######## block 1 ########
**Block 1: sequential cells grouped by signal name**

Other sequential cells in the stronger grey, the rest of the logic in the fainter grey.
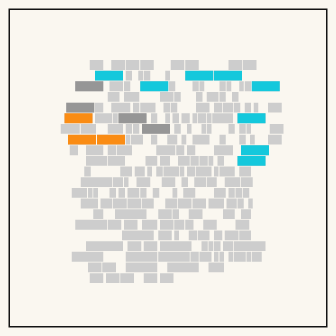
**Block 1: wiring by layer**

Two of the layers only.
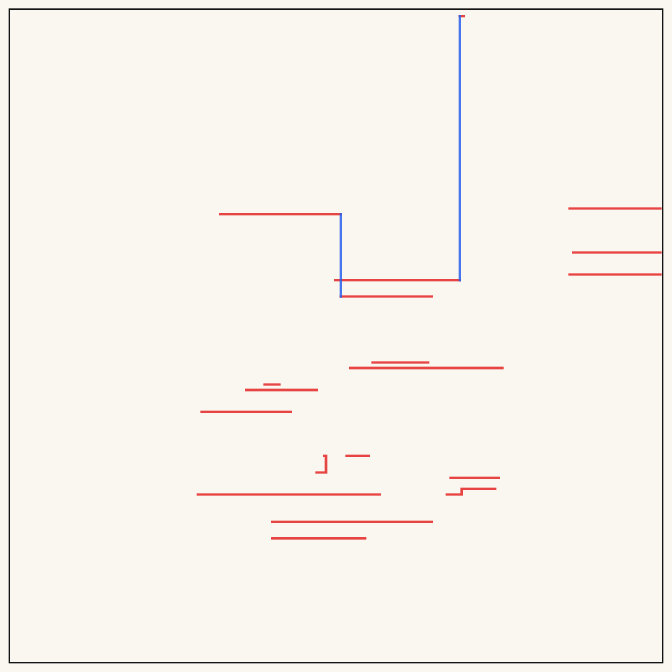
## src/rtl/arb_pkg.sv

```systemverilog
// Shared types and constants for the registered round-robin/fixed-priority arbiter.
// No logic of its own; latency and backpressure are defined by the arbiter top.
// Imported by rr_find_first and rr_priority_arbiter.
package arb_pkg;

    typedef enum logic {
        IDLE  = 1'b0,
        GRANT = 1'b1
    } arb_state_t;

    localparam bit ARB_MODE_FIXED = 1'b0;
    localparam bit ARB_MODE_RR    = 1'b1;

    // Index width for n requesters, never narrower than one bit.
    function automatic int idx_width(input int n);
        return (n <= 2) ? 1 : $clog2(n);
    endfunction

endpackage

```

## src/rtl/rr_find_first.sv

```systemverilog
// Rotated find-first: first set bit of req scanning upward from ptr, wrapping at N-1.
// Purely combinational, zero latency.
// No flow control; the caller decides when the result is consumed.
module rr_find_first
    import arb_pkg::*;
#(
    parameter int N     = 8,
    parameter int IDX_W = idx_width(N)
) (
    input  logic [N-1:0]     req,
    input  logic [IDX_W-1:0] ptr,
    output logic             found,
    output logic [IDX_W-1:0] idx,
    output logic [N-1:0]     onehot
);

    // One spare bit so ptr + k (< 2N) never overflows before the wrap compare.
    logic [IDX_W:0] pos;

    always_comb begin
        found  = 1'b0;
        idx    = '0;
        onehot = '0;
        pos    = '0;
        for (int k = 0; k < N; k++) begin
            pos = {1'b0, ptr} + (IDX_W+1)'(k);
            if (pos >= (IDX_W+1)'(N)) begin
                pos = pos - (IDX_W+1)'(N);
            end
            if (!found && req[pos[IDX_W-1:0]]) begin
                found = 1'b1;
                idx   = pos[IDX_W-1:0];
            end
        end
        if (found) begin
            onehot[idx] = 1'b1;
        end
    end

endmodule

```

## src/rtl/rr_priority_arbiter.sv

```systemverilog
// Registered N-way arbiter, fixed-priority (bit 0 highest) or round-robin, valid/ready grant port.
// First grant one cycle after req is seen in IDLE; back-to-back grants with no bubble.
// Grant held bit-stable while grant_ready is low; req changes ignored while a grant is pending.
module rr_priority_arbiter
    import arb_pkg::*;
#(
    parameter int N     = 8,
    parameter bit RR    = ARB_MODE_RR,
    parameter int IDX_W = idx_width(N)
) (
    input  logic             clk,
    input  logic             reset,
    input  logic [N-1:0]     req,
    output logic             grant_valid,
    output logic [IDX_W-1:0] grant_idx,
    output logic [N-1:0]     grant_onehot,
    input  logic             grant_ready
);

    arb_state_t       state, state_nxt;
    logic [IDX_W-1:0] ptr, ptr_nxt;
    logic             load;

    logic             ff_found;
    logic [IDX_W-1:0] ff_idx;
    logic [N-1:0]     ff_onehot;

    // The scan uses the post-accept pointer so the next winner sees the rotation immediately.
    rr_find_first #(
        .N     (N),
        .IDX_W (IDX_W)
    ) u_find_first (
        .req    (req),
        .ptr    (ptr_nxt),
        .found  (ff_found),
        .idx    (ff_idx),
        .onehot (ff_onehot)
    );

    assign grant_valid = (state == GRANT);

    always_comb begin
        state_nxt = state;
        ptr_nxt   = ptr;
        load      = 1'b0;
        case (state)
            IDLE: begin
                if (ff_found) begin
                    load      = 1'b1;
                    state_nxt = GRANT;
                end
            end
            GRANT: begin
                if (grant_ready) begin
                    if (RR != ARB_MODE_FIXED) begin
                        ptr_nxt = (grant_idx == IDX_W'(N-1)) ? '0 : grant_idx + 1'b1;
                    end
                    if (ff_found) begin
                        load = 1'b1;
                    end else begin
                        state_nxt = IDLE;
                    end
                end
            end
            default: begin
                state_nxt = IDLE;
            end
        endcase
    end

    always_ff @(posedge clk) begin
        if (reset) begin
            state <= IDLE;
        end else begin
            state <= state_nxt;
        end
    end

    always_ff @(posedge clk) begin
        if (reset) begin
            ptr          <= '0;
            grant_idx    <= '0;
            grant_onehot <= '0;
        end else begin
            ptr <= ptr_nxt;
            if (load) begin
                grant_idx    <= ff_idx;
                grant_onehot <= ff_onehot;
            end else if (state_nxt == IDLE) begin
                // grant_idx keeps its last value in IDLE; only the one-hot clears.
                grant_onehot <= '0;
            end
        end
    end

endmodule

```

## config.mk

```make
export PLATFORM = sky130hd
export DESIGN_NAME = rr_priority_arbiter
export DESIGN_NICKNAME = d
export VERILOG_FILES = /design/src/rtl/arb_pkg.sv /design/src/rtl/rr_find_first.sv /design/src/rtl/rr_priority_arbiter.sv
export SDC_FILE = /design/constraint.sdc
export NUM_CORES = 1
export LEC_CHECK = 0
export CAP_MARGIN = 20
export CORE_MARGIN = 10
export CORE_UTILIZATION = 45
export CTS_CLUSTER_SIZE = 12
export DETAILED_ROUTE_END_ITERATION = 7
export GPL_TIMING_DRIVEN = 0
export PLACE_DENSITY = 0.75
export SETUP_SLACK_MARGIN = 0.2
export SLEW_MARGIN = 20
export SYNTH_ARGS = -nofsm -noshare
export SYNTH_HDL_FRONTEND = slang
export SYNTH_HIERARCHICAL = 1
export SYNTH_SLANG_ARGS = --single-unit
```

## constraint.sdc

```tcl
create_clock -name clk -period 5.4 [get_ports clk]
set_clock_uncertainty 0.15 [all_clocks]
set_input_delay 0.54 -clock clk [delete_from_list [all_inputs] [get_ports clk]]
set_output_delay 0.54 -clock clk [all_outputs]
set_load 0.03 [all_outputs]
```

==> flow_metrics.rpt <==
=== SYNTHESIS / PLACE & ROUTE SUMMARY ===
----------------------------------------------------
[Worst hold path]
  Hold Path Sink ........................ grant_onehot[0]
  Worst hold path class ........................ register to register

[Floorplanning]
  Vertical extent of the die ........................ 80.7 um
  Rows ........................ 21

[Logic synthesis]
  Syn Std Cell Area ........................ 0.00166 mm^2
  Top cells by area ........................ sky130_fd_sc_hd__dfxtp_1 18%, sky130_fd_sc_hd__mux4_2 14%, sky130_fd_sc_hd__mux2i_1 7.9%
  Yosys aoi share ........................ 0.201

[STA]
  Setup violators final ........................ 0
  Setup TNS ........................ 0 ns

[Power and ir drop]
  Sequential fraction of design power ........................ 0.176
  Max power group ........................ combinational cells
  Reported sequential group power ........................ 146 uW
  Net Switching ........................ 383 uW
  Internal power of the cells ........................ 443 uW

[Placed design]
  Pre-CTS setup slack ........................ -0.136 ns

[Run status]
  Run status ........................ finished, final reports clean

----------------------------------------------------
## Picture notes: 'sequential cells grouped by signal name' of block 1
| colour | name in the netlist | placed flops |
|---|---|---|
| orange | `ptr` | 3 |
| cyan | `grant_onehot` | 8 |
not coloured: 4

## Picture notes: 'wiring by layer' of block 1
| colour | layer | wire length |
|---|---|---|
| blue | metal 4 | 42.8 um |
| red | metal 3 | 195 um |

[layer usage]
metal	wire length (um)	track usage	up-vias
met1	1870	0.168	711
met2	1980	0.211	35
met3	195	0.0234	4
met4	42	0.0346	0
li1	-	-	759
met5	0	0	-
[sequential cells by signal, indices dropped and copies added, names as in the netlist]
| signal | cells |
|---|---|
| ptr | 3 |
| grant_valid | 1 |
| grant_onehot | 8 |
| grant_idx | 3 |
[repair_timing]
item                                    in CTS  in global routing
setup buffers                                0                  1
hold buffers                                 0                  0
endpoints found under the setup margin       2                  2
gates resized                                1                  2

######## block 2 ########
**Block 2: wiring by layer**

Two of the layers only.
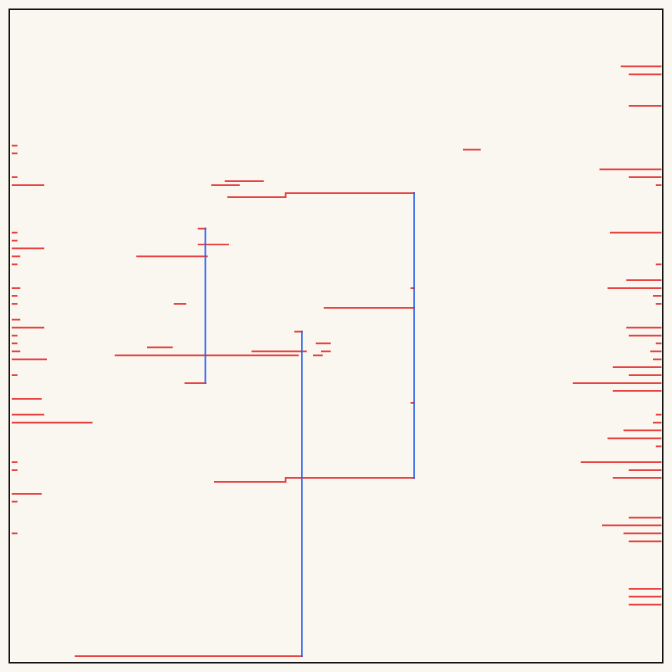
**Block 2: met3 routing**

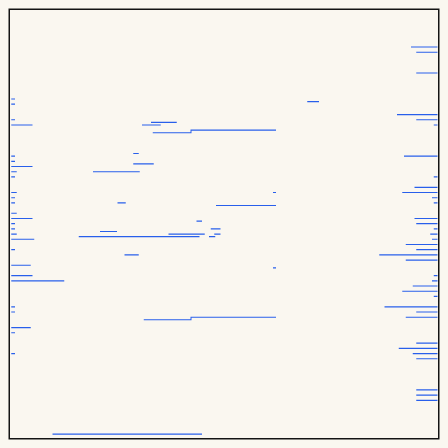
**Block 2: pin map**

Pins as bars across the die edge, other pins in grey.
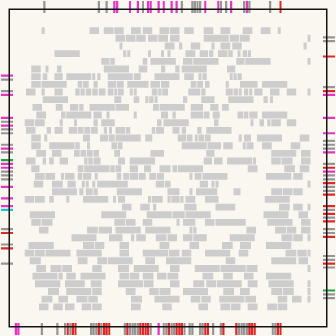
## src/rtl/fetch_issuer.sv

```systemverilog
// Instruction-fetch producer for the fetch buffer: credit-gated sequential AHB-Lite reads, responses pushed with status.
// Optional macro FETCH_CHECKSUM_EN registers a SECDED checksum of each fetched word; otherwise s_checksum_o is 0.
module fetch_issuer #(
    parameter int unsigned IFB_SIZE  = 2,
    parameter logic [31:0] BOOT_ADDR = 32'h0000_0000,
    localparam int unsigned IFB_WIDTH = 38
) (
    input  logic                 s_clk_i,
    input  logic                 s_resetn_i,
    input  logic                 s_flush_i,
    input  logic [31:0]          s_flush_addr_i,
    input  logic [IFB_SIZE-1:0]  s_occupied_i,
    input  logic                 s_hready_i,
    input  logic                 s_hresp_i,
    input  logic [31:0]          s_hrdata_i,
    output logic [31:0]          s_haddr_o,
    output logic [1:0]           s_htrans_o,
    output logic                 s_push_o,
    output logic [IFB_WIDTH-1:0] s_data_o,
    output logic [6:0]           s_checksum_o
);

    localparam int unsigned CW = $clog2(IFB_SIZE + 1) + 1;
    localparam logic [1:0] HTRANS_IDLE   = 2'b00;
    localparam logic [1:0] HTRANS_NONSEQ = 2'b10;
    localparam logic [2:0] FETCH_VALID   = 3'b001;
    localparam logic [2:0] FETCH_BUSERR  = 3'b010;

    typedef enum logic {ST_BOOT, ST_RUN} state_e;

    state_e               state_q, state_d;
    logic [31:0]          pc_q, pc_d;
    logic                 dph_pend_q, dph_pend_d;
    logic                 dph_discard_q, dph_discard_d;
    logic                 push_q, push_d;
    logic [IFB_WIDTH-1:0] data_q, data_d;

    logic [CW-1:0]        occ_cnt, free_cnt, inflight;
    logic                 issue, addr_accept, dph_done;
    logic                 unused_addr_bits;

    assign unused_addr_bits = ^s_flush_addr_i[1:0];

    // Conservative credit: same-cycle pops are not counted, so the buffer never overflows.
    always_comb begin
        occ_cnt  = CW'($countones(s_occupied_i));
        free_cnt = CW'(IFB_SIZE) - occ_cnt;
        inflight = CW'(dph_pend_q) + CW'(push_q);
    end

    assign issue       = (state_q == ST_RUN) && !s_flush_i && (free_cnt > inflight);
    assign addr_accept = issue && s_hready_i;
    assign dph_done    = dph_pend_q && s_hready_i;

    assign s_haddr_o  = pc_q;
    assign s_htrans_o = issue ? HTRANS_NONSEQ : HTRANS_IDLE;
    assign s_push_o   = push_q;
    assign s_data_o   = data_q;

    always_comb begin
        state_d       = state_q;
        pc_d          = pc_q;
        dph_pend_d    = dph_pend_q;
        dph_discard_d = dph_discard_q;
        push_d        = 1'b0;
        data_d        = data_q;

        case (state_q)
            ST_BOOT: state_d = ST_RUN;
            ST_RUN:  state_d = ST_RUN;
            default: state_d = ST_RUN;
        endcase

        if (dph_done) begin
            dph_pend_d = 1'b0;
            if (!dph_discard_q && !s_flush_i) begin
                push_d = 1'b1;
                data_d = {2'b00, (s_hresp_i ? FETCH_BUSERR : FETCH_VALID), 1'b0, s_hrdata_i};
            end
        end

        // A flush leaves a stalled data phase outstanding but marks its response as dead.
        if (s_flush_i) begin
            pc_d          = {s_flush_addr_i[31:2], 2'b00};
            dph_discard_d = dph_pend_q && !dph_done;
        end else if (addr_accept) begin
            pc_d          = pc_q + 32'd4;
            dph_pend_d    = 1'b1;
            dph_discard_d = 1'b0;
        end
    end

    always_ff @(posedge s_clk_i or negedge s_resetn_i) begin
        if (!s_resetn_i) begin
            state_q       <= ST_BOOT;
            pc_q          <= BOOT_ADDR;
            dph_pend_q    <= 1'b0;
            dph_discard_q <= 1'b0;
            push_q        <= 1'b0;
            data_q        <= '0;
        end else begin
            state_q       <= state_d;
            pc_q          <= pc_d;
            dph_pend_q    <= dph_pend_d;
            dph_discard_q <= dph_discard_d;
            push_q        <= push_d;
            data_q        <= data_d;
        end
    end

`ifdef FETCH_CHECKSUM_EN
    // Hamming(38,32) check bits over non-power-of-two positions 1..38, plus overall parity in bit 6.
    function automatic logic [6:0] secded_encode(input logic [31:0] d);
        logic [6:0]  c;
        int unsigned k;
        c = '0;
        k = 0;
        for (int unsigned p = 1; p <= 38; p++) begin
            if ((p & (p - 1)) != 0) begin
                for (int unsigned j = 0; j < 6; j++) begin
                    if (p[j[4:0]]) c[j[2:0]] = c[j[2:0]] ^ d[k[4:0]];
                end
                k++;
            end
        end
        c[6] = ^{d, c[5:0]};
        return c;
    endfunction

    logic [6:0] chk_q, chk_d;

    always_comb begin
        chk_d = chk_q;
        if (dph_done && !dph_discard_q && !s_flush_i) chk_d = secded_encode(s_hrdata_i);
    end

    always_ff @(posedge s_clk_i or negedge s_resetn_i) begin
        if (!s_resetn_i) chk_q <= '0;
        else             chk_q <= chk_d;
    end

    assign s_checksum_o = chk_q;
`else
    assign s_checksum_o = 7'h00;
`endif

endmodule
```

## config.mk

```make
export PLATFORM = sky130hd
export DESIGN_NAME = fetch_issuer
export DESIGN_NICKNAME = d
export VERILOG_FILES = /design/src/rtl/fetch_issuer.sv
export SDC_FILE = /design/constraint.sdc
export NUM_CORES = 1
export LEC_CHECK = 0
export CAP_MARGIN = 25
export CORE_MARGIN = 5
export CORE_UTILIZATION = 33
export CTS_CLUSTER_DIAMETER = 200
export CTS_CLUSTER_SIZE = 40
export DETAILED_ROUTE_END_ITERATION = 10
export HOLD_SLACK_MARGIN = 0.03
export MAX_ROUTING_LAYER = met4
export PLACE_DENSITY_LB_ADDON = 0.1
export SLEW_MARGIN = 5
export SYNTH_ARGS = -nofsm -noshare
export SYNTH_HDL_FRONTEND = slang
export SYNTH_SLANG_ARGS = --single-unit
```

## constraint.sdc

```tcl
create_clock -name s_clk_i -period 2.63 [get_ports s_clk_i]
set_clock_uncertainty 0.1 [all_clocks]
set_input_delay 0.263 -clock s_clk_i [delete_from_list [all_inputs] [get_ports s_clk_i]]
set_output_delay 0.263 -clock s_clk_i [all_outputs]
set_load 0.01 [all_outputs]
```

==> flow_metrics.rpt <==
=== SYNTHESIS / PLACE & ROUTE SUMMARY ===
----------------------------------------------------
[Run status]
  Run status ........................ finished, final reports clean

[Floorplanning]
  Rows ........................ 37
  DIE WIDTH ........................ 112 um
  Well-tap cell count ........................ 136

[Setup path]
  Slowest stage cell, crit path ........................ sky130_fd_sc_hd__clkdlybuf4s50_1
  CP Data Arrival Time ........................ 2.09 ns
  R2R Path Start ........................ s_push_o

[Logic synthesis]
  Number of cell instances after yosys synthesis ........................ 323
  Post-synthesis share of cell area spent on full adders, half adders and majority gates ........................ 0.0182
  Async S/R FF share, synth ........................ 1.00
  Flip-flop cell with the highest count after synthesis ........................ sky130_fd_sc_hd__dfrtp_1
  Top area contributor share ........................ 0.495
  Basic-gate share of the synthesized area counting and, or, nand and nor cells ........................ 0.177
  Cell type contributing the most total cell area after synthesis ........................ sky130_fd_sc_hd__dfrtp_1

[Global routing]
  Layer carrying the most global-route usage ........................ met2

[Clocking]
  Register clock-pin slew on the reported worst setup and hold paths ........................ 0.08 ns
  Max H-tree Level ........................ 3
  Clk root buf ........................ sky130_fd_sc_hd__clkbuf_8
  # hold bufs at CTS ........................ 1

[Drt]
  Vias after detailed routing ........................ 2913
  Detailed-route wire length per cell ........................ 15.6 um
  Drt initial violations ........................ 100

[STA]
  Part of the cycle the worst path needs ........................ 0.935
  Max-slew headroom at the worst pin ........................ 0.577

[Worst hold path]
  Number of cells on the worst hold path ........................ 3

[Final layout]
  Layout Cells excl Fill ........................ 607

----------------------------------------------------
## Picture notes: 'wiring by layer' of block 2
| colour | layer | wire length |
|---|---|---|
| red | metal 3 | 473 um |
| blue | metal 4 | 131 um |

## Picture notes: 'met3 routing' of block 2
nets with wire on the layer: 77
main direction: horizontal
wire length on this layer: 473 um
share of all routed wire: 5.0%
longest straight run: 38.9 um

## Picture notes: 'pin map' of block 2
| colour | port | pins | direction | edge |
|---|---|---|---|---|
| cyan | `s_flush_i` | 1 | input | left |
| magenta | `s_flush_addr_i` | 32 | input | 14 top, 10 left, 5 right, 3 bottom |
| red | `s_data_o` | 38 | output | 25 bottom, 10 right, 2 left, 1 top |
| green | `s_htrans_o` | 2 | output | 1 right, 1 left |
all pins by edge: 59 bottom, 36 right, 29 top, 27 left

## flip-flops by register name (all words and copies together) (netlist names)
register,flops
s_push_o,1
s_data_o,34
dph_discard_q,1
s_haddr_o,30
state_q,1
dph_pend_q,1
## report_power, final
| part | internal (uW) | total [uW] | switching (uW) |
|---|---|---|---|
| clock network | 530 | 941 | 411 |
| registers | 1310 | 1480 | 165 |
| logic | 712 | 1160 | 446 |

######## block 3 ########
## src/rtl/interrupt_seq.sv

```systemverilog
// interrupt_seq: reset/NMI/IRQ/BRK push and vector-fetch sequencer for the 6502 core
module interrupt_seq #(
  parameter logic [15:0] NMI_VEC = 16'hFFFA,
  parameter logic [15:0] RST_VEC = 16'hFFFC,
  parameter logic [15:0] IRQ_VEC = 16'hFFFE
) (
  input  logic        ph1,
  input  logic        reset,
  input  logic        rdy,
  input  logic        nmi_b,
  input  logic        irq_b,
  input  logic        i_flag,
  input  logic        last_cycle,
  input  logic        brk_start,
  output logic        busy,
  output logic        take_int,
  output logic        stack_wr,
  output logic        stack_dec,
  output logic [1:0]  push_sel,
  output logic        b_flag,
  output logic        vec_rd,
  output logic [15:0] vec_addr,
  output logic        pcl_load,
  output logic        pch_load,
  output logic        set_i,
  output logic        done
);
  typedef enum logic [3:0] {
    RST_HOLD, RST_D1, RST_D2, RST_D3, IDLE, PUSH_PCH, PUSH_PCL, PUSH_P, VEC_LO, VEC_HI
  } state_t;
  state_t state;
  logic nmi_q, nmi_pend, brk, push, dummy;
  logic [15:0] base;
  assign take_int = ~reset & rdy & last_cycle & (state == IDLE) & (nmi_pend | (~irq_b & ~i_flag));
  always_ff @(posedge ph1) begin
    if (reset) begin
      state    <= RST_HOLD;
      nmi_q    <= 1'b1;
      nmi_pend <= 1'b0;
      brk      <= 1'b0;
      base     <= RST_VEC;
    end else begin
      nmi_q    <= nmi_b;
      // a new falling edge outranks the clear taken when the NMI vector is latched
      nmi_pend <= (nmi_q & ~nmi_b) | (nmi_pend & ~(rdy & state == PUSH_P));
      if (rdy)
        case (state)
          RST_HOLD: state <= RST_D1;
          RST_D1:   state <= RST_D2;
          RST_D2:   state <= RST_D3;
          RST_D3: begin
            state <= VEC_LO;
            base  <= RST_VEC;
          end
          IDLE:
            if (take_int) begin
              state <= PUSH_PCH;
              brk   <= 1'b0;
            end else if (brk_start) begin
              state <= PUSH_PCH;
              brk   <= 1'b1;
            end
          PUSH_PCH: state <= PUSH_PCL;
          PUSH_PCL: state <= PUSH_P;
          PUSH_P: begin
            state <= VEC_LO;
            base  <= nmi_pend ? NMI_VEC : IRQ_VEC;
          end
          VEC_LO:   state <= VEC_HI;
          VEC_HI: begin
            state <= IDLE;
            brk   <= 1'b0;
          end
          default:  state <= RST_HOLD;
        endcase
    end
  end
  assign push      = state inside {PUSH_PCH, PUSH_PCL, PUSH_P};
  assign dummy     = state inside {RST_D1, RST_D2, RST_D3};
  assign busy      = state != IDLE;
  assign stack_wr  = rdy & push;
  assign stack_dec = rdy & (push | dummy);
  assign push_sel  = state == PUSH_PCL ? 2'b01 : state == PUSH_P ? 2'b10 : 2'b00;
  assign b_flag    = brk;
  assign vec_rd    = state == VEC_LO || state == VEC_HI;
  assign vec_addr  = state == VEC_LO ? base : state == VEC_HI ? base + 16'd1 : RST_VEC;
  assign pcl_load  = rdy & (state == VEC_LO);
  assign set_i     = rdy & (state == VEC_LO);
  assign pch_load  = rdy & (state == VEC_HI);
  assign done      = rdy & (state == VEC_HI);
endmodule
```

## config.mk

```make
export PLATFORM = sky130hd
export DESIGN_NAME = interrupt_seq
export DESIGN_NICKNAME = d
export VERILOG_FILES = /design/src/rtl/interrupt_seq.sv
export SDC_FILE = /design/constraint.sdc
export NUM_CORES = 1
export LEC_CHECK = 0
export CELL_PAD_IN_SITES_DETAIL_PLACEMENT = 1
export CELL_PAD_IN_SITES_GLOBAL_PLACEMENT = 1
export CORE_MARGIN = 2
export CORE_UTILIZATION = 25
export DETAILED_ROUTE_END_ITERATION = 10
export GPL_TIMING_DRIVEN = 0
export HOLD_SLACK_MARGIN = 0.08
export PLACE_DENSITY = 0.75
export SLEW_MARGIN = 15
export SYNTH_ARGS = -nofsm -noshare
export SYNTH_HDL_FRONTEND = slang
export SYNTH_SLANG_ARGS = --single-unit
```

## constraint.sdc

```tcl
create_clock -name ph1 -period 1.16 [get_ports ph1]
set_input_delay 0.174 -clock ph1 [delete_from_list [all_inputs] [get_ports ph1]]
set_output_delay 0.174 -clock ph1 [all_outputs]
set_load 0.05 [all_outputs]
```

**Block 3: met3 routing**

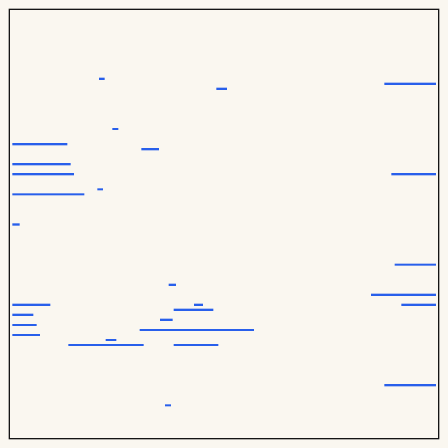
longest straight run: 15.2 um
share of all routed wire: 5.0%
wire length on this layer: 128 um

**Block 3: wiring by layer**

Two of the layers only.
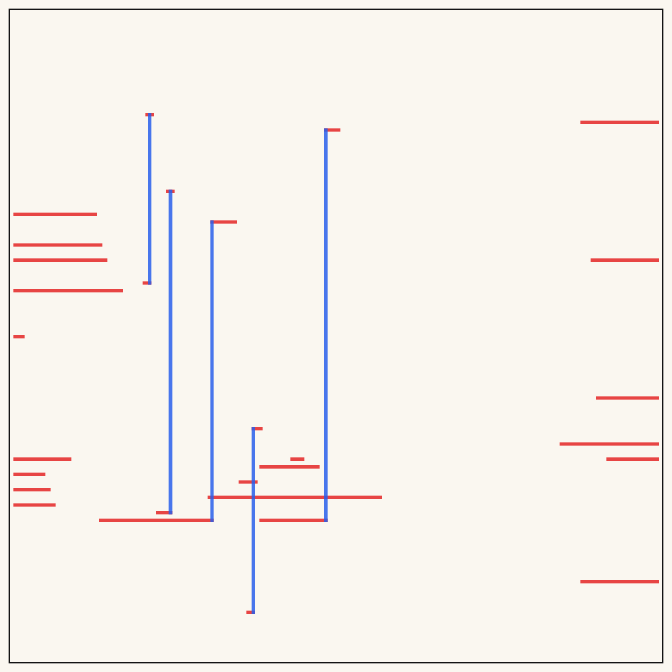
| colour | layer | wire length |
|---|---|---|
| blue | metal 4 | 121 um |
| red | metal 3 | 128 um |

==> flow_metrics.rpt <==
=== SYNTHESIS / PLACE & ROUTE SUMMARY ===
----------------------------------------------------
[Run status]
  Run status ........................ complete, but fails checks
  Violations in the final reports ........................ setup timing

[Placed design]
  Placement-stage cell area ........................ 0.00109 mm^2

[Final layout]
  Leading cell kind ........................ non-clock buffers
  Registers with the highest flip-flop counts ........................ state (4), base (2)
  Combined flip-flop and latch cell area ........................ 190 um^2
  Most common library cell in the layout ignoring fill and taps ........................ sky130_fd_sc_hd__buf_4
  Clkbuf count ........................ 4
  Util after Layout ........................ 0.520
  Total area of multi-input combinational cells ........................ 542 um^2

[Power and ir drop]
  Combinational share of power ........................ 0.424
  P_clk ........................ 248 uW

[Clocking]
  Number of setup buffers added after CTS ........................ 18
  Insertion Delay late pin ........................ 0.26 ns
  Clk sinks ........................ 9

[STA]
  Setup violators final ........................ 19
  Minimum clock period after layout ........................ 1.63 ns
  Final WS setup ........................ -0.472 ns

[Logic synthesis]
  Most popular library cell in the synthesized design by count ........................ sky130_fd_sc_hd__buf_4
  Flip-flop cell with the highest count after synthesis ........................ sky130_fd_sc_hd__dfxtp_1
  Number of cell instances after yosys synthesis ........................ 82

[Drt]
  Detailed-route wire length per cell ........................ 14.9 um

----------------------------------------------------
[metal layers]
metal,GRT usage,part of all wire
met1,0.171,0.36
met2,0.317,0.55
met3,0.0179,0.050
met4,0.0797,0.047
met5,0,0
[worst max-delay path, cell delays in order (launching register included)]
cell                         delay (ns)
sky130_fd_sc_hd__dfxtp_2           0.36
sky130_fd_sc_hd__nor3b_4           0.26
sky130_fd_sc_hd__buf_6             0.15
sky130_fd_sc_hd__nand3_4           0.07
sky130_fd_sc_hd__clkinvlp_4        0.13
sky130_fd_sc_hd__buf_6             0.10
sky130_fd_sc_hd__buf_8             0.13

######## block 4 ########
**Block 4: wiring by layer**

Two of the layers only.
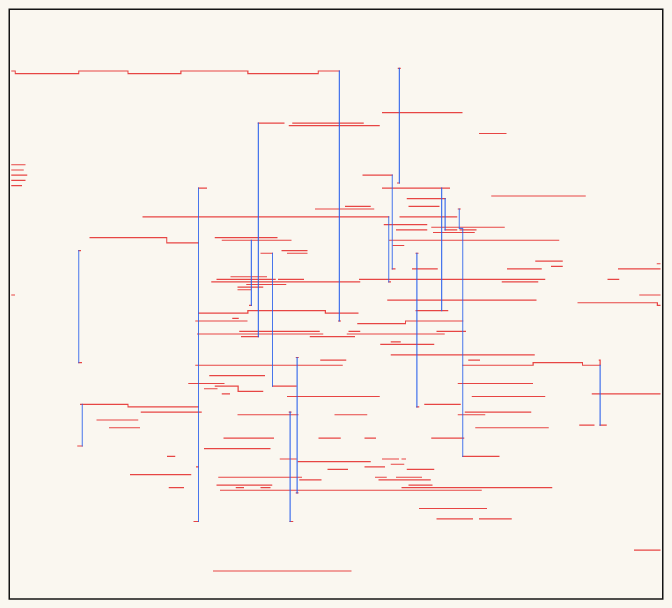
<file path="src/rtl/hazard_pkg.sv">
// hazard_pkg -- shared sizing and helpers for the countdown hazard scoreboard.
//   NUM_REGS  architectural registers (register 0 is hard-wired, never busy)
//   RA_W      register address width
//   NUM_SRC   source operands checked per instruction
//   MAX_LAT   largest producer latency, in cycles until forwardable
//   WB_EXTRA  extra cycles from forwardable to register-file visible
//   CNT_W     countdown width; must hold MAX_LAT + WB_EXTRA
//   load_value() computes the countdown a producer installs, saturated to CNT_W.
package hazard_pkg;

  localparam int NUM_REGS = 32;
  localparam int RA_W     = 5;
  localparam int NUM_SRC  = 2;
  localparam int MAX_LAT  = 7;
  localparam int WB_EXTRA = 2;
  localparam int CNT_W    = 4;

  localparam logic [CNT_W-1:0] CNT_MAX = '1;

  // Without forwarding a consumer must also wait for the register-file write,
  // so the producer's latency is stretched by wb_extra. Oversized values clamp
  // rather than wrap, so a long producer can never appear ready early.
  function automatic logic [CNT_W-1:0] load_value(input logic [CNT_W-1:0] lat,
                                                  input logic             fwd,
                                                  input int unsigned      wb_extra);
    int unsigned sum;
    sum = 32'(lat);
    if (!fwd) sum = sum + wb_extra;
    if (sum > 32'(CNT_MAX)) return CNT_MAX;
    return sum[CNT_W-1:0];
  endfunction

endpackage

</file>
<file path="src/rtl/hazard_scoreboard_sb_counter.sv">
// sb_counter -- countdown for one architectural register.
//   clk, rst_n   pipeline clock, asynchronous active-low reset
//   load_en_i    an accepted instruction writes this register
//   load_val_i   countdown to install (already saturated)
//   cnt_o        cycles remaining before a consumer may read the register
//   busy_o       cnt_o is non-zero
module sb_counter
  import hazard_pkg::*;
(
  input  logic             clk,
  input  logic             rst_n,
  input  logic             load_en_i,
  input  logic [CNT_W-1:0] load_val_i,
  output logic [CNT_W-1:0] cnt_o,
  output logic             busy_o
);

  logic [CNT_W-1:0] cnt_q;
  logic [CNT_W-1:0] cnt_d;

  // A new producer overrides the running countdown; otherwise count to zero
  // and hold there.
  // NOTE: the default assignment at the top of every always_comb guarantees
  // each path assigns cnt_d, so no latch is inferred.
  always_comb begin
    cnt_d = cnt_q;
    if (load_en_i) begin
      cnt_d = load_val_i;
    end else if (cnt_q != '0) begin
      cnt_d = cnt_q - CNT_W'(1);
    end
  end

  // NOTE: counters are real pipeline state, so they are reset; a reset in the
  // middle of a run must drop every pending producer at once.
  // NOTE: sequential state uses non-blocking assignments so all registers
  // update together at the edge, independent of process ordering.
  always_ff @(posedge clk or negedge rst_n) begin
    if (!rst_n) begin
      cnt_q <= '0;
    end else begin
      cnt_q <= cnt_d;
    end
  end

  assign cnt_o  = cnt_q;
  assign busy_o = (cnt_q != '0);

endmodule

</file>
<file path="src/rtl/hazard_scoreboard.sv">
// hazard_scoreboard -- ID-stage RAW/WAW hazard detector built on a
// per-register countdown scoreboard. Handles variable-latency producers and
// any number of source operands.
//   clk, rst_n          pipeline clock, asynchronous active-low reset
//   issue_valid         ID holds a valid instruction
//   issue_wb_en         instruction writes a register
//   issue_dest          destination register
//   issue_lat           producer latency; 0 = result usable next issue
//   src_addr            packed source addresses, source 0 in the LSBs
//   src_valid           per-source use mask
//   forwarding_enable   forwarding mode; may change only while idle
//   hazard_detected     stall ID this cycle (freeze PC/IF-ID, bubble ID-EX)
//   src_hazard          per-source RAW stall reason
//   idle                no register has a pending producer
module hazard_scoreboard
  import hazard_pkg::*;
(
  input  logic                    clk,
  input  logic                    rst_n,
  input  logic                    issue_valid,
  input  logic                    issue_wb_en,
  input  logic [RA_W-1:0]         issue_dest,
  input  logic [CNT_W-1:0]        issue_lat,
  input  logic [NUM_SRC*RA_W-1:0] src_addr,
  input  logic [NUM_SRC-1:0]      src_valid,
  input  logic                    forwarding_enable,
  output logic                    hazard_detected,
  output logic [NUM_SRC-1:0]      src_hazard,
  output logic                    idle
);

  logic [NUM_REGS-1:0][CNT_W-1:0] cnt;
  logic [NUM_REGS-1:0]            busy;
  logic [CNT_W-1:0]               load_val;
  logic                           waw;
  logic                           write_en;

  assign load_val = load_value(issue_lat, forwarding_enable, WB_EXTRA);

  // Register 0 is hard-wired and never tracked.
  assign cnt[0]  = '0;
  assign busy[0] = 1'b0;

  // Only an accepted instruction updates the scoreboard; a stalled one is
  // re-presented and retried next cycle.
  assign write_en = issue_valid & ~hazard_detected & issue_wb_en & (issue_dest != '0);

  for (genvar r = 1; r < NUM_REGS; r++) begin : g_reg
    sb_counter u_cnt (
      .clk        (clk),
      .rst_n      (rst_n),
      .load_en_i  (write_en && (issue_dest == RA_W'(r))),
      .load_val_i (load_val),
      .cnt_o      (cnt[r]),
      .busy_o     (busy[r])
    );
  end

  // Sources compare against the pre-update counters, so an instruction that
  // reads and writes the same register never stalls on itself.
  always_comb begin
    logic [RA_W-1:0] addr;
    addr       = '0;
    src_hazard = '0;
    for (int i = 0; i < NUM_SRC; i++) begin
      addr          = src_addr[i*RA_W +: RA_W];
      src_hazard[i] = src_valid[i] && (addr != '0) && (cnt[addr] != '0);
    end
  end

  // Write-after-write: a new producer may not finish before an older one to
  // the same register, so it waits until the old countdown is no longer than
  // its own.
  assign waw = issue_valid & issue_wb_en & (issue_dest != '0) & (cnt[issue_dest] > load_val);

  assign hazard_detected = issue_valid & ((|src_hazard) | waw);
  assign idle            = ~(|busy);

endmodule

</file>
<file path="config.mk">
export PLATFORM = sky130hd
export DESIGN_NAME = hazard_scoreboard
export DESIGN_NICKNAME = d
export VERILOG_FILES = /design/src/rtl/hazard_pkg.sv /design/src/rtl/hazard_scoreboard_sb_counter.sv /design/src/rtl/hazard_scoreboard.sv
export SDC_FILE = /design/constraint.sdc
export NUM_CORES = 1
export LEC_CHECK = 0
export CORE_ASPECT_RATIO = 0.9
export CORE_MARGIN = 2
export CORE_UTILIZATION = 40
export DETAILED_ROUTE_END_ITERATION = 8
export PLACE_DENSITY_LB_ADDON = 0.25
export SLEW_MARGIN = 30
export SYNTH_ARGS = -nofsm -noshare
export SYNTH_HDL_FRONTEND = slang
export SYNTH_SLANG_ARGS = --single-unit
</file>
<file path="constraint.sdc">
create_clock -name clk -period 10.75 [get_ports clk]
set_clock_uncertainty 0.1 [all_clocks]
set_input_delay 2.15 -clock clk [delete_from_list [all_inputs] [get_ports clk]]
set_output_delay 2.15 -clock clk [all_outputs]
set_load 0.02 [all_outputs]
</file>
==> flow_metrics.rpt <==
=== SYNTHESIS / PLACE & ROUTE SUMMARY ===
----------------------------------------------------
[Run status]
  Run status ........................ finished, final reports clean

[STA]
  Setup violators final ........................ 0

[Clocking]
  CTS tree ........................ built
  Clk root buf ........................ sky130_fd_sc_hd__clkbuf_16

[Placed design]
  Placement-stage cell area ........................ 0.0106 mm^2
  Port Buf Inserts ........................ 29

[Logic synthesis]
  Post-synthesis cell count ........................ 1019

[Setup path]
  Delay of the slowest cell on the worst path ........................ 0.66 ns
  R2R Path Start ........................ g_reg[14].u_cnt.cnt_o[1]
  CP Depth ........................ 12
  Crit path buf inv count ........................ 3
  Capture instance of the worst register-to-register path ........................ g_reg[4].u_cnt.cnt_o[2]

[Global routing]
  Layer carrying the most global-route usage ........................ met1
  Via count of the first global-routing pass ........................ 7659
  First-pass GRT wire length ........................ 45700 um
  Antenna violations before repair ........................ 0

[Final layout]
  Net count reported at finish ........................ 1125
  Top Layout Cells ........................ 134 x sky130_fd_sc_hd__mux2i_1, 124 x sky130_fd_sc_hd__dfrtp_1, 106 x sky130_fd_sc_hd__nand2_1

[Power and ir drop]
  Cell Pwr Density ........................ 287 mW/mm^2
  Clock group share of total power ........................ 0.204

[Floorplanning]
  Vertical extent of the die ........................ 154 um

----------------------------------------------------
## Picture notes: 'wiring by layer' of block 4
| colour | layer | wire length |
|---|---|---|
| red | metal 3 | 1790 um |
| blue | metal 4 | 597 um |

-- cell type report --
cell class / instances / area, um^2 / area share
multi-input combinational: 776 / 6450 / 0.574
sequential: 124 / 3100 / 0.276
clock buffer: 19 / 453 / 0.0403
tap: 308 / 385 / 0.0343
timing repair buffer: 38 / 349 / 0.0311
inverter: 76 / 288 / 0.0256
clock inverter: 13 / 214 / 0.0190
-- cells by family after synthesis --
group | count (synthesis) | synth area share
fa+ha+maj | 66 | 0.0830
simple gates | 356 | 0.200
mux | 187 | 0.241
flops | 124 | 0.312
buf+inv | 119 | 0.0463
xor+xnor | 56 | 0.0493
compound gates | 111 | 0.0685

######## block 5 ########
## src/rtl/rr_arb8_sel.sv

```systemverilog
// rr_arb8_sel: 8-channel round-robin arbiter feeding a 3-to-8 decoder.
// Holds each grant until done, requester drop or the hold limit, then
// forces a one-cycle idle gap before the next owner is selected.
module rr_arb8_sel #(
   parameter int unsigned HOLD_W   = 4,
   parameter int unsigned HOLD_MAX = 15
) (
   input  logic       clk,
   input  logic       rst_n,
   input  logic       en,
   input  logic [7:0] req,
   input  logic       done,
   output logic       gnt_valid,
   output logic [2:0] gnt_sel,
   output logic       timeout
);

   localparam int unsigned N     = 8;
   localparam int unsigned SEL_W = 3;

   typedef enum logic [0:0] {
      IDLE  = 1'b0,
      GRANT = 1'b1
   } state_t;

   state_t              state_q;
   state_t              state_d;
   logic [SEL_W-1:0]    ptr_q;
   logic [SEL_W-1:0]    ptr_d;
   logic [HOLD_W-1:0]   hold_q;
   logic [HOLD_W-1:0]   hold_d;
   logic                valid_d;
   logic [SEL_W-1:0]    sel_d;
   logic                timeout_d;

   logic                win_found;
   logic [SEL_W-1:0]    win_idx;
   logic [SEL_W-1:0]    cand;
   logic                limit_hit;
   logic                req_drop;
   logic                release_now;

   // Rotating priority search: ptr+1 is highest, ptr itself is lowest.
   always_comb begin
      win_found = 1'b0;
      win_idx   = ptr_q;
      cand      = ptr_q;
      for (int i = N; i >= 1; i--) begin
         cand = ptr_q + SEL_W'(i);
         if (req[cand]) begin
            win_found = 1'b1;
            win_idx   = cand;
         end
      end
   end

   // Release conditions for the current grant; limit disabled when HOLD_MAX is 0.
   always_comb begin
      limit_hit   = (HOLD_MAX != 0) && (hold_q == HOLD_W'(HOLD_MAX));
      req_drop    = ~req[gnt_sel];
      release_now = done | req_drop | limit_hit;
   end

   // Next-state and next-output logic.
   always_comb begin
      state_d   = state_q;
      ptr_d     = ptr_q;
      hold_d    = hold_q;
      valid_d   = gnt_valid;
      sel_d     = gnt_sel;
      timeout_d = 1'b0;
      unique case (state_q)
         IDLE: begin
            valid_d = 1'b0;
            if (en && win_found) begin
               sel_d   = win_idx;
               valid_d = 1'b1;
               hold_d  = HOLD_W'(1);
               state_d = GRANT;
            end
         end
         GRANT: begin
            if (release_now) begin
               state_d   = IDLE;
               valid_d   = 1'b0;
               ptr_d     = gnt_sel;
               timeout_d = limit_hit & ~done & ~req_drop;
            end else if (hold_q != {HOLD_W{1'b1}}) begin
               hold_d = hold_q + HOLD_W'(1);
            end
         end
         default: begin
            state_d = IDLE;
            valid_d = 1'b0;
         end
      endcase
   end

   // State and registered outputs; synchronous active-low reset.
   always_ff @(posedge clk) begin
      if (!rst_n) begin
         state_q   <= IDLE;
         ptr_q     <= SEL_W'(N - 1);
         hold_q    <= '0;
         gnt_valid <= 1'b0;
         gnt_sel   <= '0;
         timeout   <= 1'b0;
      end else begin
         state_q   <= state_d;
         ptr_q     <= ptr_d;
         hold_q    <= hold_d;
         gnt_valid <= valid_d;
         gnt_sel   <= sel_d;
         timeout   <= timeout_d;
      end
   end

endmodule

```

## config.mk

```make
export PLATFORM = sky130hd
export DESIGN_NAME = rr_arb8_sel
export DESIGN_NICKNAME = d
export VERILOG_FILES = /design/src/rtl/rr_arb8_sel.sv
export SDC_FILE = /design/constraint.sdc
export NUM_CORES = 1
export LEC_CHECK = 0
export CORE_MARGIN = 1
export CORE_UTILIZATION = 45
export DETAILED_ROUTE_END_ITERATION = 12
export GPL_TIMING_DRIVEN = 0
export PLACE_DENSITY_LB_ADDON = 0.3
export SLEW_MARGIN = 15
export SYNTH_ARGS = -nofsm -noshare
export SYNTH_HDL_FRONTEND = slang
export SYNTH_SLANG_ARGS = --single-unit
```

## constraint.sdc

```tcl
create_clock -name clk -period 6.4 [get_ports clk]
set_clock_uncertainty 0.1 [all_clocks]
set_input_delay 0.64 -clock clk [delete_from_list [all_inputs] [get_ports clk]]
set_output_delay 0.64 -clock clk [all_outputs]
set_load 0.05 [all_outputs]
```

**Block 5: track usage over the die**

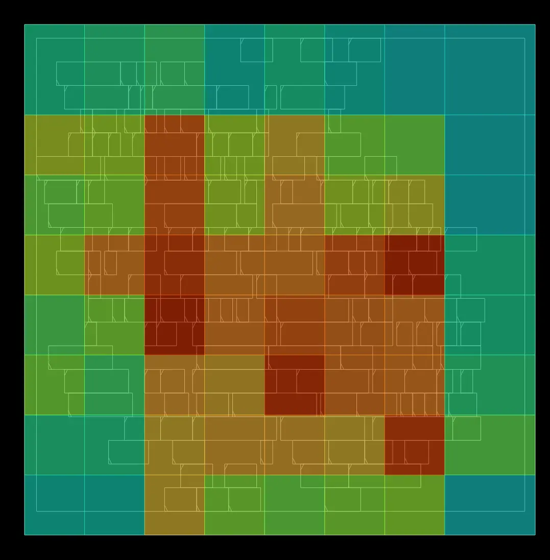
Util after Layout: 0.553
met3 usage in global routing: 0.0374

**Block 5: pin map**

Pins as bars across the die edge, other pins in grey.
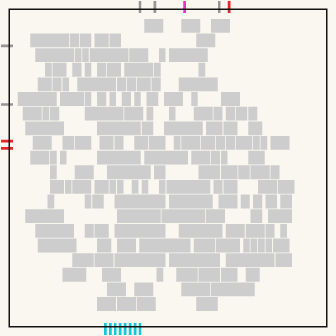
| colour | port | pins | direction | edge |
|---|---|---|---|---|
| red | `gnt_sel` | 3 | output | 2 left, 1 top |
| magenta | `en` | 1 | input | top |
| cyan | `req` | 8 | input | bottom |

**Block 5: sequential cells grouped by signal name**

Other sequential cells in the stronger grey, the rest of the logic in the fainter grey.
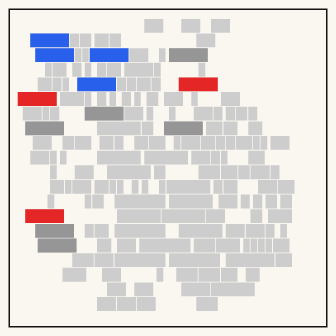
| colour | name in the netlist | placed flops |
|---|---|---|
| red | `gnt_sel` | 3 |
| blue | `hold_q` | 4 |
not coloured: 6

==> flow_metrics.rpt <==
=== SYNTHESIS / PLACE & ROUTE SUMMARY ===
----------------------------------------------------
[Logic synthesis]
  Net count entering floorplan ........................ 164
  Number of warning messages in the yosys log ........................ 0
  Flip-flop cell with the highest count after synthesis ........................ sky130_fd_sc_hd__dfxtp_1
  Cell type contributing the most total cell area after synthesis ........................ sky130_fd_sc_hd__dfxtp_1
  Syn Std Cell Area ........................ 0.00145 mm^2
  Number of cell instances after yosys synthesis ........................ 149

[Clocking]
  # hold bufs at CTS ........................ 0

[Final layout]
  Clkbuf count ........................ 4
  Count of fill cells added during filler insertion ........................ 287
  Top Layout Cells ........................ 16 x sky130_fd_sc_hd__clkdlybuf4s50_1, 14 x sky130_fd_sc_hd__nand2_1, 14 x sky130_fd_sc_hd__nor2_1
  Inverter count of the layout excluding clock inverters ........................ 7
  Register share of the cell area ........................ 0.154

[Drt]
  Drt initial violations ........................ 143
  Vias after detailed routing ........................ 1366
  Routed metal-1 wirelength ........................ 1440 um

[Run status]
  Run status ........................ finished, final reports clean

[Setup path]
  R2R Path Start ........................ ptr_q[1]
  CP Data Arrival Time ........................ 3.39 ns
  Slowest stage cell, crit path ........................ sky130_fd_sc_hd__mux4_2
  Worst Reg2Reg Path Length in Cells ........................ 10

[Run]
  Number of logged tool warnings ........................ 27

[STA]
  Max-slew headroom at the worst pin ........................ 0.489
  Setup violators final ........................ 0
  Worst slack on hold paths ........................ 0.386 ns

----------------------------------------------------
[registers in the layout, indices dropped and copies added, names as in the netlist]
signal	cells
gnt_sel	3
gnt_valid	1
hold_q	4
ptr_q	3
state_q	1
timeout	1
[worst min-delay path by stage]
| stage | startpoint | end | slack [ns] | cells after the start |
|---|---|---|---|---|
| 2_1_floorplan | state_q | timeout | 0.34 | 2 |
| 3_3_place_gp | state_q | timeout | 0.37 | 2 |
| 3_5_place_dp | state_q | timeout | 0.38 | 2 |
| 4_1_cts | state_q | timeout | 0.39 | 2 |
| 5_1_grt | state_q | timeout | 0.43 | 2 |
| 6_report | state_q | timeout | 0.39 | 2 |

######## block 6 ########
**Block 6: pin map**

Pins as bars across the die edge, other pins in grey.
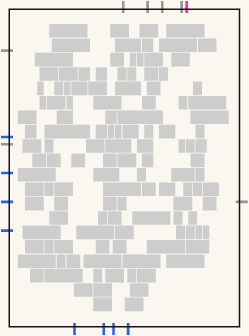
**Block 6: wiring by layer**

Two of the layers only.
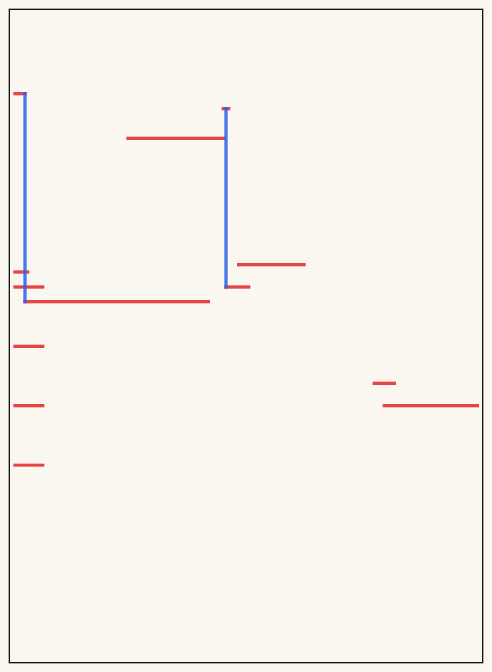
==> src/rtl/uart_tx.sv <==
// -----------------------------------------------------------------------------
// uart_tx
//
// UART transmitter, fed by the baud generator. A byte is taken in over a
// valid/ready handshake and sent on tx as: one start bit (0), DATA_BITS data
// bits LSB first, an optional parity bit, then STOP_BITS stop bits (1). Every
// bit lasts one baud_tick interval. tx idles high.
//
// Compile-time option:
//   UART_TX_PARITY_EN  when defined, a parity bit is sent after the data bits
//                      (parity = ^data ^ PARITY_ODD). When undefined, no
//                      parity state or parity logic exists and PARITY_ODD
//                      has no effect.
//
// Parameters:
//   DATA_BITS   data bits per frame, 5..9
//   STOP_BITS   stop bits per frame, 1 or 2
//   PARITY_ODD  0 = even parity, 1 = odd parity (parity builds only)
//
// Ports:
//   clk        in   system clock, all logic on posedge
//   reset      in   synchronous, active-high
//   baud_tick  in   one-cycle pulse per bit period
//   tx_data    in   byte to send, sampled only on accept
//   tx_valid   in   upstream holds tx_data valid
//   tx_ready   out  high while idle (combinational decode of the state)
//   tx         out  registered serial line, idle high
//   tx_busy    out  registered, high from accept until frame end
//   tx_done    out  registered one-cycle pulse when the last stop bit ends
// -----------------------------------------------------------------------------
module uart_tx #(
    parameter int DATA_BITS  = 8,
    parameter int STOP_BITS  = 1,
    parameter int PARITY_ODD = 0
) (
    input  logic                 clk,
    input  logic                 reset,
    input  logic                 baud_tick,
    input  logic [DATA_BITS-1:0] tx_data,
    input  logic                 tx_valid,
    output logic                 tx_ready,
    output logic                 tx,
    output logic                 tx_busy,
    output logic                 tx_done
);

    // Elaboration-time sanity checks on the configuration.
    if (DATA_BITS < 5 || DATA_BITS > 9) begin : g_bad_data_bits
        $error("uart_tx: DATA_BITS must be in 5..9");
    end
    if (STOP_BITS != 1 && STOP_BITS != 2) begin : g_bad_stop_bits
        $error("uart_tx: STOP_BITS must be 1 or 2");
    end
    if (PARITY_ODD != 0 && PARITY_ODD != 1) begin : g_bad_parity_odd
        $error("uart_tx: PARITY_ODD must be 0 or 1");
    end

    // Bit counter saturates at DATA_BITS; it is cleared on every accept.
    localparam int                CNT_W    = $clog2(DATA_BITS + 1);
    localparam logic [CNT_W-1:0]  BIT_LAST = CNT_W'(DATA_BITS - 1);
    localparam logic [CNT_W-1:0]  BIT_MAX  = CNT_W'(DATA_BITS);
    // One-bit stop counter: value it holds during the final stop bit.
    localparam logic              STOP_LAST = (STOP_BITS == 2) ? 1'b1 : 1'b0;

`ifdef UART_TX_PARITY_EN
    localparam logic PARITY_SEED = (PARITY_ODD != 0) ? 1'b1 : 1'b0;

    typedef enum logic [2:0] {
        S_IDLE   = 3'd0,
        S_SYNC   = 3'd1,
        S_START  = 3'd2,
        S_DATA   = 3'd3,
        S_PARITY = 3'd4,
        S_STOP   = 3'd5
    } state_t;

    // Parity over the data word; seed 1 turns even parity into odd.
    function automatic logic parity_f(input logic [DATA_BITS-1:0] data,
                                      input logic                 seed);
        return (^data) ^ seed;
    endfunction
`else
    typedef enum logic [2:0] {
        S_IDLE   = 3'd0,
        S_SYNC   = 3'd1,
        S_START  = 3'd2,
        S_DATA   = 3'd3,
        S_STOP   = 3'd5
    } state_t;
`endif

    state_t                 state_q,   state_d;
    logic [DATA_BITS-1:0]   shreg_q,   shreg_d;
    logic [CNT_W-1:0]       bitcnt_q,  bitcnt_d;
    logic                   stopcnt_q, stopcnt_d;
    logic                   tx_q,      tx_d;
    logic                   busy_q,    busy_d;
    logic                   done_q,    done_d;
`ifdef UART_TX_PARITY_EN
    // Parity is computed once from the accepted word so later edits of
    // tx_data cannot influence the frame in flight.
    logic                   parity_q,  parity_d;
`endif

    // Next-state and next-output decode; nothing advances without baud_tick
    // except the accept out of IDLE.
    always_comb begin
        state_d   = state_q;
        shreg_d   = shreg_q;
        bitcnt_d  = bitcnt_q;
        stopcnt_d = stopcnt_q;
        tx_d      = tx_q;
        busy_d    = busy_q;
        done_d    = 1'b0;
`ifdef UART_TX_PARITY_EN
        parity_d  = parity_q;
`endif

        case (state_q)
            S_IDLE: begin
                tx_d = 1'b1;
                // A tick in the accept cycle is deliberately not used: the
                // frame waits in SYNC for the next tick so the start bit
                // spans a full bit period.
                if (tx_valid) begin
                    shreg_d   = tx_data;
                    bitcnt_d  = '0;
                    stopcnt_d = 1'b0;
                    busy_d    = 1'b1;
                    state_d   = S_SYNC;
`ifdef UART_TX_PARITY_EN
                    parity_d  = parity_f(tx_data, PARITY_SEED);
`endif
                end else begin
                    busy_d = 1'b0;
                end
            end

            S_SYNC: begin
                if (baud_tick) begin
                    tx_d    = 1'b0;
                    state_d = S_START;
                end else begin
                    tx_d = 1'b1;
                end
            end

            S_START: begin
                if (baud_tick) begin
                    tx_d    = shreg_q[0];
                    state_d = S_DATA;
                end else begin
                    tx_d = 1'b0;
                end
            end

            S_DATA: begin
                if (baud_tick) begin
                    shreg_d  = {1'b0, shreg_q[DATA_BITS-1:1]};
                    bitcnt_d = (bitcnt_q == BIT_MAX) ? bitcnt_q
                                                     : bitcnt_q + CNT_W'(1);
                    if (bitcnt_q == BIT_LAST) begin
`ifdef UART_TX_PARITY_EN
                        tx_d    = parity_q;
                        state_d = S_PARITY;
`else
                        tx_d      = 1'b1;
                        stopcnt_d = 1'b0;
                        state_d   = S_STOP;
`endif
                    end else begin
                        // Next data bit is the one that becomes shreg[0]
                        // after this shift.
                        tx_d = shreg_q[1];
                    end
                end else begin
                    tx_d = tx_q;
                end
            end

`ifdef UART_TX_PARITY_EN
            S_PARITY: begin
                if (baud_tick) begin
                    tx_d      = 1'b1;
                    stopcnt_d = 1'b0;
                    state_d   = S_STOP;
                end else begin
                    tx_d = parity_q;
                end
            end
`endif

            S_STOP: begin
                tx_d = 1'b1;
                if (baud_tick) begin
                    if (stopcnt_q == STOP_LAST) begin
                        busy_d  = 1'b0;
                        done_d  = 1'b1;
                        state_d = S_IDLE;
                    end else begin
                        stopcnt_d = stopcnt_q + 1'b1;
                    end
                end else begin
                    stopcnt_d = stopcnt_q;
                end
            end

            default: begin
                tx_d    = 1'b1;
                busy_d  = 1'b0;
                state_d = S_IDLE;
            end
        endcase
    end

    // State and output registers; reset aborts any frame without a done pulse.
    always_ff @(posedge clk) begin
        if (reset) begin
            state_q   <= S_IDLE;
            shreg_q   <= '0;
            bitcnt_q  <= '0;
            stopcnt_q <= 1'b0;
            tx_q      <= 1'b1;
            busy_q    <= 1'b0;
            done_q    <= 1'b0;
`ifdef UART_TX_PARITY_EN
            parity_q  <= 1'b0;
`endif
        end else begin
            state_q   <= state_d;
            shreg_q   <= shreg_d;
            bitcnt_q  <= bitcnt_d;
            stopcnt_q <= stopcnt_d;
            tx_q      <= tx_d;
            busy_q    <= busy_d;
            done_q    <= done_d;
`ifdef UART_TX_PARITY_EN
            parity_q  <= parity_d;
`endif
        end
    end

    assign tx_ready = (state_q == S_IDLE);
    assign tx       = tx_q;
    assign tx_busy  = busy_q;
    assign tx_done  = done_q;

endmodule

==> config.mk <==
export PLATFORM = sky130hd
export DESIGN_NAME = uart_tx
export DESIGN_NICKNAME = d
export VERILOG_FILES = /design/src/rtl/uart_tx.sv
export SDC_FILE = /design/constraint.sdc
export NUM_CORES = 1
export LEC_CHECK = 0
export CAP_MARGIN = 10
export CORE_ASPECT_RATIO = 1.4
export CORE_UTILIZATION = 44
export CTS_BUF_LIST = sky130_fd_sc_hd__clkbuf_8
export DETAILED_ROUTE_END_ITERATION = 7
export PLACE_DENSITY = 0.67
export REMOVE_ABC_BUFFERS = 1
export SETUP_SLACK_MARGIN = 0.02
export SLEW_MARGIN = 40
export SYNTH_ARGS = -nofsm -noshare
export SYNTH_HDL_FRONTEND = slang
export SYNTH_SLANG_ARGS = --single-unit
==> constraint.sdc <==
create_clock -name clk -period 2.8 [get_ports clk]
set_clock_uncertainty 0.15 [all_clocks]
set_input_delay 0.28 -clock clk [delete_from_list [all_inputs] [get_ports clk]]
set_output_delay 0.28 -clock clk [all_outputs]
set_load 0.05 [all_outputs]
==> flow_metrics.rpt <==
=== SYNTHESIS / PLACE & ROUTE SUMMARY ===
----------------------------------------------------
[Run status]
  Run status ........................ finished, final reports clean

[Logic synthesis]
  Flip-flop cell with the highest count after synthesis ........................ sky130_fd_sc_hd__dfxtp_1
  Count of library flops with an enable pin ........................ 0
  Post-synthesis share of cell area spent on full adders, half adders and majority gates ........................ 0.0239
  Post-synthesis cell count ........................ 114
  Part of the Yosys area used for sequential elements ........................ 0.344

[Setup path]
  Kind of capture point of the worst setup path ........................ output port
  Worst Path Class, Setup ........................ register to output port
  Critical path origin ........................ state_q[1]
  Setup slack, reg-to-reg ........................ 0.75 ns

[Clocking]
  CTS tree ........................ built
  Max H-tree Level ........................ 1

[Placed design]
  Pre-CTS setup slack ........................ 0.694 ns

[STA]
  Setup TNS ........................ 0 ns
  Setup violators final ........................ 0

[Final layout]
  Inserted Diodes ........................ 0
  Count of fill cells added during filler insertion ........................ 219
  Top Layout Cells ........................ 18 x sky130_fd_sc_hd__dfxtp_1, 15 x sky130_fd_sc_hd__clkdlybuf4s50_1, 13 x sky130_fd_sc_hd__a21oi_1

[Power and ir drop]
  Worst VDD drop ........................ 0.414 mV
  Cell Pwr Density ........................ 752 mW/mm^2
  Power Total ........................ 920 uW
  Combinational share of power ........................ 0.339

[Drt]
  Highest metal used ........................ met4
  Length of routed met3 wiring ........................ 56 um
  Vias per cell ........................ 6.09

[Worst hold path]
  Number of cells on the worst hold path ........................ 2

[Floorplanning]
  Vertical extent of the die ........................ 59.7 um

[Global routing]
  Met1 layer usage reported by global route ........................ 0.231

----------------------------------------------------
About 'pin map' of block 6:
| colour | port | pins | direction | edge |
|---|---|---|---|---|
| magenta | `tx_done` | 1 | output | top |
| blue | `tx_data` | 8 | input | 4 bottom, 4 left |
all pins by edge: 6 left, 5 top, 4 bottom, 1 right

About 'wiring by layer' of block 6:
| colour | layer | wire length |
|---|---|---|
| blue | metal 4 | 35.4 um |
| red | metal 3 | 56.4 um |

[critical path: stages, from the launching register on]
cell,delay [ns]
sky130_fd_sc_hd__dfxtp_1,0.83
sky130_fd_sc_hd__nor3_1,0.16
sky130_fd_sc_hd__clkdlybuf4s50_1,0.74
[final cells by class]
| type | count | area, um^2 | area share |
|---|---|---|---|
| well taps | 22 | 27.5 | 0.0225 |
| inverters | 6 | 22.5 | 0.0184 |
| clock buffers | 4 | 55.1 | 0.0450 |
| multi-input cells | 81 | 608 | 0.497 |
| repair buffers | 15 | 150 | 0.123 |
| flip-flops and latches | 18 | 360 | 0.294 |

######## block 7 ########
**Block 7: met3 routing**

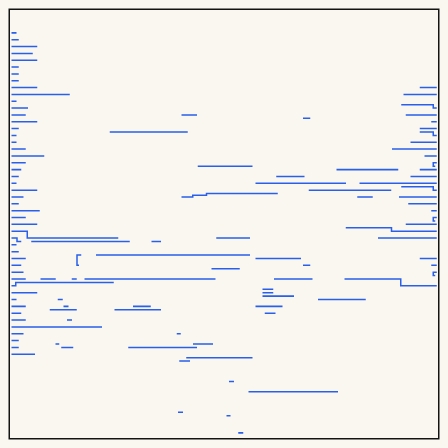
**Block 7: wiring by layer**

Two of the layers only.
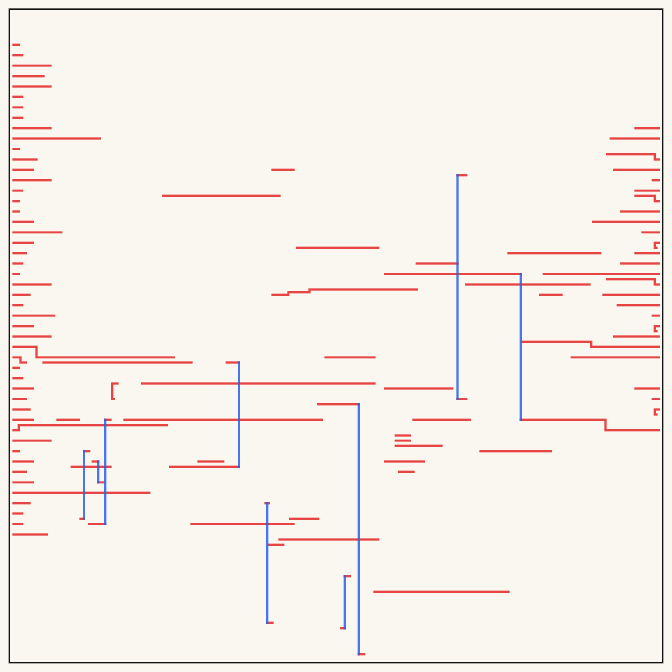
**Block 7: sequential cells grouped by signal name**

Other sequential cells in the stronger grey, the rest of the logic in the fainter grey.
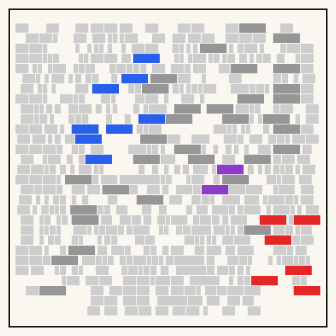
$ cat config.mk
export PLATFORM = sky130hd
export DESIGN_NAME = rdd_arbiter
export DESIGN_NICKNAME = d
export VERILOG_FILES = /design/src/rtl/rdd_pkg.sv /design/src/rtl/rdd_arbiter_rr_grant.sv /design/src/rtl/rdd_arbiter.sv
export SDC_FILE = /design/constraint.sdc
export NUM_CORES = 1
export LEC_CHECK = 0
export CORE_UTILIZATION = 47
export CTS_CLUSTER_SIZE = 12
export DETAILED_ROUTE_END_ITERATION = 10
export GPL_ROUTABILITY_DRIVEN = 0
export MAX_ROUTING_LAYER = met4
export PLACE_DENSITY = 0.86
export SYNTH_ARGS = -nofsm -noshare
export SYNTH_HDL_FRONTEND = slang
export SYNTH_SLANG_ARGS = --single-unit
export TNS_END_PERCENT = 1
$ cat constraint.sdc
create_clock -name clk -period 7.9 [get_ports clk]
set_input_delay 1.58 -clock clk [delete_from_list [all_inputs] [get_ports clk]]
set_output_delay 1.58 -clock clk [all_outputs]
set_load 0.01 [all_outputs]
$ cat src/rtl/rdd_pkg.sv
// Shared definitions for the restoring-divider arbiter: FSM state encoding,
// response status codes and a small modular-add helper used by the
// round-robin search and the pointer update.
package rdd_pkg;

  typedef enum logic [1:0] {
    ST_IDLE  = 2'd0,
    ST_ISSUE = 2'd1,
    ST_WAIT  = 2'd2,
    ST_RESP  = 2'd3
  } arbState_e;

  localparam logic [1:0] ERR_OK   = 2'b00;
  localparam logic [1:0] ERR_DIV0 = 2'b01;
  localparam logic [1:0] ERR_TMO  = 2'b10;

  // Adds two values that are each already below the modulus and wraps the
  // sum back into range; cheaper than a true modulo for our small N_REQ.
  function automatic int wrapAdd(input int base, input int offset, input int modulus);
    int sum;
    sum = base + offset;
    if (sum >= modulus) begin
      sum = sum - modulus;
    end
    return sum;
  endfunction

endpackage

$ cat src/rtl/rdd_arbiter_rr_grant.sv
// Combinational round-robin priority search. Starting at i_ptr and walking
// upward with wrap-around, the first asserted request wins. Produces the
// winner both as a one-hot vector and as a binary index.
module rr_grant #(
  parameter int N_REQ = 4,
  parameter int IW    = $clog2(N_REQ)
) (
  input  logic [N_REQ-1:0] i_valid,
  input  logic [IW-1:0]    i_ptr,
  output logic [N_REQ-1:0] o_oneHot,
  output logic [IW-1:0]    o_index,
  output logic             o_any
);

  import rdd_pkg::*;

  // Walk the candidates in priority order (ptr, ptr+1, ...) and keep the
  // first valid one; later hits are masked by o_any once a winner exists.
  always_comb begin
    o_oneHot = '0;
    o_index  = '0;
    o_any    = 1'b0;
    for (int k = 0; k < N_REQ; k++) begin
      if (!o_any && i_valid[IW'(wrapAdd(int'(i_ptr), k, N_REQ))]) begin
        o_any    = 1'b1;
        o_index  = IW'(wrapAdd(int'(i_ptr), k, N_REQ));
        o_oneHot[IW'(wrapAdd(int'(i_ptr), k, N_REQ))] = 1'b1;
      end
    end
  end

endmodule

$ cat src/rtl/rdd_arbiter.sv
// Round-robin arbiter and sequencer sharing one external restoring divider
// between N_REQ requesters. One request is in flight at a time: it is
// accepted in IDLE, the divider is kicked in ISSUE, WAIT watches for done or
// a timeout, and RESP pulses the tagged result onto the shared response bus.
// Divide-by-zero is answered locally without touching the divider.
module rdd_arbiter #(
  parameter int W       = 8,
  parameter int N_REQ   = 4,
  parameter int TIMEOUT = 64,
  parameter int IW      = $clog2(N_REQ)
) (
  input  logic               clk,
  input  logic               reset,
  input  logic [N_REQ-1:0]   req_valid,
  input  logic [N_REQ*W-1:0] req_x,
  input  logic [N_REQ*W-1:0] req_y,
  output logic [N_REQ-1:0]   req_ready,
  output logic               rsp_valid,
  output logic [IW-1:0]      rsp_id,
  output logic [W-1:0]       rsp_q,
  output logic [W-1:0]       rsp_r,
  output logic [1:0]         rsp_err,
  output logic               busy,
  output logic [W-1:0]       div_x,
  output logic [W-1:0]       div_y,
  output logic               div_start,
  input  logic               div_done,
  input  logic [W-1:0]       div_q,
  input  logic [W-1:0]       div_r
);

  import rdd_pkg::*;

  localparam int CW = $clog2(TIMEOUT);

  arbState_e        r_state;
  arbState_e        w_nextState;

  logic [IW-1:0]    r_rrPtr;
  logic [IW-1:0]    r_id;
  logic [W-1:0]     r_x;
  logic [W-1:0]     r_y;
  logic [CW-1:0]    r_cnt;

  logic [IW-1:0]    r_rspId;
  logic [W-1:0]     r_rspQ;
  logic [W-1:0]     r_rspR;
  logic [1:0]       r_rspErr;

  logic [N_REQ-1:0] w_grantOneHot;
  logic [IW-1:0]    w_grantIdx;
  logic             w_grantAny;
  logic [W-1:0]     w_selX;
  logic [W-1:0]     w_selY;
  logic             w_selYZero;
  logic             w_accept;
  logic             w_timeout;

  rr_grant #(
    .N_REQ (N_REQ),
    .IW    (IW)
  ) u_rrGrant (
    .i_valid  (req_valid),
    .i_ptr    (r_rrPtr),
    .o_oneHot (w_grantOneHot),
    .o_index  (w_grantIdx),
    .o_any    (w_grantAny)
  );

  assign w_selX     = req_x[int'(w_grantIdx)*W +: W];
  assign w_selY     = req_y[int'(w_grantIdx)*W +: W];
  assign w_selYZero = (w_selY == '0);
  assign w_accept   = (r_state == ST_IDLE) && w_grantAny && reset;
  assign w_timeout  = (r_cnt == CW'(TIMEOUT - 1));

  assign div_x   = r_x;
  assign div_y   = r_y;
  assign rsp_id  = r_rspId;
  assign rsp_q   = r_rspQ;
  assign rsp_r   = r_rspR;
  assign rsp_err = r_rspErr;

  // State register; reset wins from any state, even mid-division, and the
  // divider is simply abandoned (its late done lands outside WAIT).
  always_ff @(posedge clk) begin
    if (!reset) begin
      r_state <= ST_IDLE;
    end else begin
      r_state <= w_nextState;
    end
  end

  // Next-state logic. A zero divisor skips the divider entirely, and in WAIT
  // a done arriving on the timeout cycle still counts as a normal finish.
  always_comb begin
    w_nextState = r_state;
    case (r_state)
      ST_IDLE: begin
        if (w_grantAny) begin
          w_nextState = w_selYZero ? ST_RESP : ST_ISSUE;
        end
      end
      ST_ISSUE: begin
        w_nextState = ST_WAIT;
      end
      ST_WAIT: begin
        if (div_done || w_timeout) begin
          w_nextState = ST_RESP;
        end
      end
      ST_RESP: begin
        w_nextState = ST_IDLE;
      end
      default: begin
        w_nextState = ST_IDLE;
      end
    endcase
  end

  // Moore-style strobes plus the combinational accept strobe. req_ready is
  // gated by reset so a request shown during a reset cycle is not dropped
  // after the requester believes it was taken.
  always_comb begin
    req_ready = '0;
    div_start = 1'b0;
    rsp_valid = 1'b0;
    busy      = 1'b0;
    case (r_state)
      ST_IDLE: begin
        if (reset) begin
          req_ready = w_grantOneHot;
        end
      end
      ST_ISSUE: begin
        div_start = 1'b1;
        busy      = 1'b1;
      end
      ST_WAIT: begin
        busy = 1'b1;
      end
      ST_RESP: begin
        rsp_valid = 1'b1;
        busy      = 1'b1;
      end
      default: begin
        busy = 1'b1;
      end
    endcase
  end

  // Request capture: operands and id are frozen at accept time so the
  // divider sees stable inputs no matter what the requester does next, and
  // the round-robin pointer moves just past the winner.
  always_ff @(posedge clk) begin
    if (!reset) begin
      r_x     <= '0;
      r_y     <= '0;
      r_id    <= '0;
      r_rrPtr <= '0;
    end else if (w_accept) begin
      r_x     <= w_selX;
      r_y     <= w_selY;
      r_id    <= w_grantIdx;
      r_rrPtr <= IW'(wrapAdd(int'(w_grantIdx), 1, N_REQ));
    end
  end

  // Watchdog counter: cleared while the start pulse goes out, then counts
  // every WAIT cycle so a divider that never answers can be abandoned.
  always_ff @(posedge clk) begin
    if (!reset) begin
      r_cnt <= '0;
    end else if (r_state == ST_ISSUE) begin
      r_cnt <= '0;
    end else if (r_state == ST_WAIT) begin
      r_cnt <= r_cnt + 1'b1;
    end
  end

  // Response bus registers. They are written only when a transaction
  // finishes, so they keep the last result after the rsp_valid pulse.
  always_ff @(posedge clk) begin
    if (!reset) begin
      r_rspId  <= '0;
      r_rspQ   <= '0;
      r_rspR   <= '0;
      r_rspErr <= ERR_OK;
    end else if (w_accept && w_selYZero) begin
      r_rspId  <= w_grantIdx;
      r_rspQ   <= '1;
      r_rspR   <= w_selX;
      r_rspErr <= ERR_DIV0;
    end else if (r_state == ST_WAIT && div_done) begin
      r_rspId  <= r_id;
      r_rspQ   <= div_q;
      r_rspR   <= div_r;
      r_rspErr <= ERR_OK;
    end else if (r_state == ST_WAIT && w_timeout) begin
      r_rspId  <= r_id;
      r_rspQ   <= '0;
      r_rspR   <= '0;
      r_rspErr <= ERR_TMO;
    end
  end

endmodule

==> flow_metrics.rpt <==
=== SYNTHESIS / PLACE & ROUTE SUMMARY ===
----------------------------------------------------
[Run status]
  Run status ........................ finished, final reports clean

[Final layout]
  Total area of multi-input combinational cells ........................ 0.00212 mm^2
  Synthesis-to-layout area growth ........................ 42.1%

[Drt]
  Count of antenna-violating nets left after detailed routing ........................ 0
  First-pass DRT Iterations ........................ 5

[Setup path]
  Required time of the worst setup path ........................ 8.10 ns
  Slowest stage cell, crit path ........................ sky130_fd_sc_hd__and2_1

[Power and ir drop]
  P_clk ........................ 173 uW
  Net Switching ........................ 639 uW

[STA]
  Minimum clock period after layout ........................ 6.12 ns
  Hold Violations, Final ........................ 0

[Floorplanning]
  Chip Footprint ........................ 0.00725 mm^2
  Rows ........................ 29

[Worst hold path]
  Hold_sp ........................ div_y[2]

[Clocking]
  Clk root buf ........................ sky130_fd_sc_hd__clkbuf_8
  Number of setup buffers added after CTS ........................ 0

[Logic synthesis]
  Net count entering floorplan ........................ 542
  Yosys aoi share ........................ 0.164
  Distinct cell type count after synthesis ........................ 51
  Ranking of synthesized cells by instance count ........................ 117 x sky130_fd_sc_hd__nand2_1, 68 x sky130_fd_sc_hd__nand3_1, 48 x sky130_fd_sc_hd__dfxtp_1

[Global routing]
  Via count of the first global-routing pass ........................ 3317

[Placed design]
  Placement-stage cell area ........................ 0.00451 mm^2

----------------------------------------------------
About 'met3 routing' of block 7:
main direction: horizontal
wire length on this layer: 646 um
nets with wire on the layer: 106
longest straight run: 30.4 um
share of all routed wire: 6.9%

About 'wiring by layer' of block 7:
| colour | layer | wire length |
|---|---|---|
| blue | metal 4 | 142 um |
| red | metal 3 | 646 um |

About 'sequential cells grouped by signal name' of block 7:
| colour | name in the netlist | placed flops |
|---|---|---|
| red | `r_cnt` | 6 |
| blue | `div_x` | 8 |
| purple | `r_rrPtr` | 2 |
not coloured: 32

per-layer routing:
metal  global-route usage  part of all wire
met1                0.328              0.43
met2                0.463              0.49
met3               0.0340             0.068
met4               0.0724             0.015
met5                    -                 0
state kept, by name, summed over array words and instances, names as in the netlist:
signal   cells
rsp_id       2
r_id         2
r_cnt        6
rsp_q        8
r_state      2
div_x        8
div_y        8
rsp_r        8
rsp_err      2
r_rrPtr      2

######## block 8 ########
**Block 8: wiring by layer**

Two of the layers only.
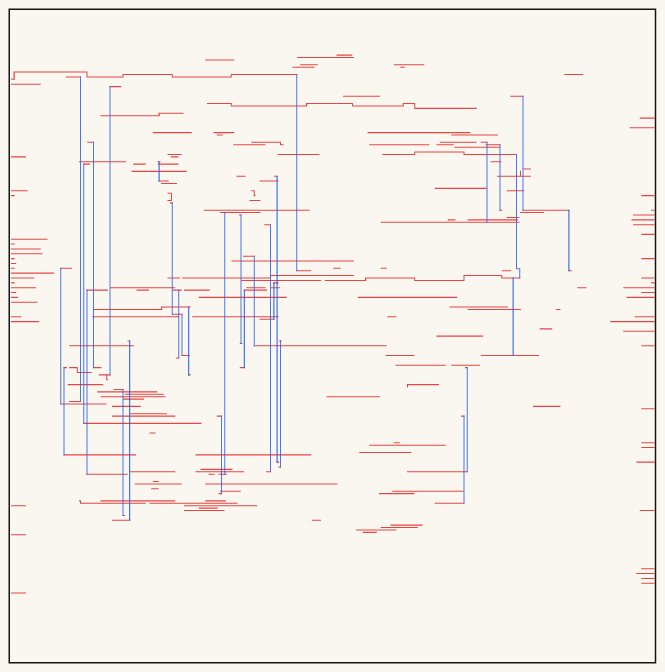
**Block 8: met3 routing**

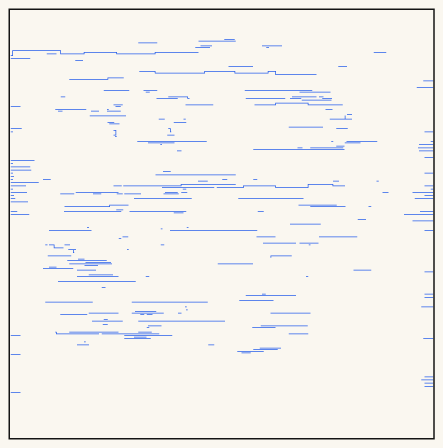
**src/rtl/adc_meter_pkg.sv**
```systemverilog
// ============================================================================
// Module      : adc_meter_pkg
// Description : Shared types, widths and helpers for the ADC waveform meter.
// Revision    : 1.0 - initial release
// ============================================================================
`default_nettype none

package adc_meter_pkg;

    localparam int unsigned c_sample_w = 8;
    localparam int unsigned c_cnt_w    = 32;
    localparam logic [c_sample_w-1:0] c_vmin_rst = '1;

    typedef enum logic [1:0] {
        ST_ARM    = 2'd0,
        ST_MEAS   = 2'd1,
        ST_REPORT = 2'd2
    } meter_state_t;

    // Saturating add so counters stick at all-ones instead of wrapping.
    function automatic logic [c_cnt_w-1:0] sat_add(input logic [c_cnt_w-1:0] a,
                                                   input logic [c_cnt_w-1:0] b);
        logic [c_cnt_w:0] s;
        s = {1'b0, a} + {1'b0, b};
        return s[c_cnt_w] ? '1 : s[c_cnt_w-1:0];
    endfunction

    function automatic logic [c_sample_w-1:0] thr_hi(input logic [c_sample_w-1:0] mid,
                                                     input logic [c_sample_w-1:0] hyst);
        logic [c_sample_w:0] s;
        s = {1'b0, mid} + {1'b0, hyst};
        return s[c_sample_w] ? '1 : s[c_sample_w-1:0];
    endfunction

    function automatic logic [c_sample_w-1:0] thr_lo(input logic [c_sample_w-1:0] mid,
                                                     input logic [c_sample_w-1:0] hyst);
        logic [c_sample_w:0] s;
        s = {1'b0, mid} - {1'b0, hyst};
        return s[c_sample_w] ? '0 : s[c_sample_w-1:0];
    endfunction

endpackage

`default_nettype wire

```
**src/rtl/adc_level_detect.sv**
```systemverilog
// ============================================================================
// Module      : adc_level_detect
// Description : Hysteresis comparator on the registered sample; emits the
//               current level (only with DUTY_MEAS_EN) and a lo->hi pulse.
// Revision    : 1.0 - initial release
// ============================================================================
`default_nettype none

module adc_level_detect
    import adc_meter_pkg::*;
#(
    parameter logic [c_sample_w-1:0] MID_LEVEL = 8'd128,
    parameter logic [c_sample_w-1:0] HYST      = 8'd16
) (
    input  logic                  clk,
    input  logic                  rst,
    input  logic [c_sample_w-1:0] i_sample,
`ifdef DUTY_MEAS_EN
    output logic                  o_level,
`endif
    output logic                  o_rise
);

    localparam logic [c_sample_w-1:0] c_thr_hi = thr_hi(MID_LEVEL, HYST);
    localparam logic [c_sample_w-1:0] c_thr_lo = thr_lo(MID_LEVEL, HYST);

    logic level_q;
    logic level_d;

    // Between the thresholds the previous level is held.
    always_comb begin
        level_d = level_q;
        if (i_sample >= c_thr_hi) begin
            level_d = 1'b1;
        end else if (i_sample <= c_thr_lo) begin
            level_d = 1'b0;
        end
    end

    always_ff @(posedge clk) begin
        if (rst) begin
            level_q <= 1'b0;
        end else begin
            level_q <= level_d;
        end
    end

    assign o_rise = level_d & ~level_q;

`ifdef DUTY_MEAS_EN
    assign o_level = level_d;
`endif

endmodule

`default_nettype wire

```
**src/rtl/adc_wave_meter.sv**
```systemverilog
// ============================================================================
// Module      : adc_wave_meter
// Description : Measures period sum, peak and trough of an ADC waveform over
//               N_PERIODS rising crossings. DUTY_MEAS_EN adds high-time sum.
// Revision    : 1.0 - initial release
// ============================================================================
`default_nettype none

module adc_wave_meter
    import adc_meter_pkg::*;
#(
    parameter int unsigned          N_PERIODS = 4,
    parameter logic [c_sample_w-1:0] MID_LEVEL = 8'd128,
    parameter logic [c_sample_w-1:0] HYST      = 8'd16,
    parameter logic [c_cnt_w-1:0]    TIMEOUT   = 32'd50000000
) (
    input  logic                  sys_clk,
    input  logic                  sys_rst,
    input  logic [c_sample_w-1:0] adc_data,
    output logic                  adc_clk,
    output logic                  meas_valid,
    output logic                  meas_timeout,
    output logic [c_cnt_w-1:0]    period_sum,
    output logic [c_sample_w-1:0] vmax,
    output logic [c_sample_w-1:0] vmin,
    output logic [c_cnt_w-1:0]    high_sum
);

    localparam logic [7:0]         c_n_periods = 8'(N_PERIODS);
    localparam logic [c_cnt_w-1:0] c_one       = 32'd1;

    meter_state_t          state_q, state_d;
    logic [c_sample_w-1:0] s1_q;
    logic [c_cnt_w-1:0]    cnt_q, cnt_d;
    logic [c_cnt_w-1:0]    psum_q, psum_d;
    logic [7:0]            k_q, k_d;
    logic [c_sample_w-1:0] wmax_q, wmax_d, wmin_q, wmin_d;
    logic [c_cnt_w-1:0]    res_psum_q, res_psum_d;
    logic [c_sample_w-1:0] res_max_q, res_max_d, res_min_q, res_min_d;
    logic                  meas_valid_q, meas_valid_d;
    logic                  meas_timeout_q, meas_timeout_d;
    logic [c_cnt_w-1:0]    period_sum_q, period_sum_d;
    logic [c_sample_w-1:0] vmax_q, vmax_d, vmin_q, vmin_d;
    logic                  rise;
`ifdef DUTY_MEAS_EN
    logic                  level;
`endif

    assign adc_clk = ~sys_clk;

    adc_level_detect #(
        .MID_LEVEL (MID_LEVEL),
        .HYST      (HYST)
    ) u_level_detect (
        .clk      (sys_clk),
        .rst      (sys_rst),
        .i_sample (s1_q),
`ifdef DUTY_MEAS_EN
        .o_level  (level),
`endif
        .o_rise   (rise)
    );

    always_comb begin
        state_d        = state_q;
        cnt_d          = cnt_q;
        psum_d         = psum_q;
        k_d            = k_q;
        wmax_d         = wmax_q;
        wmin_d         = wmin_q;
        res_psum_d     = res_psum_q;
        res_max_d      = res_max_q;
        res_min_d      = res_min_q;
        meas_valid_d   = 1'b0;
        meas_timeout_d = meas_timeout_q;
        period_sum_d   = period_sum_q;
        vmax_d         = vmax_q;
        vmin_d         = vmin_q;

        case (state_q)
            ST_ARM: begin
                cnt_d = sat_add(cnt_q, c_one);
                if (rise) begin
                    cnt_d   = c_one;
                    psum_d  = '0;
                    k_d     = '0;
                    wmax_d  = s1_q;
                    wmin_d  = s1_q;
                    state_d = ST_MEAS;
                end else if (cnt_q >= TIMEOUT) begin
                    meas_valid_d = 1'b1;
                end
            end
            ST_MEAS: begin
                cnt_d  = sat_add(cnt_q, c_one);
                wmax_d = (s1_q > wmax_q) ? s1_q : wmax_q;
                wmin_d = (s1_q < wmin_q) ? s1_q : wmin_q;
                if (rise) begin
                    psum_d = sat_add(psum_q, cnt_q);
                    cnt_d  = c_one;
                    k_d    = k_q + 8'd1;
                    // The Nth crossing closes this window and opens the next.
                    if (k_q + 8'd1 == c_n_periods) begin
                        res_psum_d = sat_add(psum_q, cnt_q);
                        res_max_d  = wmax_q;
                        res_min_d  = wmin_q;
                        psum_d     = '0;
                        k_d        = '0;
                        wmax_d     = s1_q;
                        wmin_d     = s1_q;
                        state_d    = ST_REPORT;
                    end
                end else if (cnt_q >= TIMEOUT) begin
                    meas_valid_d = 1'b1;
                end
            end
            ST_REPORT: begin
                cnt_d          = sat_add(cnt_q, c_one);
                wmax_d         = (s1_q > wmax_q) ? s1_q : wmax_q;
                wmin_d         = (s1_q < wmin_q) ? s1_q : wmin_q;
                meas_valid_d   = 1'b1;
                meas_timeout_d = 1'b0;
                period_sum_d   = res_psum_q;
                vmax_d         = res_max_q;
                vmin_d         = res_min_q;
                state_d        = ST_MEAS;
            end
            default: begin
                state_d = ST_ARM;
            end
        endcase

        // Timeout result: window extremes so far, then re-arm.
        if (meas_valid_d && (state_q != ST_REPORT)) begin
            meas_timeout_d = 1'b1;
            period_sum_d   = '0;
            vmax_d         = wmax_q;
            vmin_d         = wmin_q;
            wmax_d         = '0;
            wmin_d         = c_vmin_rst;
            cnt_d          = c_one;
            state_d        = ST_ARM;
        end
    end

    always_ff @(posedge sys_clk) begin
        if (sys_rst) begin
            state_q        <= ST_ARM;
            s1_q           <= '0;
            cnt_q          <= '0;
            psum_q         <= '0;
            k_q            <= '0;
            wmax_q         <= '0;
            wmin_q         <= c_vmin_rst;
            res_psum_q     <= '0;
            res_max_q      <= '0;
            res_min_q      <= c_vmin_rst;
            meas_valid_q   <= 1'b0;
            meas_timeout_q <= 1'b0;
            period_sum_q   <= '0;
            vmax_q         <= '0;
            vmin_q         <= c_vmin_rst;
        end else begin
            state_q        <= state_d;
            s1_q           <= adc_data;
            cnt_q          <= cnt_d;
            psum_q         <= psum_d;
            k_q            <= k_d;
            wmax_q         <= wmax_d;
            wmin_q         <= wmin_d;
            res_psum_q     <= res_psum_d;
            res_max_q      <= res_max_d;
            res_min_q      <= res_min_d;
            meas_valid_q   <= meas_valid_d;
            meas_timeout_q <= meas_timeout_d;
            period_sum_q   <= period_sum_d;
            vmax_q         <= vmax_d;
            vmin_q         <= vmin_d;
        end
    end

    assign meas_valid   = meas_valid_q;
    assign meas_timeout = meas_timeout_q;
    assign period_sum   = period_sum_q;
    assign vmax         = vmax_q;
    assign vmin         = vmin_q;

`ifdef DUTY_MEAS_EN
    logic               rpt_cycle, win_end, win_start, to_fire;
    logic [c_cnt_w-1:0] hcnt_q, hcnt_d, hres_q, hres_d, high_sum_q, high_sum_d;

    assign rpt_cycle = (state_q == ST_REPORT);
    assign win_end   = (state_q == ST_MEAS) && (state_d == ST_REPORT);
    assign win_start = ((state_q == ST_ARM) && (state_d == ST_MEAS)) || win_end;
    assign to_fire   = meas_valid_d && !rpt_cycle;

    // High-time follows the same window boundaries as the period counter.
    always_comb begin
        hcnt_d     = sat_add(hcnt_q, {{(c_cnt_w-1){1'b0}}, level});
        hres_d     = hres_q;
        high_sum_d = high_sum_q;
        if (win_end) begin
            hres_d = hcnt_q;
        end
        if (win_start) begin
            hcnt_d = {{(c_cnt_w-1){1'b0}}, level};
        end
        if (rpt_cycle) begin
            high_sum_d = hres_q;
        end else if (to_fire) begin
            high_sum_d = '0;
        end
    end

    always_ff @(posedge sys_clk) begin
        if (sys_rst) begin
            hcnt_q     <= '0;
            hres_q     <= '0;
            high_sum_q <= '0;
        end else begin
            hcnt_q     <= hcnt_d;
            hres_q     <= hres_d;
            high_sum_q <= high_sum_d;
        end
    end

    assign high_sum = high_sum_q;
`else
    assign high_sum = '0;
`endif

endmodule

`default_nettype wire

```
**config.mk**
```make
export PLATFORM = sky130hd
export DESIGN_NAME = adc_wave_meter
export DESIGN_NICKNAME = d
export VERILOG_FILES = /design/src/rtl/adc_meter_pkg.sv /design/src/rtl/adc_level_detect.sv /design/src/rtl/adc_wave_meter.sv
export SDC_FILE = /design/constraint.sdc
export NUM_CORES = 1
export LEC_CHECK = 0
export ABC_AREA = 1
export CAP_MARGIN = 20
export CORE_AREA = 3 3 178 180
export DETAILED_ROUTE_END_ITERATION = 10
export DIE_AREA = 0 0 181 183
export GPL_TIMING_DRIVEN = 1
export PLACE_DENSITY = 0.7
export RECOVER_POWER = 50
export SYNTH_ARGS = -nofsm -noshare
export SYNTH_HDL_FRONTEND = slang
export SYNTH_HIERARCHICAL = 1
export SYNTH_SLANG_ARGS = --single-unit
```
**constraint.sdc**
```tcl
create_clock -name sys_clk -period 4.6 [get_ports sys_clk]
set_input_delay 0.46 -clock sys_clk [delete_from_list [all_inputs] [get_ports sys_clk]]
set_output_delay 0.46 -clock sys_clk [all_outputs]
set_load 0.1 [all_outputs]
```
==> flow_metrics.rpt <==
=== SYNTHESIS / PLACE & ROUTE SUMMARY ===
----------------------------------------------------
[Drt]
  Vias per cell ........................ 5.13

[STA]
  Number of max-slew violations in the final report ........................ 81
  Tightest Pin Transition ........................ 3.20 ns

[Clocking]
  Register clock-pin slew on the reported worst setup and hold paths ........................ 0.07 ns
  # hold bufs at CTS ........................ 0

[Floorplanning]
  Rows ........................ 64

[Logic synthesis]
  Yosys aoi share ........................ 0.125
  Logic family by area ........................ simple AND/OR/NAND/NOR gates

[Worst hold path]
  Worst hold path class ........................ register to register

[Run status]
  Run status ........................ complete, but fails checks
  Violations in the final reports ........................ capacitance limit, slew limit

[Setup path]
  Cell family with most CP delay ........................ buffers and inverters

[Placed design]
  Pre-CTS setup slack ........................ 0.701 ns

[Power and ir drop]
  P_clk ........................ 1650 uW

[Run]
  Reported max-cap violation count ........................ 2

----------------------------------------------------
About 'wiring by layer' of block 8:
| colour | layer | wire length |
|---|---|---|
| red | metal 3 | 2010 um |
| blue | metal 4 | 1220 um |

About 'met3 routing' of block 8:
longest straight run: 38.6 um
nets with wire on the layer: 166
main direction: horizontal

-- per-layer routing --
layer	wire length, um	share of wire	global-route usage	vias up
li1	-	-	-	6057
met1	16300	0.45	0.282	5498
met2	16900	0.46	0.369	357
met3	2010	0.055	0.0363	66
met4	1220	0.034	0.0826	0
met5	0	0	0	-
-- cells in the mapped netlist (all sizes together) (19+ instances only) --
master	instances
buf	61
o21ai	74
a21oi	152
clkbuf	40
o211ai	25
nand2	604
nor3	40
inv	240
nor2	207
xor2	19
ha	55
dfxtp	197
nand4	29
nand3	118

######## block 9 ########
--- config.mk ---
export PLATFORM = sky130hd
export DESIGN_NAME = add_arbiter
export DESIGN_NICKNAME = d
export VERILOG_FILES = /design/src/rtl/add_arbiter.sv
export SDC_FILE = /design/constraint.sdc
export NUM_CORES = 1
export LEC_CHECK = 0
export CORE_ASPECT_RATIO = 0.6
export CORE_MARGIN = 1
export CORE_UTILIZATION = 49
export CTS_CLUSTER_SIZE = 20
export DETAILED_ROUTE_END_ITERATION = 16
export GPL_ROUTABILITY_DRIVEN = 0
export PLACE_DENSITY_LB_ADDON = 0.2
export SYNTH_ARGS = -nofsm -noshare
export SYNTH_HDL_FRONTEND = slang
export SYNTH_SLANG_ARGS = --single-unit
--- constraint.sdc ---
create_clock -name clock -period 3.87 [get_ports clock]
set_input_delay 0.9675 -clock clock [delete_from_list [all_inputs] [get_ports clock]]
set_output_delay 0.9675 -clock clock [all_outputs]
set_load 0.02 [all_outputs]
--- src/rtl/add_arbiter.sv ---
// add_arbiter: round-robin arbiter for two requesters sharing one 32-bit add/sub datapath.
// Define ADD_ARBITER_SATURATE_EN to clamp overflowed results instead of wrapping.
module add_arbiter #(
   parameter int unsigned PRIO_INIT = 0
) (
   input  logic        clock,
   input  logic        reset,
   input  logic        req0_valid,
   output logic        req0_ready,
   input  logic [31:0] req0_a,
   input  logic [31:0] req0_b,
   input  logic        req0_sub,
   input  logic        req1_valid,
   output logic        req1_ready,
   input  logic [31:0] req1_a,
   input  logic [31:0] req1_b,
   input  logic        req1_sub,
   output logic        rsp_valid,
   input  logic        rsp_ready,
   output logic [31:0] rsp_data,
   output logic        rsp_overflow,
   output logic        rsp_id
);
   typedef enum logic [1:0] {IDLE, EXEC, HOLD} state_t;
   state_t      state;
   logic        prio;
   logic [31:0] op_a, op_b;
   logic        op_sub, op_id;
   logic        gnt0, gnt1;
   logic [31:0] b_x, lo, res;
   logic        c31, cout, s31, ovf;
   always_comb begin
      gnt0 = req0_valid && (!req1_valid || !prio);
      gnt1 = req1_valid && (!req0_valid || prio);
      req0_ready = !reset && state == IDLE && gnt0;
      req1_ready = !reset && state == IDLE && gnt1;
      rsp_valid = !reset && state == HOLD;
   end
   // Low 31 bits and the sign bit are added separately to expose the carry into bit 31.
   always_comb begin
      b_x = op_b ^ {32{op_sub}};
      lo = {1'b0, op_a[30:0]} + {1'b0, b_x[30:0]} + {31'b0, op_sub};
      c31 = lo[31];
      {cout, s31} = {1'b0, op_a[31]} + {1'b0, b_x[31]} + {1'b0, c31};
      ovf = c31 ^ cout;
`ifdef ADD_ARBITER_SATURATE_EN
      res = ovf ? (op_a[31] ? 32'h8000_0000 : 32'h7FFF_FFFF) : {s31, lo[30:0]};
`else
      res = {s31, lo[30:0]};
`endif
   end
   always_ff @(posedge clock) begin
      if (reset) begin
         state <= IDLE;
         prio <= (PRIO_INIT != 0);
         rsp_data <= '0;
         rsp_overflow <= 1'b0;
         rsp_id <= 1'b0;
         op_a <= '0;
         op_b <= '0;
         op_sub <= 1'b0;
         op_id <= 1'b0;
      end else begin
         case (state)
            IDLE: if (gnt0 || gnt1) begin
               op_a <= gnt1 ? req1_a : req0_a;
               op_b <= gnt1 ? req1_b : req0_b;
               op_sub <= gnt1 ? req1_sub : req0_sub;
               op_id <= gnt1;
               state <= EXEC;
            end
            EXEC: begin
               rsp_data <= res;
               rsp_overflow <= ovf;
               rsp_id <= op_id;
               state <= HOLD;
            end
            HOLD: if (rsp_ready) begin
               prio <= !rsp_id;
               state <= IDLE;
            end
            default: state <= IDLE;
         endcase
      end
   end
endmodule

**Block 9: track usage over the die**

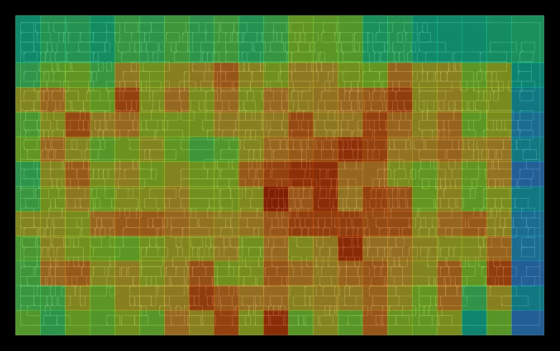
met3 usage in global routing: 0.0827
overall track demand over capacity in global routing: 0.285

**Block 9: wiring by layer**

Two of the layers only.
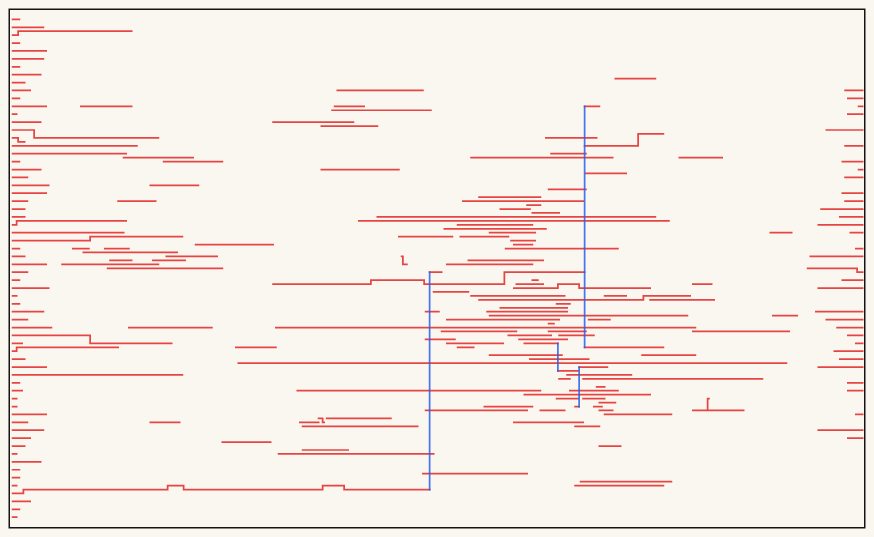
| colour | layer | wire length |
|---|---|---|
| blue | metal 4 | 90.4 um |
| red | metal 3 | 2070 um |

==> flow_metrics.rpt <==
=== SYNTHESIS / PLACE & ROUTE SUMMARY ===
----------------------------------------------------
[Final layout]
  Leading cell kind ........................ multi-input combinational cells
  Data buffer area share ........................ 0.220
  Flop count ........................ 103
  Top Layout Cells ........................ 212 x sky130_fd_sc_hd__nand2_1, 170 x sky130_fd_sc_hd__clkdlybuf4s50_1, 102 x sky130_fd_sc_hd__dfxtp_1
  Count of fill cells added during filler insertion ........................ 1080

[Setup path]
  Capture instance of the worst register-to-register path ........................ rsp_overflow
  Kind of capture point of the worst setup path ........................ register

[Drt]
  Drt initial violations ........................ 527
  Detailed-route wire length per cell ........................ 16.6 um
  Length of routed met3 wiring ........................ 2070 um

[Placed design]
  Pre-CTS setup slack ........................ 0.392 ns

[Run status]
  Run status ........................ finished, final reports clean

[Logic synthesis]
  Ranking of synthesized cells by instance count ........................ 212 x sky130_fd_sc_hd__nand2_1, 103 x sky130_fd_sc_hd__dfxtp_1, 80 x sky130_fd_sc_hd__nor2_1

[Power and ir drop]
  Worst VDD drop ........................ 0.244 mV
  Max power group ........................ combinational cells

----------------------------------------------------
state kept, by name, summed over array words and instances (netlist names):
name / count
state: 2
op_b: 32
rsp_overflow: 1
rsp_data: 32
op_a: 32
op_sub: 1
op_id: 1
rsp_id: 1
prio: 1
cell families (layout without fill, tap and decap cells):
kind of cell	count (synthesis)	count (layout)	share of synthesized area
flops	103	103	0.334
xor+xnor	52	52	0.0737
mux	3	3	0.00486
compound gates	202	202	0.236
fa+ha+maj	32	32	0.0672
simple gates	356	356	0.242
buf+inv	68	211	0.0425

######## block 10 ########
**Block 10: sequential cells grouped by signal name**

Other sequential cells in the stronger grey, the rest of the logic in the fainter grey.
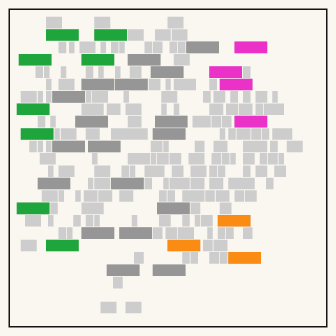
**config.mk**
```make
export PLATFORM = sky130hd
export DESIGN_NAME = uart_rx
export DESIGN_NICKNAME = d
export VERILOG_FILES = /design/src/rtl/uart_rx.sv
export SDC_FILE = /design/constraint.sdc
export NUM_CORES = 1
export LEC_CHECK = 0
export CAP_MARGIN = 20
export CORE_MARGIN = 1
export CORE_UTILIZATION = 35
export CTS_CLUSTER_DIAMETER = 80
export CTS_CLUSTER_SIZE = 24
export DETAILED_ROUTE_END_ITERATION = 6
export SYNTH_ARGS = -nofsm -noshare
export SYNTH_HDL_FRONTEND = slang
export SYNTH_SLANG_ARGS = --single-unit
```
**constraint.sdc**
```tcl
create_clock -name clk -period 2.15 [get_ports clk]
set_input_delay 0.3225 -clock clk [delete_from_list [all_inputs] [get_ports clk]]
set_output_delay 0.3225 -clock clk [all_outputs]
set_load 0.01 [all_outputs]
```
**src/rtl/uart_rx.sv**
```systemverilog
// uart_rx: oversampling UART receiver.
// Frame format: 1 start bit (0), 8 data bits LSB first, optional even-parity
// bit, 1 stop bit (1). Received bytes are held in UART_RxREG with a
// data-valid flag that the management area clears with UART_RX_ACK.
module uart_rx #(
   parameter int OVERSAMPLE = 16,    // baud_tick strobes per bit, power of 2 (8..16)
   parameter bit PARITY_EN  = 1'b1   // 1: even-parity bit follows the data bits
) (
   input  logic       clk,
   input  logic       rst,
   input  logic       baud_tick,
   input  logic       UART_RXD,
   input  logic       UART_RX_ACK,
   output logic [7:0] UART_RxREG,
   output logic       UART_STA_RX,
   output logic       UART_PERR,
   output logic       UART_FERR,
   output logic       UART_OVR
);

   localparam int CW = $clog2(OVERSAMPLE);
   // Tick count at which the start bit is re-checked (its mid-point).
   localparam logic [CW-1:0] MID = CW'(OVERSAMPLE / 2 - 1);
   // Tick count one full bit after the previous sample; because the count
   // restarts at mid-start, this lands on the middle of every later bit.
   localparam logic [CW-1:0] BIT_END = CW'(OVERSAMPLE - 1);

   typedef enum logic [2:0] {
      IDLE,
      START,
      DATA,
      PARITY,
      STOP
   } state_e;

   logic          rx_meta_q;
   logic          rxs_q;
   state_e        state_q;
   logic [CW-1:0] cnt_q;
   logic [CW-1:0] cnt_d;
   logic [2:0]    bit_idx_q;
   logic [7:0]    shift_q;
   logic [7:0]    shift_d;
   logic          perr_n_q;
   logic          at_mid;
   logic          at_end;
   logic [7:0]    rx_reg_q;
   logic          sta_q;
   logic          perr_q;
   logic          ferr_q;
   logic          ovr_q;

   // Two-flop synchronizer for the asynchronous pin; idles at the line's idle level.
   // NOTE: sequential state uses non-blocking assignments so every flop samples
   // pre-edge values, independent of statement order between blocks.
   always_ff @(posedge clk) begin
      if (rst) begin
         rx_meta_q <= 1'b1;
         rxs_q     <= 1'b1;
      end else begin
         rx_meta_q <= UART_RXD;
         rxs_q     <= rx_meta_q;
      end
   end

   // Next-count, next-shift and sample-point decodes shared by all states.
   always_comb begin
      cnt_d   = cnt_q + CW'(1);
      shift_d = {rxs_q, shift_q[7:1]};
      at_mid  = (cnt_q == MID);
      at_end  = (cnt_q == BIT_END);
   end

   // Receive FSM plus the registered status/data outputs; advances only on baud_tick.
   // NOTE: every register here, including the data-path ones, is given a reset
   // value so a reset mid-frame leaves no stale shift or parity state behind.
   always_ff @(posedge clk) begin
      if (rst) begin
         state_q   <= IDLE;
         cnt_q     <= '0;
         bit_idx_q <= '0;
         shift_q   <= '0;
         perr_n_q  <= 1'b0;
         rx_reg_q  <= '0;
         sta_q     <= 1'b0;
         perr_q    <= 1'b0;
         ferr_q    <= 1'b0;
         ovr_q     <= 1'b0;
      end else begin
         // An acknowledge consumes the held byte; a commit later in this
         // block overrides these assignments, so a same-cycle commit wins.
         if (UART_RX_ACK) begin
            sta_q <= 1'b0;
            ovr_q <= 1'b0;
         end

         if (baud_tick) begin
            unique case (state_q)
               IDLE: begin
                  if (!rxs_q) begin
                     state_q <= START;
                     cnt_q   <= '0;
                  end
               end

               START: begin
                  if (at_mid) begin
                     if (rxs_q) begin
                        // Line went back high before mid-start: glitch.
                        state_q <= IDLE;
                     end else begin
                        state_q   <= DATA;
                        cnt_q     <= '0;
                        bit_idx_q <= '0;
                     end
                  end else begin
                     cnt_q <= cnt_d;
                  end
               end

               DATA: begin
                  if (at_end) begin
                     shift_q   <= shift_d;
                     cnt_q     <= '0;
                     bit_idx_q <= bit_idx_q + 3'd1;
                     if (bit_idx_q == 3'd7) begin
                        state_q <= PARITY_EN ? PARITY : STOP;
                     end
                  end else begin
                     cnt_q <= cnt_d;
                  end
               end

               PARITY: begin
                  if (at_end) begin
                     perr_n_q <= rxs_q ^ (^shift_q);
                     cnt_q    <= '0;
                     state_q  <= STOP;
                  end else begin
                     cnt_q <= cnt_d;
                  end
               end

               STOP: begin
                  if (at_end) begin
                     // Commit at mid-stop; returning to IDLE here lets a
                     // back-to-back start bit be seen without an idle gap.
                     rx_reg_q <= shift_q;
                     perr_q   <= PARITY_EN ? perr_n_q : 1'b0;
                     ferr_q   <= ~rxs_q;
                     sta_q    <= 1'b1;
                     ovr_q    <= UART_RX_ACK ? 1'b0 : (sta_q | ovr_q);
                     cnt_q    <= '0;
                     state_q  <= IDLE;
                  end else begin
                     cnt_q <= cnt_d;
                  end
               end

               default: state_q <= IDLE;
            endcase
         end
      end
   end

   assign UART_RxREG  = rx_reg_q;
   assign UART_STA_RX = sta_q;
   assign UART_PERR   = perr_q;
   assign UART_FERR   = ferr_q;
   assign UART_OVR    = ovr_q;

endmodule

```
==> flow_metrics.rpt <==
=== SYNTHESIS / PLACE & ROUTE SUMMARY ===
----------------------------------------------------
[Setup path]
  Slowest stage cell, crit path ........................ sky130_fd_sc_hd__or3b_1
  Delay of the slowest cell on the worst path ........................ 0.53 ns
  Worst Path Class, Setup ........................ register to register
  Cell family with most CP delay ........................ simple AND/OR/NAND/NOR gates
  CP Depth ........................ 5
  Critical path cell sequence ........................ or3b_1, nor2_2, buf_4, nand2_1, a21oi_1
  Kind of capture point of the worst setup path ........................ register
  Crit path buf inv count ........................ 1

[Power and ir drop]
  Cell Pwr Density ........................ 615 mW/mm^2
  P_leak ........................ 0.000628 uW
  Reported sequential group power ........................ 620 uW

[Logic synthesis]
  Per-instance average area after synthesis ........................ 8.88 um^2
  Syn Std Cell Area ........................ 0.00159 mm^2
  Cell type contributing the most total cell area after synthesis ........................ sky130_fd_sc_hd__dfxtp_1
  Distinct cell type count after synthesis ........................ 44
  Ranking of synthesized cells by instance count ........................ 33 x sky130_fd_sc_hd__dfxtp_1, 22 x sky130_fd_sc_hd__nand2_1, 19 x sky130_fd_sc_hd__a21oi_1

[Clocking]
  Maximum clock insertion buffer count ........................ 2
  CTS tree ........................ built

[Worst hold path]
  Worst hold path class ........................ register to register

[Floorplanning]
  Rows ........................ 24
  Chip Footprint ........................ 0.00482 mm^2
  Vertical extent of the die ........................ 69.4 um

[Run status]
  Run status ........................ finished, final reports clean

[Final layout]
  Register share of the cell area ........................ 0.355
  Leading cell kind ........................ multi-input combinational cells
  Total area of multi-input combinational cells ........................ 842 um^2
  Combined flip-flop and latch cell area ........................ 661 um^2

[STA]
  Number of max-slew violations in the final report ........................ 0

[Drt]
  Vias after detailed routing ........................ 1307

----------------------------------------------------
## Picture notes: 'sequential cells grouped by signal name' of block 10
| colour | name in the netlist | placed flops |
|---|---|---|
| magenta | `cnt_q` | 4 |
| orange | `state_q` | 3 |
| green | `UART_RxREG` | 8 |

-- per-layer routing --
metal,GRT usage,share of wire,vias up
met3,0.0334,0.047,12
met1,0.191,0.49,595
met2,0.216,0.44,35
li1,-,-,665
met4,0.0748,0.022,0
met5,0,0,-
-- state kept, by name, summed over array words and instances (netlist names) --
| name | flops |
|---|---|
| state_q | 3 |
| bit_idx_q | 3 |
| perr_n_q | 1 |
| UART_STA_RX | 1 |
| rxs_q | 1 |
| cnt_q | 4 |
| UART_OVR | 1 |
| rx_meta_q | 1 |
| UART_PERR | 1 |
| UART_RxREG | 8 |
| UART_FERR | 1 |
| shift_q | 8 |

######## block 11 ########
**Block 11: wiring by layer**

Two of the layers only.
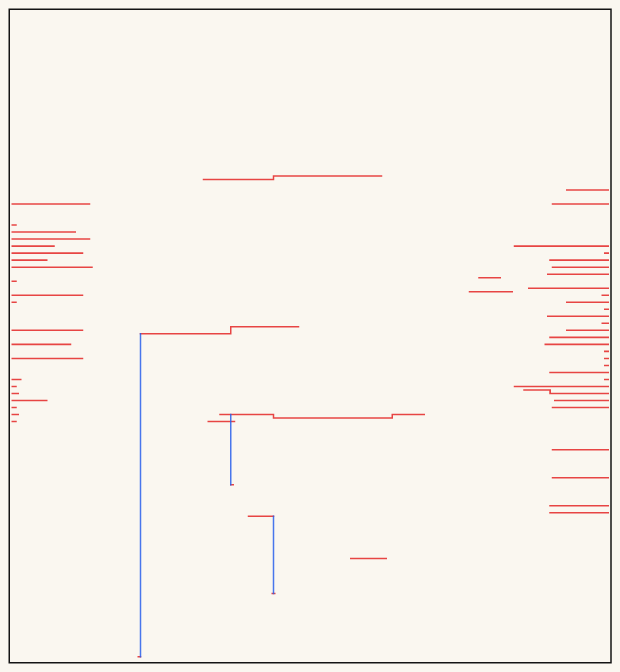
**Block 11: track usage over the die**

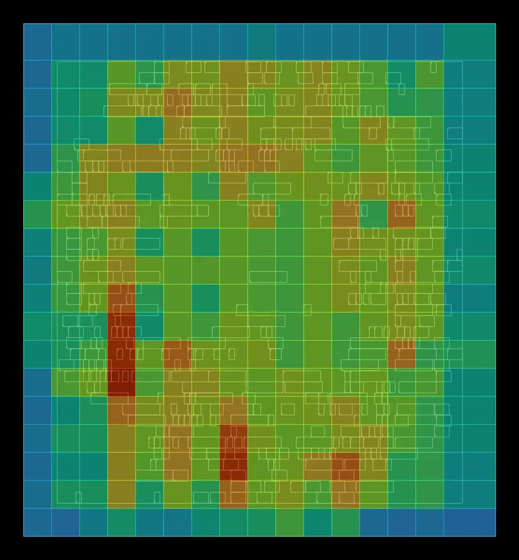
### config.mk
export PLATFORM = sky130hd
export DESIGN_NAME = controle_busca_instrucao
export DESIGN_NICKNAME = d
export VERILOG_FILES = /design/src/rtl/controle_busca_instrucao_pkg.sv /design/src/rtl/controle_busca_instrucao_pc_registrador.sv /design/src/rtl/controle_busca_instrucao.sv
export SDC_FILE = /design/constraint.sdc
export NUM_CORES = 1
export LEC_CHECK = 0
export ABC_AREA = 1
export CAP_MARGIN = 10
export CORE_ASPECT_RATIO = 1.1
export CORE_MARGIN = 8
export CORE_UTILIZATION = 25
export DETAILED_ROUTE_END_ITERATION = 7
export HOLD_SLACK_MARGIN = 0.05
export PLACE_DENSITY = 0.52
export RECOVER_POWER = 50
export SETUP_SLACK_MARGIN = 0.4
export SYNTH_ARGS = -nofsm -noshare
export SYNTH_HDL_FRONTEND = slang
export SYNTH_SLANG_ARGS = --single-unit
### constraint.sdc
create_clock -name clk -period 4.85 [get_ports clk]
set_input_delay 1.2125 -clock clk [delete_from_list [all_inputs] [get_ports clk]]
set_output_delay 1.2125 -clock clk [all_outputs]
set_load 0.01 [all_outputs]
### src/rtl/controle_busca_instrucao_pkg.sv
// Shared definitions for the instruction-fetch sequencer: FSM encoding,
// ROM padding word and PC step.
package controle_busca_instrucao_pkg;

    typedef enum logic [1:0] {
        IDLE  = 2'd0,
        FETCH = 2'd1,
        HALT  = 2'd2
    } estado_t;

    localparam logic [31:0] HALT_WORD = 32'h0000_0000;
    localparam int unsigned PC_STEP   = 4;

endpackage

### src/rtl/controle_busca_instrucao_pc_registrador.sv
// PC register: async reset, word-aligned redirect load and increment by
// PC_STEP that wraps naturally at 2^ADDR_W.
module pc_registrador
    import controle_busca_instrucao_pkg::*;
#(
    parameter int unsigned ADDR_W   = 6,
    parameter int unsigned RESET_PC = 0
) (
    input  logic              clk,
    input  logic              reset,
    input  logic              incr,
    input  logic              load,
    input  logic [ADDR_W-1:0] load_pc,
    output logic [ADDR_W-1:0] pc
);

    localparam logic [ADDR_W-1:0] ALIGN_MASK = ~ADDR_W'(2'b11);

    // Redirect wins over increment; low address bits are forced to zero.
    always_ff @(posedge clk or posedge reset) begin
        if (reset) begin
            pc <= ADDR_W'(RESET_PC);
        end else if (load) begin
            pc <= load_pc & ALIGN_MASK;
        end else if (incr) begin
            pc <= pc + ADDR_W'(PC_STEP);
        end
    end

endmodule

### src/rtl/controle_busca_instrucao.sv
// Instruction-fetch sequencer: walks the ROM, holds one fetched word in a
// valid/ready slot for decode, takes redirects and halts on the padding word.
module controle_busca_instrucao
    import controle_busca_instrucao_pkg::*;
#(
    parameter int unsigned ADDR_W   = 6,
    parameter int unsigned DATA_W   = 32,
    parameter int unsigned CNT_W    = 16,
    parameter int unsigned RESET_PC = 0
) (
    input  logic              clk,
    input  logic              reset,
    input  logic              start,
    output logic [ADDR_W-1:0] i_mem_addr,
    input  logic [DATA_W-1:0] i_mem_data,
    input  logic              redirect_valid,
    input  logic [ADDR_W-1:0] redirect_pc,
    output logic              instr_valid,
    input  logic              instr_ready,
    output logic [DATA_W-1:0] instr_out,
    output logic [ADDR_W-1:0] pc_out,
    output logic              halted,
    output logic [CNT_W-1:0]  instr_count
);

    estado_t           estado;
    logic [ADDR_W-1:0] pc;
    logic              slot_free;
    logic              palavra_nula;
    logic              em_fetch;
    logic              pc_incr;
    logic              pc_load;

    assign slot_free    = !instr_valid || instr_ready;
    assign palavra_nula = (i_mem_data == DATA_W'(HALT_WORD));
    assign em_fetch     = (estado == FETCH);
    assign pc_load      = em_fetch && redirect_valid;
    assign pc_incr      = em_fetch && !redirect_valid && slot_free && !palavra_nula;
    assign i_mem_addr   = pc;

    pc_registrador #(
        .ADDR_W   (ADDR_W),
        .RESET_PC (RESET_PC)
    ) u_pc (
        .clk     (clk),
        .reset   (reset),
        .incr    (pc_incr),
        .load    (pc_load),
        .load_pc (redirect_pc),
        .pc      (pc)
    );

    // FSM, output slot and handshake counter.
    always_ff @(posedge clk or posedge reset) begin
        if (reset) begin
            estado      <= IDLE;
            instr_valid <= 1'b0;
            instr_out   <= '0;
            pc_out      <= '0;
            halted      <= 1'b0;
            instr_count <= '0;
        end else begin
            if (instr_valid && instr_ready) begin
                instr_count <= instr_count + CNT_W'(1);
            end

            case (estado)
                IDLE: begin
                    if (start) begin
                        estado <= FETCH;
                    end
                end
                FETCH: begin
                    if (redirect_valid) begin
                        instr_valid <= 1'b0;
                    end else if (slot_free) begin
                        if (palavra_nula) begin
                            instr_valid <= 1'b0;
                            halted      <= 1'b1;
                            estado      <= HALT;
                        end else begin
                            instr_out   <= i_mem_data;
                            pc_out      <= pc;
                            instr_valid <= 1'b1;
                        end
                    end
                end
                HALT: begin
                    halted <= 1'b1;
                end
                default: begin
                    estado <= IDLE;
                end
            endcase
        end
    end

endmodule

==> flow_metrics.rpt <==
=== SYNTHESIS / PLACE & ROUTE SUMMARY ===
----------------------------------------------------
[STA]
  Largest clock skew in the final design ........................ 0.00459 ns
  Worst slack on hold paths ........................ 0.459 ns
  Max-slew headroom at the worst pin ........................ 0.0610
  Unrepaired setup endpoints after global routing ........................ no

[Power and ir drop]
  Power Total ........................ 1350 uW
  Reported sequential group power ........................ 579 uW

[Logic synthesis]
  Number of warning messages in the yosys log ........................ 0
  Post-synthesis cell count ........................ 322
  Post-synthesis share of cell area spent on full adders, half adders and majority gates ........................ 0.00905
  Most popular library cell in the synthesized design by count ........................ sky130_fd_sc_hd__nand2_1

[Final layout]
  Synthesis-to-layout area growth ........................ 49.0%

[Setup path]
  Critical path origin ........................ i_mem_data[29]
  Critical path cell sequence ........................ clkdlybuf4s50_1, nor2_1, nand2_1, nor2_1, nand2_1, o21ai_4, buf_4, nand2_1, o21ai_0
  CP Data Arrival Time ........................ 3.24 ns
  CP Max Fanout ........................ 26
  R2R Path Start ........................ instr_valid
  Crit path top cell by count ........................ sky130_fd_sc_hd__nand2_1

[Global routing]
  Sum of overflow across all layers after global routing ........................ 0

[Clocking]
  Clk sinks ........................ 60
  Maximum clock insertion buffer count ........................ 2
  Max H-tree Level ........................ 3
  Number of setup buffers added after CTS ........................ 0

[Placed design]
  Port Buf Inserts ........................ 98
  Total instance count after detailed placement ........................ 560

[Drt]
  Drt initial violations ........................ 93
  Vias after detailed routing ........................ 2411

[Floorplanning]
  Vertical extent of the die ........................ 126 um

[Run status]
  Run status ........................ finished, final reports clean

[Worst hold path]
  Hold_sp ........................ halted
  Worst hold path class ........................ register to register

----------------------------------------------------
About 'wiring by layer' of block 11:
| colour | layer | wire length |
|---|---|---|
| blue | metal 4 | 91.1 um |
| red | metal 3 | 546 um |

About 'track usage over the die' of block 11:
met1 layer usage reported by global route: 0.140
layer carrying the most global-route usage: met2

==> area by class of cell <==
type / count / area (um^2) / area share
sequential: 60 / 1500 / 0.364
clock buffer: 13 / 260 / 0.0631
multi-input combinational: 234 / 1090 / 0.265
tap: 147 / 184 / 0.0446
clock inverter: 2 / 10.0 / 0.00243
timing repair buffer: 102 / 1010 / 0.245
inverter: 17 / 63.8 / 0.0155
==> critical path: cells and delay by family <==
family / cells / cell delay (ns)
AOI/OAI and AO/OA: 2 / 0.56
buffers and inverters: 2 / 0.83
and+or+nand+nor: 5 / 0.62

######## block 12 ########
**config.mk**
```make
export PLATFORM = sky130hd
export DESIGN_NAME = peak_detector_flat
export DESIGN_NICKNAME = d
export VERILOG_FILES = /design/src/rtl/peak_detector_pkg.sv /design/src/rtl/peak_detector_if.sv /design/src/rtl/peak_detector_sat_counter.sv /design/src/rtl/peak_detector.sv /design/src/flat_wrapper.sv
export SDC_FILE = /design/constraint.sdc
export NUM_CORES = 1
export LEC_CHECK = 0
export CAP_MARGIN = 20
export CORE_MARGIN = 5
export CORE_UTILIZATION = 40
export DETAILED_ROUTE_END_ITERATION = 16
export GPL_ROUTABILITY_DRIVEN = 0
export PLACE_DENSITY_LB_ADDON = 0.05
export SYNTH_ARGS = -nofsm -noshare
export SYNTH_HDL_FRONTEND = slang
export SYNTH_SLANG_ARGS = --single-unit
```
**constraint.sdc**
```tcl
create_clock -name clk -period 3.73 [get_ports clk]
set_input_delay 0.746 -clock clk [delete_from_list [all_inputs] [get_ports clk]]
set_output_delay 0.746 -clock clk [all_outputs]
set_load 0.03 [all_outputs]
```
**src/rtl/peak_detector_pkg.sv**
```systemverilog
// Shared MCA definitions: bin address width, default ADC sample width and
// the peak-detector FSM state encoding.
package mca_pkg;

    localparam int unsigned BIN_W     = 10;
    localparam int unsigned ADC_W_DEF = 12;

    typedef enum logic [2:0] {
        S_IDLE,
        S_TRACK,
        S_EMIT,
        S_STROBE,
        S_DRAIN
    } pd_state_t;

endpackage

```
**src/rtl/peak_detector_if.sv**
```systemverilog
// Sample-in / bin-out bus of the peak detector.
//   adc_data, adc_valid : ADC sample stream (qualified by adc_valid)
//   bin_addr, bin_we    : histogram RAM increment request
// master: the side that feeds samples and consumes bin writes.
// slave : the peak detector itself.
interface peak_detector_if
    import mca_pkg::*;
#(
    parameter int unsigned ADC_W = ADC_W_DEF
);

    logic [ADC_W-1:0] adc_data;
    logic             adc_valid;
    logic [BIN_W-1:0] bin_addr;
    logic             bin_we;

    modport master (
        output adc_data,
        output adc_valid,
        input  bin_addr,
        input  bin_we
    );

    modport slave (
        input  adc_data,
        input  adc_valid,
        output bin_addr,
        output bin_we
    );

endinterface

```
**src/rtl/peak_detector_sat_counter.sv**
```systemverilog
// Saturating up-counter with synchronous active-high reset.
//   clk   : clock
//   rst   : synchronous reset, clears count
//   inc   : increment request, ignored once count is all ones
//   count : current value, never wraps
module sat_counter #(
    parameter int unsigned W = 16
) (
    input  logic         clk,
    input  logic         rst,
    input  logic         inc,
    output logic [W-1:0] count
);

    always_ff @(posedge clk) begin
        if (rst) begin
            count <= '0;
        end else if (inc && (count != '1)) begin
            count <= count + W'(1);
        end
    end

endmodule

```
**src/rtl/peak_detector.sv**
```systemverilog
// Pulse-height analyzer feeding the histogram RAM. Finds pulses at or above
// threshold, captures the peak and issues one bin increment per accepted
// pulse; rejects overrange and pile-up (over-long) pulses.
//   clk, rst   : clock, synchronous active-high reset
//   en         : analysis enable; low aborts TRACK/DRAIN and blocks new pulses
//   threshold  : pulse threshold, static while busy
//   bus        : sample stream in, bin_addr/bin_we out
//   busy       : registered "FSM not in IDLE"
//   event_cnt  : accepted pulses (saturating)
//   reject_cnt : rejected pulses (saturating)
module peak_detector
    import mca_pkg::*;
#(
    parameter int unsigned ADC_W   = ADC_W_DEF,
    parameter int unsigned MAX_LEN = 64
) (
    input  logic             clk,
    input  logic             rst,
    input  logic             en,
    input  logic [ADC_W-1:0] threshold,
    peak_detector_if.slave   bus,
    output logic             busy,
    output logic [31:0]      event_cnt,
    output logic [15:0]      reject_cnt
);

    localparam int unsigned LEN_W = $clog2(MAX_LEN + 1);

    pd_state_t        state, state_nxt;
    logic [ADC_W-1:0] peak, peak_nxt;
    logic [LEN_W-1:0] len, len_nxt, len_inc;
    logic [BIN_W-1:0] addr_q, addr_nxt;
    logic             we_q;
    logic             above, below;
    logic             reject;

    assign above   = bus.adc_valid && (bus.adc_data >= threshold);
    assign below   = bus.adc_valid && (bus.adc_data <  threshold);
    assign len_inc = len + LEN_W'(1);

    always_comb begin
        state_nxt = state;
        peak_nxt  = peak;
        len_nxt   = len;
        addr_nxt  = addr_q;
        reject    = 1'b0;
        case (state)
            S_IDLE: begin
                if (en && above) begin
                    state_nxt = S_TRACK;
                    peak_nxt  = bus.adc_data;
                    len_nxt   = LEN_W'(1);
                end
            end
            S_TRACK: begin
                if (!en) begin
                    state_nxt = S_IDLE;
                end else if (above) begin
                    peak_nxt = (bus.adc_data > peak) ? bus.adc_data : peak;
                    len_nxt  = len_inc;
                    if (len_inc == LEN_W'(MAX_LEN)) begin
                        reject    = 1'b1;
                        state_nxt = S_DRAIN;
                    end
                end else if (below) begin
                    if (peak == '1) begin
                        reject    = 1'b1;
                        state_nxt = S_IDLE;
                    end else begin
                        addr_nxt  = peak[ADC_W-1 -: BIN_W];
                        state_nxt = S_EMIT;
                    end
                end
            end
            S_EMIT:   state_nxt = S_STROBE;
            S_STROBE: state_nxt = S_IDLE;
            S_DRAIN: begin
                if (!en || below) begin
                    state_nxt = S_IDLE;
                end
            end
            default:  state_nxt = S_IDLE;
        endcase
    end

    // bin_we and busy are decoded from the next state so they are registered
    // and line up with the state they describe.
    always_ff @(posedge clk) begin
        if (rst) begin
            state  <= S_IDLE;
            peak   <= '0;
            len    <= '0;
            addr_q <= '0;
            we_q   <= 1'b0;
            busy   <= 1'b0;
        end else begin
            state  <= state_nxt;
            peak   <= peak_nxt;
            len    <= len_nxt;
            addr_q <= addr_nxt;
            we_q   <= (state_nxt == S_STROBE);
            busy   <= (state_nxt != S_IDLE);
        end
    end

    assign bus.bin_addr = addr_q;
    assign bus.bin_we   = we_q;

    sat_counter #(.W(32)) u_event_cnt (
        .clk   (clk),
        .rst   (rst),
        .inc   (state == S_STROBE),
        .count (event_cnt)
    );

    sat_counter #(.W(16)) u_reject_cnt (
        .clk   (clk),
        .rst   (rst),
        .inc   (reject),
        .count (reject_cnt)
    );

endmodule

```
**src/flat_wrapper.sv**
```systemverilog
// flat-port wrapper written by rule: the top's interface ports become plain ports
module peak_detector_flat import mca_pkg::*;
#(
    parameter int unsigned ADC_W   = ADC_W_DEF,
    parameter int unsigned MAX_LEN = 64
)
  (clk, rst, en, threshold, busy, event_cnt, reject_cnt, bus_adc_data, bus_adc_valid, bus_bin_addr, bus_bin_we);
  peak_detector_if #(.ADC_W(ADC_W)) bus_i ();
  input  logic clk;
  input  logic rst;
  input  logic en;
  input  logic [ADC_W-1:0] threshold;
  output logic busy;
  output logic [31:0] event_cnt;
  output logic [15:0] reject_cnt;
  input wire logic [$bits(bus_i.adc_data)-1:0] bus_adc_data;
  input wire logic [$bits(bus_i.adc_valid)-1:0] bus_adc_valid;
  output wire logic [$bits(bus_i.bin_addr)-1:0] bus_bin_addr;
  output wire logic [$bits(bus_i.bin_we)-1:0] bus_bin_we;
  assign bus_i.adc_data = bus_adc_data;
  assign bus_i.adc_valid = bus_adc_valid;
  assign bus_bin_addr = bus_i.bin_addr;
  assign bus_bin_we = bus_i.bin_we;
  peak_detector #(.ADC_W(ADC_W), .MAX_LEN(MAX_LEN)) u_core (.clk(clk), .rst(rst), .en(en), .threshold(threshold), .bus(bus_i), .busy(busy), .event_cnt(event_cnt), .reject_cnt(reject_cnt));
endmodule
```
**Block 12: sequential cells grouped by signal name**

Other sequential cells in the stronger grey, the rest of the logic in the fainter grey.
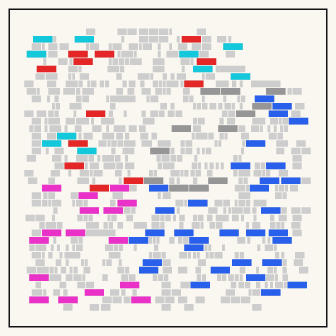
| colour | name in the netlist | placed flops |
|---|---|---|
| red | `u_core.peak` | 12 |
| cyan | `u_core.bus.bin_addr` | 10 |
| magenta | `u_core.u_reject_cnt.count` | 16 |
| blue | `u_core.u_event_cnt.count` | 32 |

==> flow_metrics.rpt <==
=== SYNTHESIS / PLACE & ROUTE SUMMARY ===
----------------------------------------------------
[Run status]
  Run status ........................ finished, final reports clean

[Final layout]
  Inserted Diodes ........................ 0
  Leading cell kind ........................ multi-input combinational cells
  Register share of the cell area ........................ 0.288

[Global routing]
  Antenna violations before repair ........................ 0
  Sum of overflow across all layers after global routing ........................ 0

[Drt]
  Post-route DRC violation count ........................ 0
  Highest metal used ........................ met4

[Power and ir drop]
  Combinational share of power ........................ 0.080

[Logic synthesis]
  Part of the Yosys area used for sequential elements ........................ 0.369
  Register bit total from synthesis ........................ 82
  Syn Std Cell Area ........................ 0.00444 mm^2
  Distinct cell type count after synthesis ........................ 56
  YS chip area ........................ 0.00444 mm^2
  Ranking of synthesized cells by instance count ........................ 82 x sky130_fd_sc_hd__dfxtp_1, 71 x sky130_fd_sc_hd__nor2_1, 41 x sky130_fd_sc_hd__nand2_1

[STA]
  Number of max-slew violations in the final report ........................ 0
  Setup TNS ........................ 0 ns

[Placed design]
  Placement-stage cell area ........................ 0.00545 mm^2
  Port Buf Inserts ........................ 87
  Pre-CTS setup slack ........................ 0.220 ns

[Clocking]
  Clk root buf ........................ sky130_fd_sc_hd__clkbuf_8
  Number of gates given a new drive strength after cts ........................ 0
  # hold bufs at CTS ........................ 0

[Floorplanning]
  Vertical extent of the die ........................ 115 um

----------------------------------------------------
**Block 12: pin map**

Pins as bars across the die edge, other pins in grey.
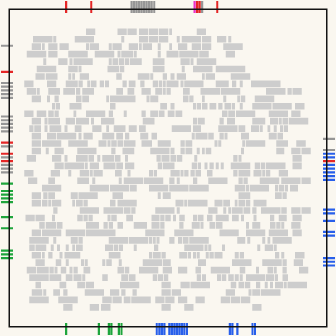
| colour | port | pins | direction | edge |
|---|---|---|---|---|
| blue | `event_cnt` | 32 | output | 17 bottom, 15 right |
| red | `bus_bin_addr` | 10 | output | 5 top, 4 left, 1 right |
| green | `reject_cnt` | 16 | output | 10 left, 6 bottom |
| magenta | `en` | 1 | input | top |

registers in the layout, summed over array words and instances, names as in the netlist:
signal	flops
u_core.bus.bin_we	1
u_core.len	7
u_core.u_event_cnt.count	32
u_core.busy	1
u_core.u_reject_cnt.count	16
u_core.peak	12
u_core.state	3
u_core.bus.bin_addr	10
kinds of logic after synthesis:
kind of cell / after synthesis / synth area share
flops: 82 / 0.369
xor+xnor: 21 / 0.0414
buf+inv: 48 / 0.0462
compound gates: 94 / 0.133
fa+ha+maj: 27 / 0.0760
mux: 25 / 0.0574
simple gates: 232 / 0.277


==> notes/layouts.md <==
Pictures saved along the way, in no particular order.

Pin map.
Pins as bars across the die edge, other pins in grey.
panel A
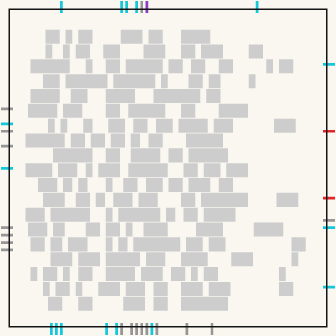
panel B
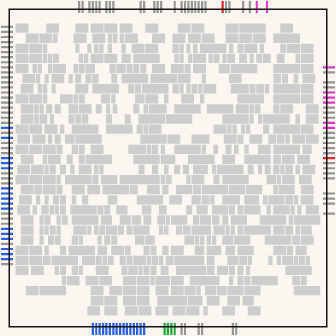
panel C
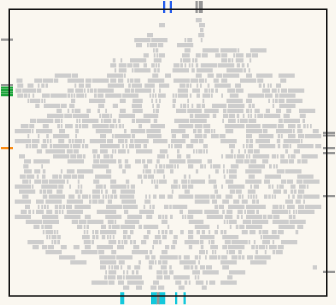
panel D
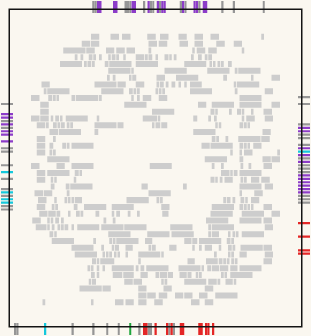
panel E
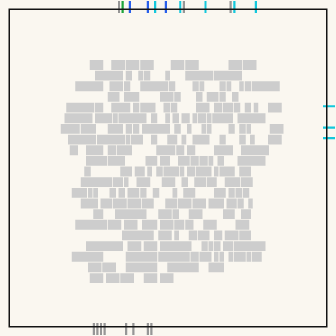
panel F
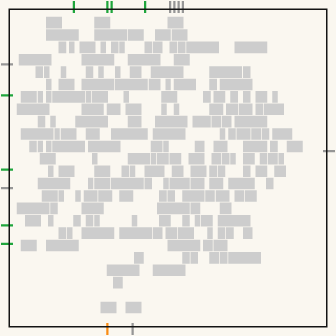
The one with the fewest pins is panel F.
The one with the most pins is panel B.
Panel C is block 4.
Panel D is block 11.
Panel F is block 10.
Panel E is block 1.
Panel A is block 3.
Panel B is block 7.

Key to panel A:
| colour | port | pins | direction | edge |
|---|---|---|---|---|
| cyan | `vec_addr` | 16 | output | 6 bottom, 5 top, 3 right, 2 left |
| purple | `set_i` | 1 | output | top |
| red | `push_sel` | 2 | output | right |


==> screenshots <==
Track usage over the die.
image #1
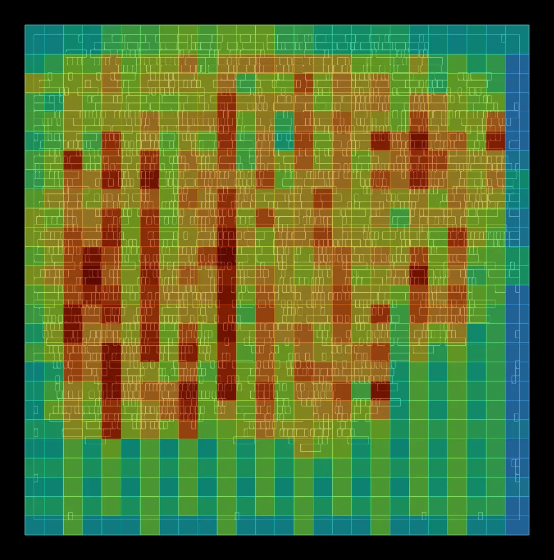
image #2
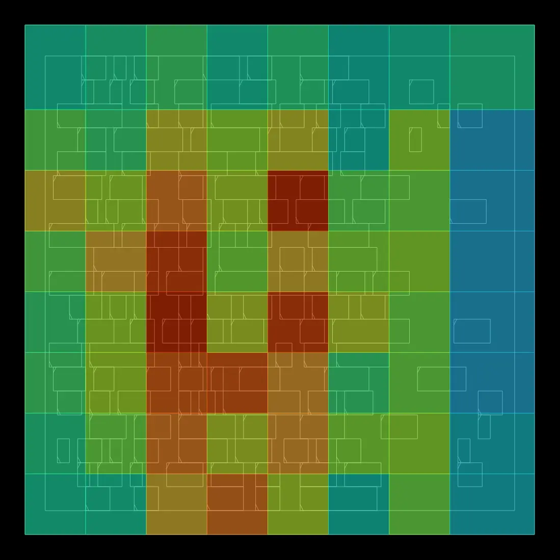
image #3
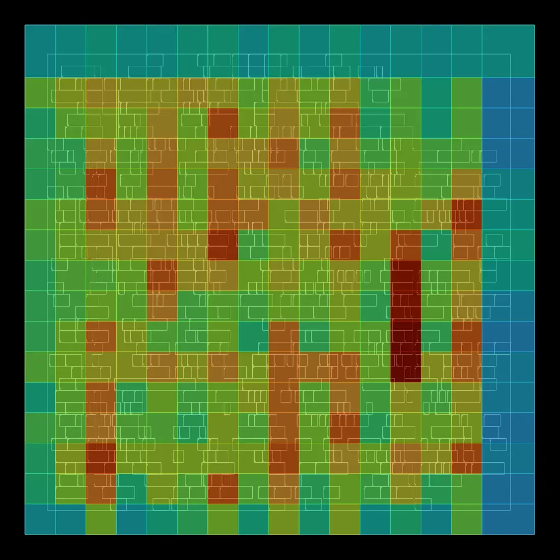
image #4
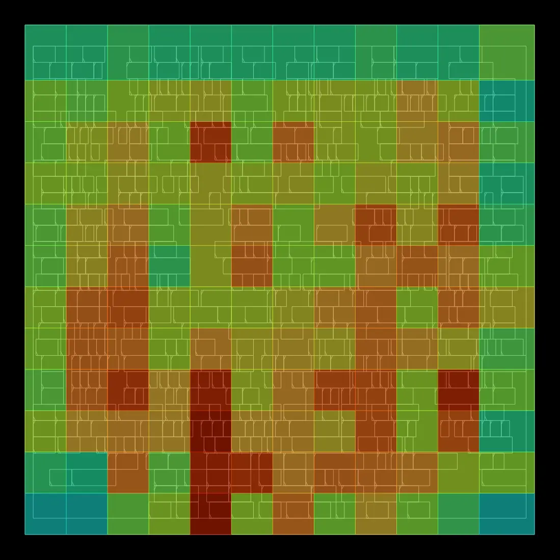
image #5
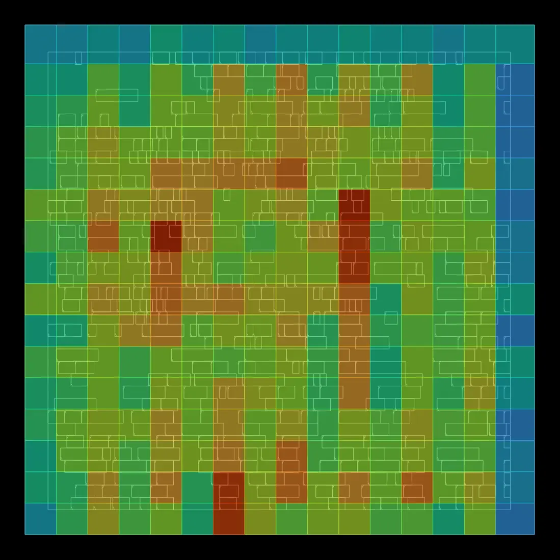
image #6
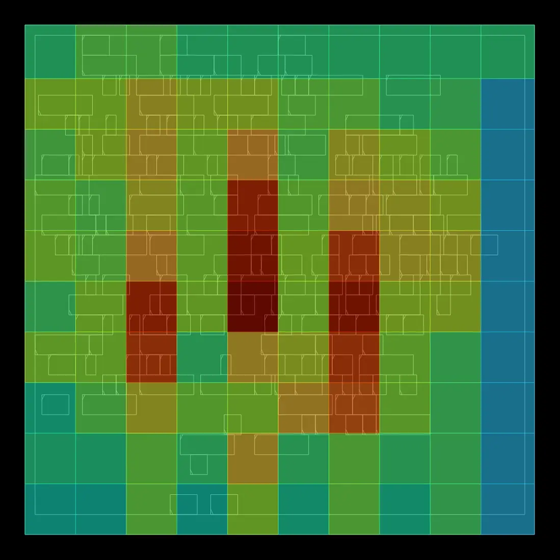
Image #5 comes from block 2.
Image #3 comes from block 12.
Image #2 comes from block 3.
Image #6 comes from block 10.
Image #1 comes from block 8.
Image #4 comes from block 7.

Power and IR drop assume default switching activity.
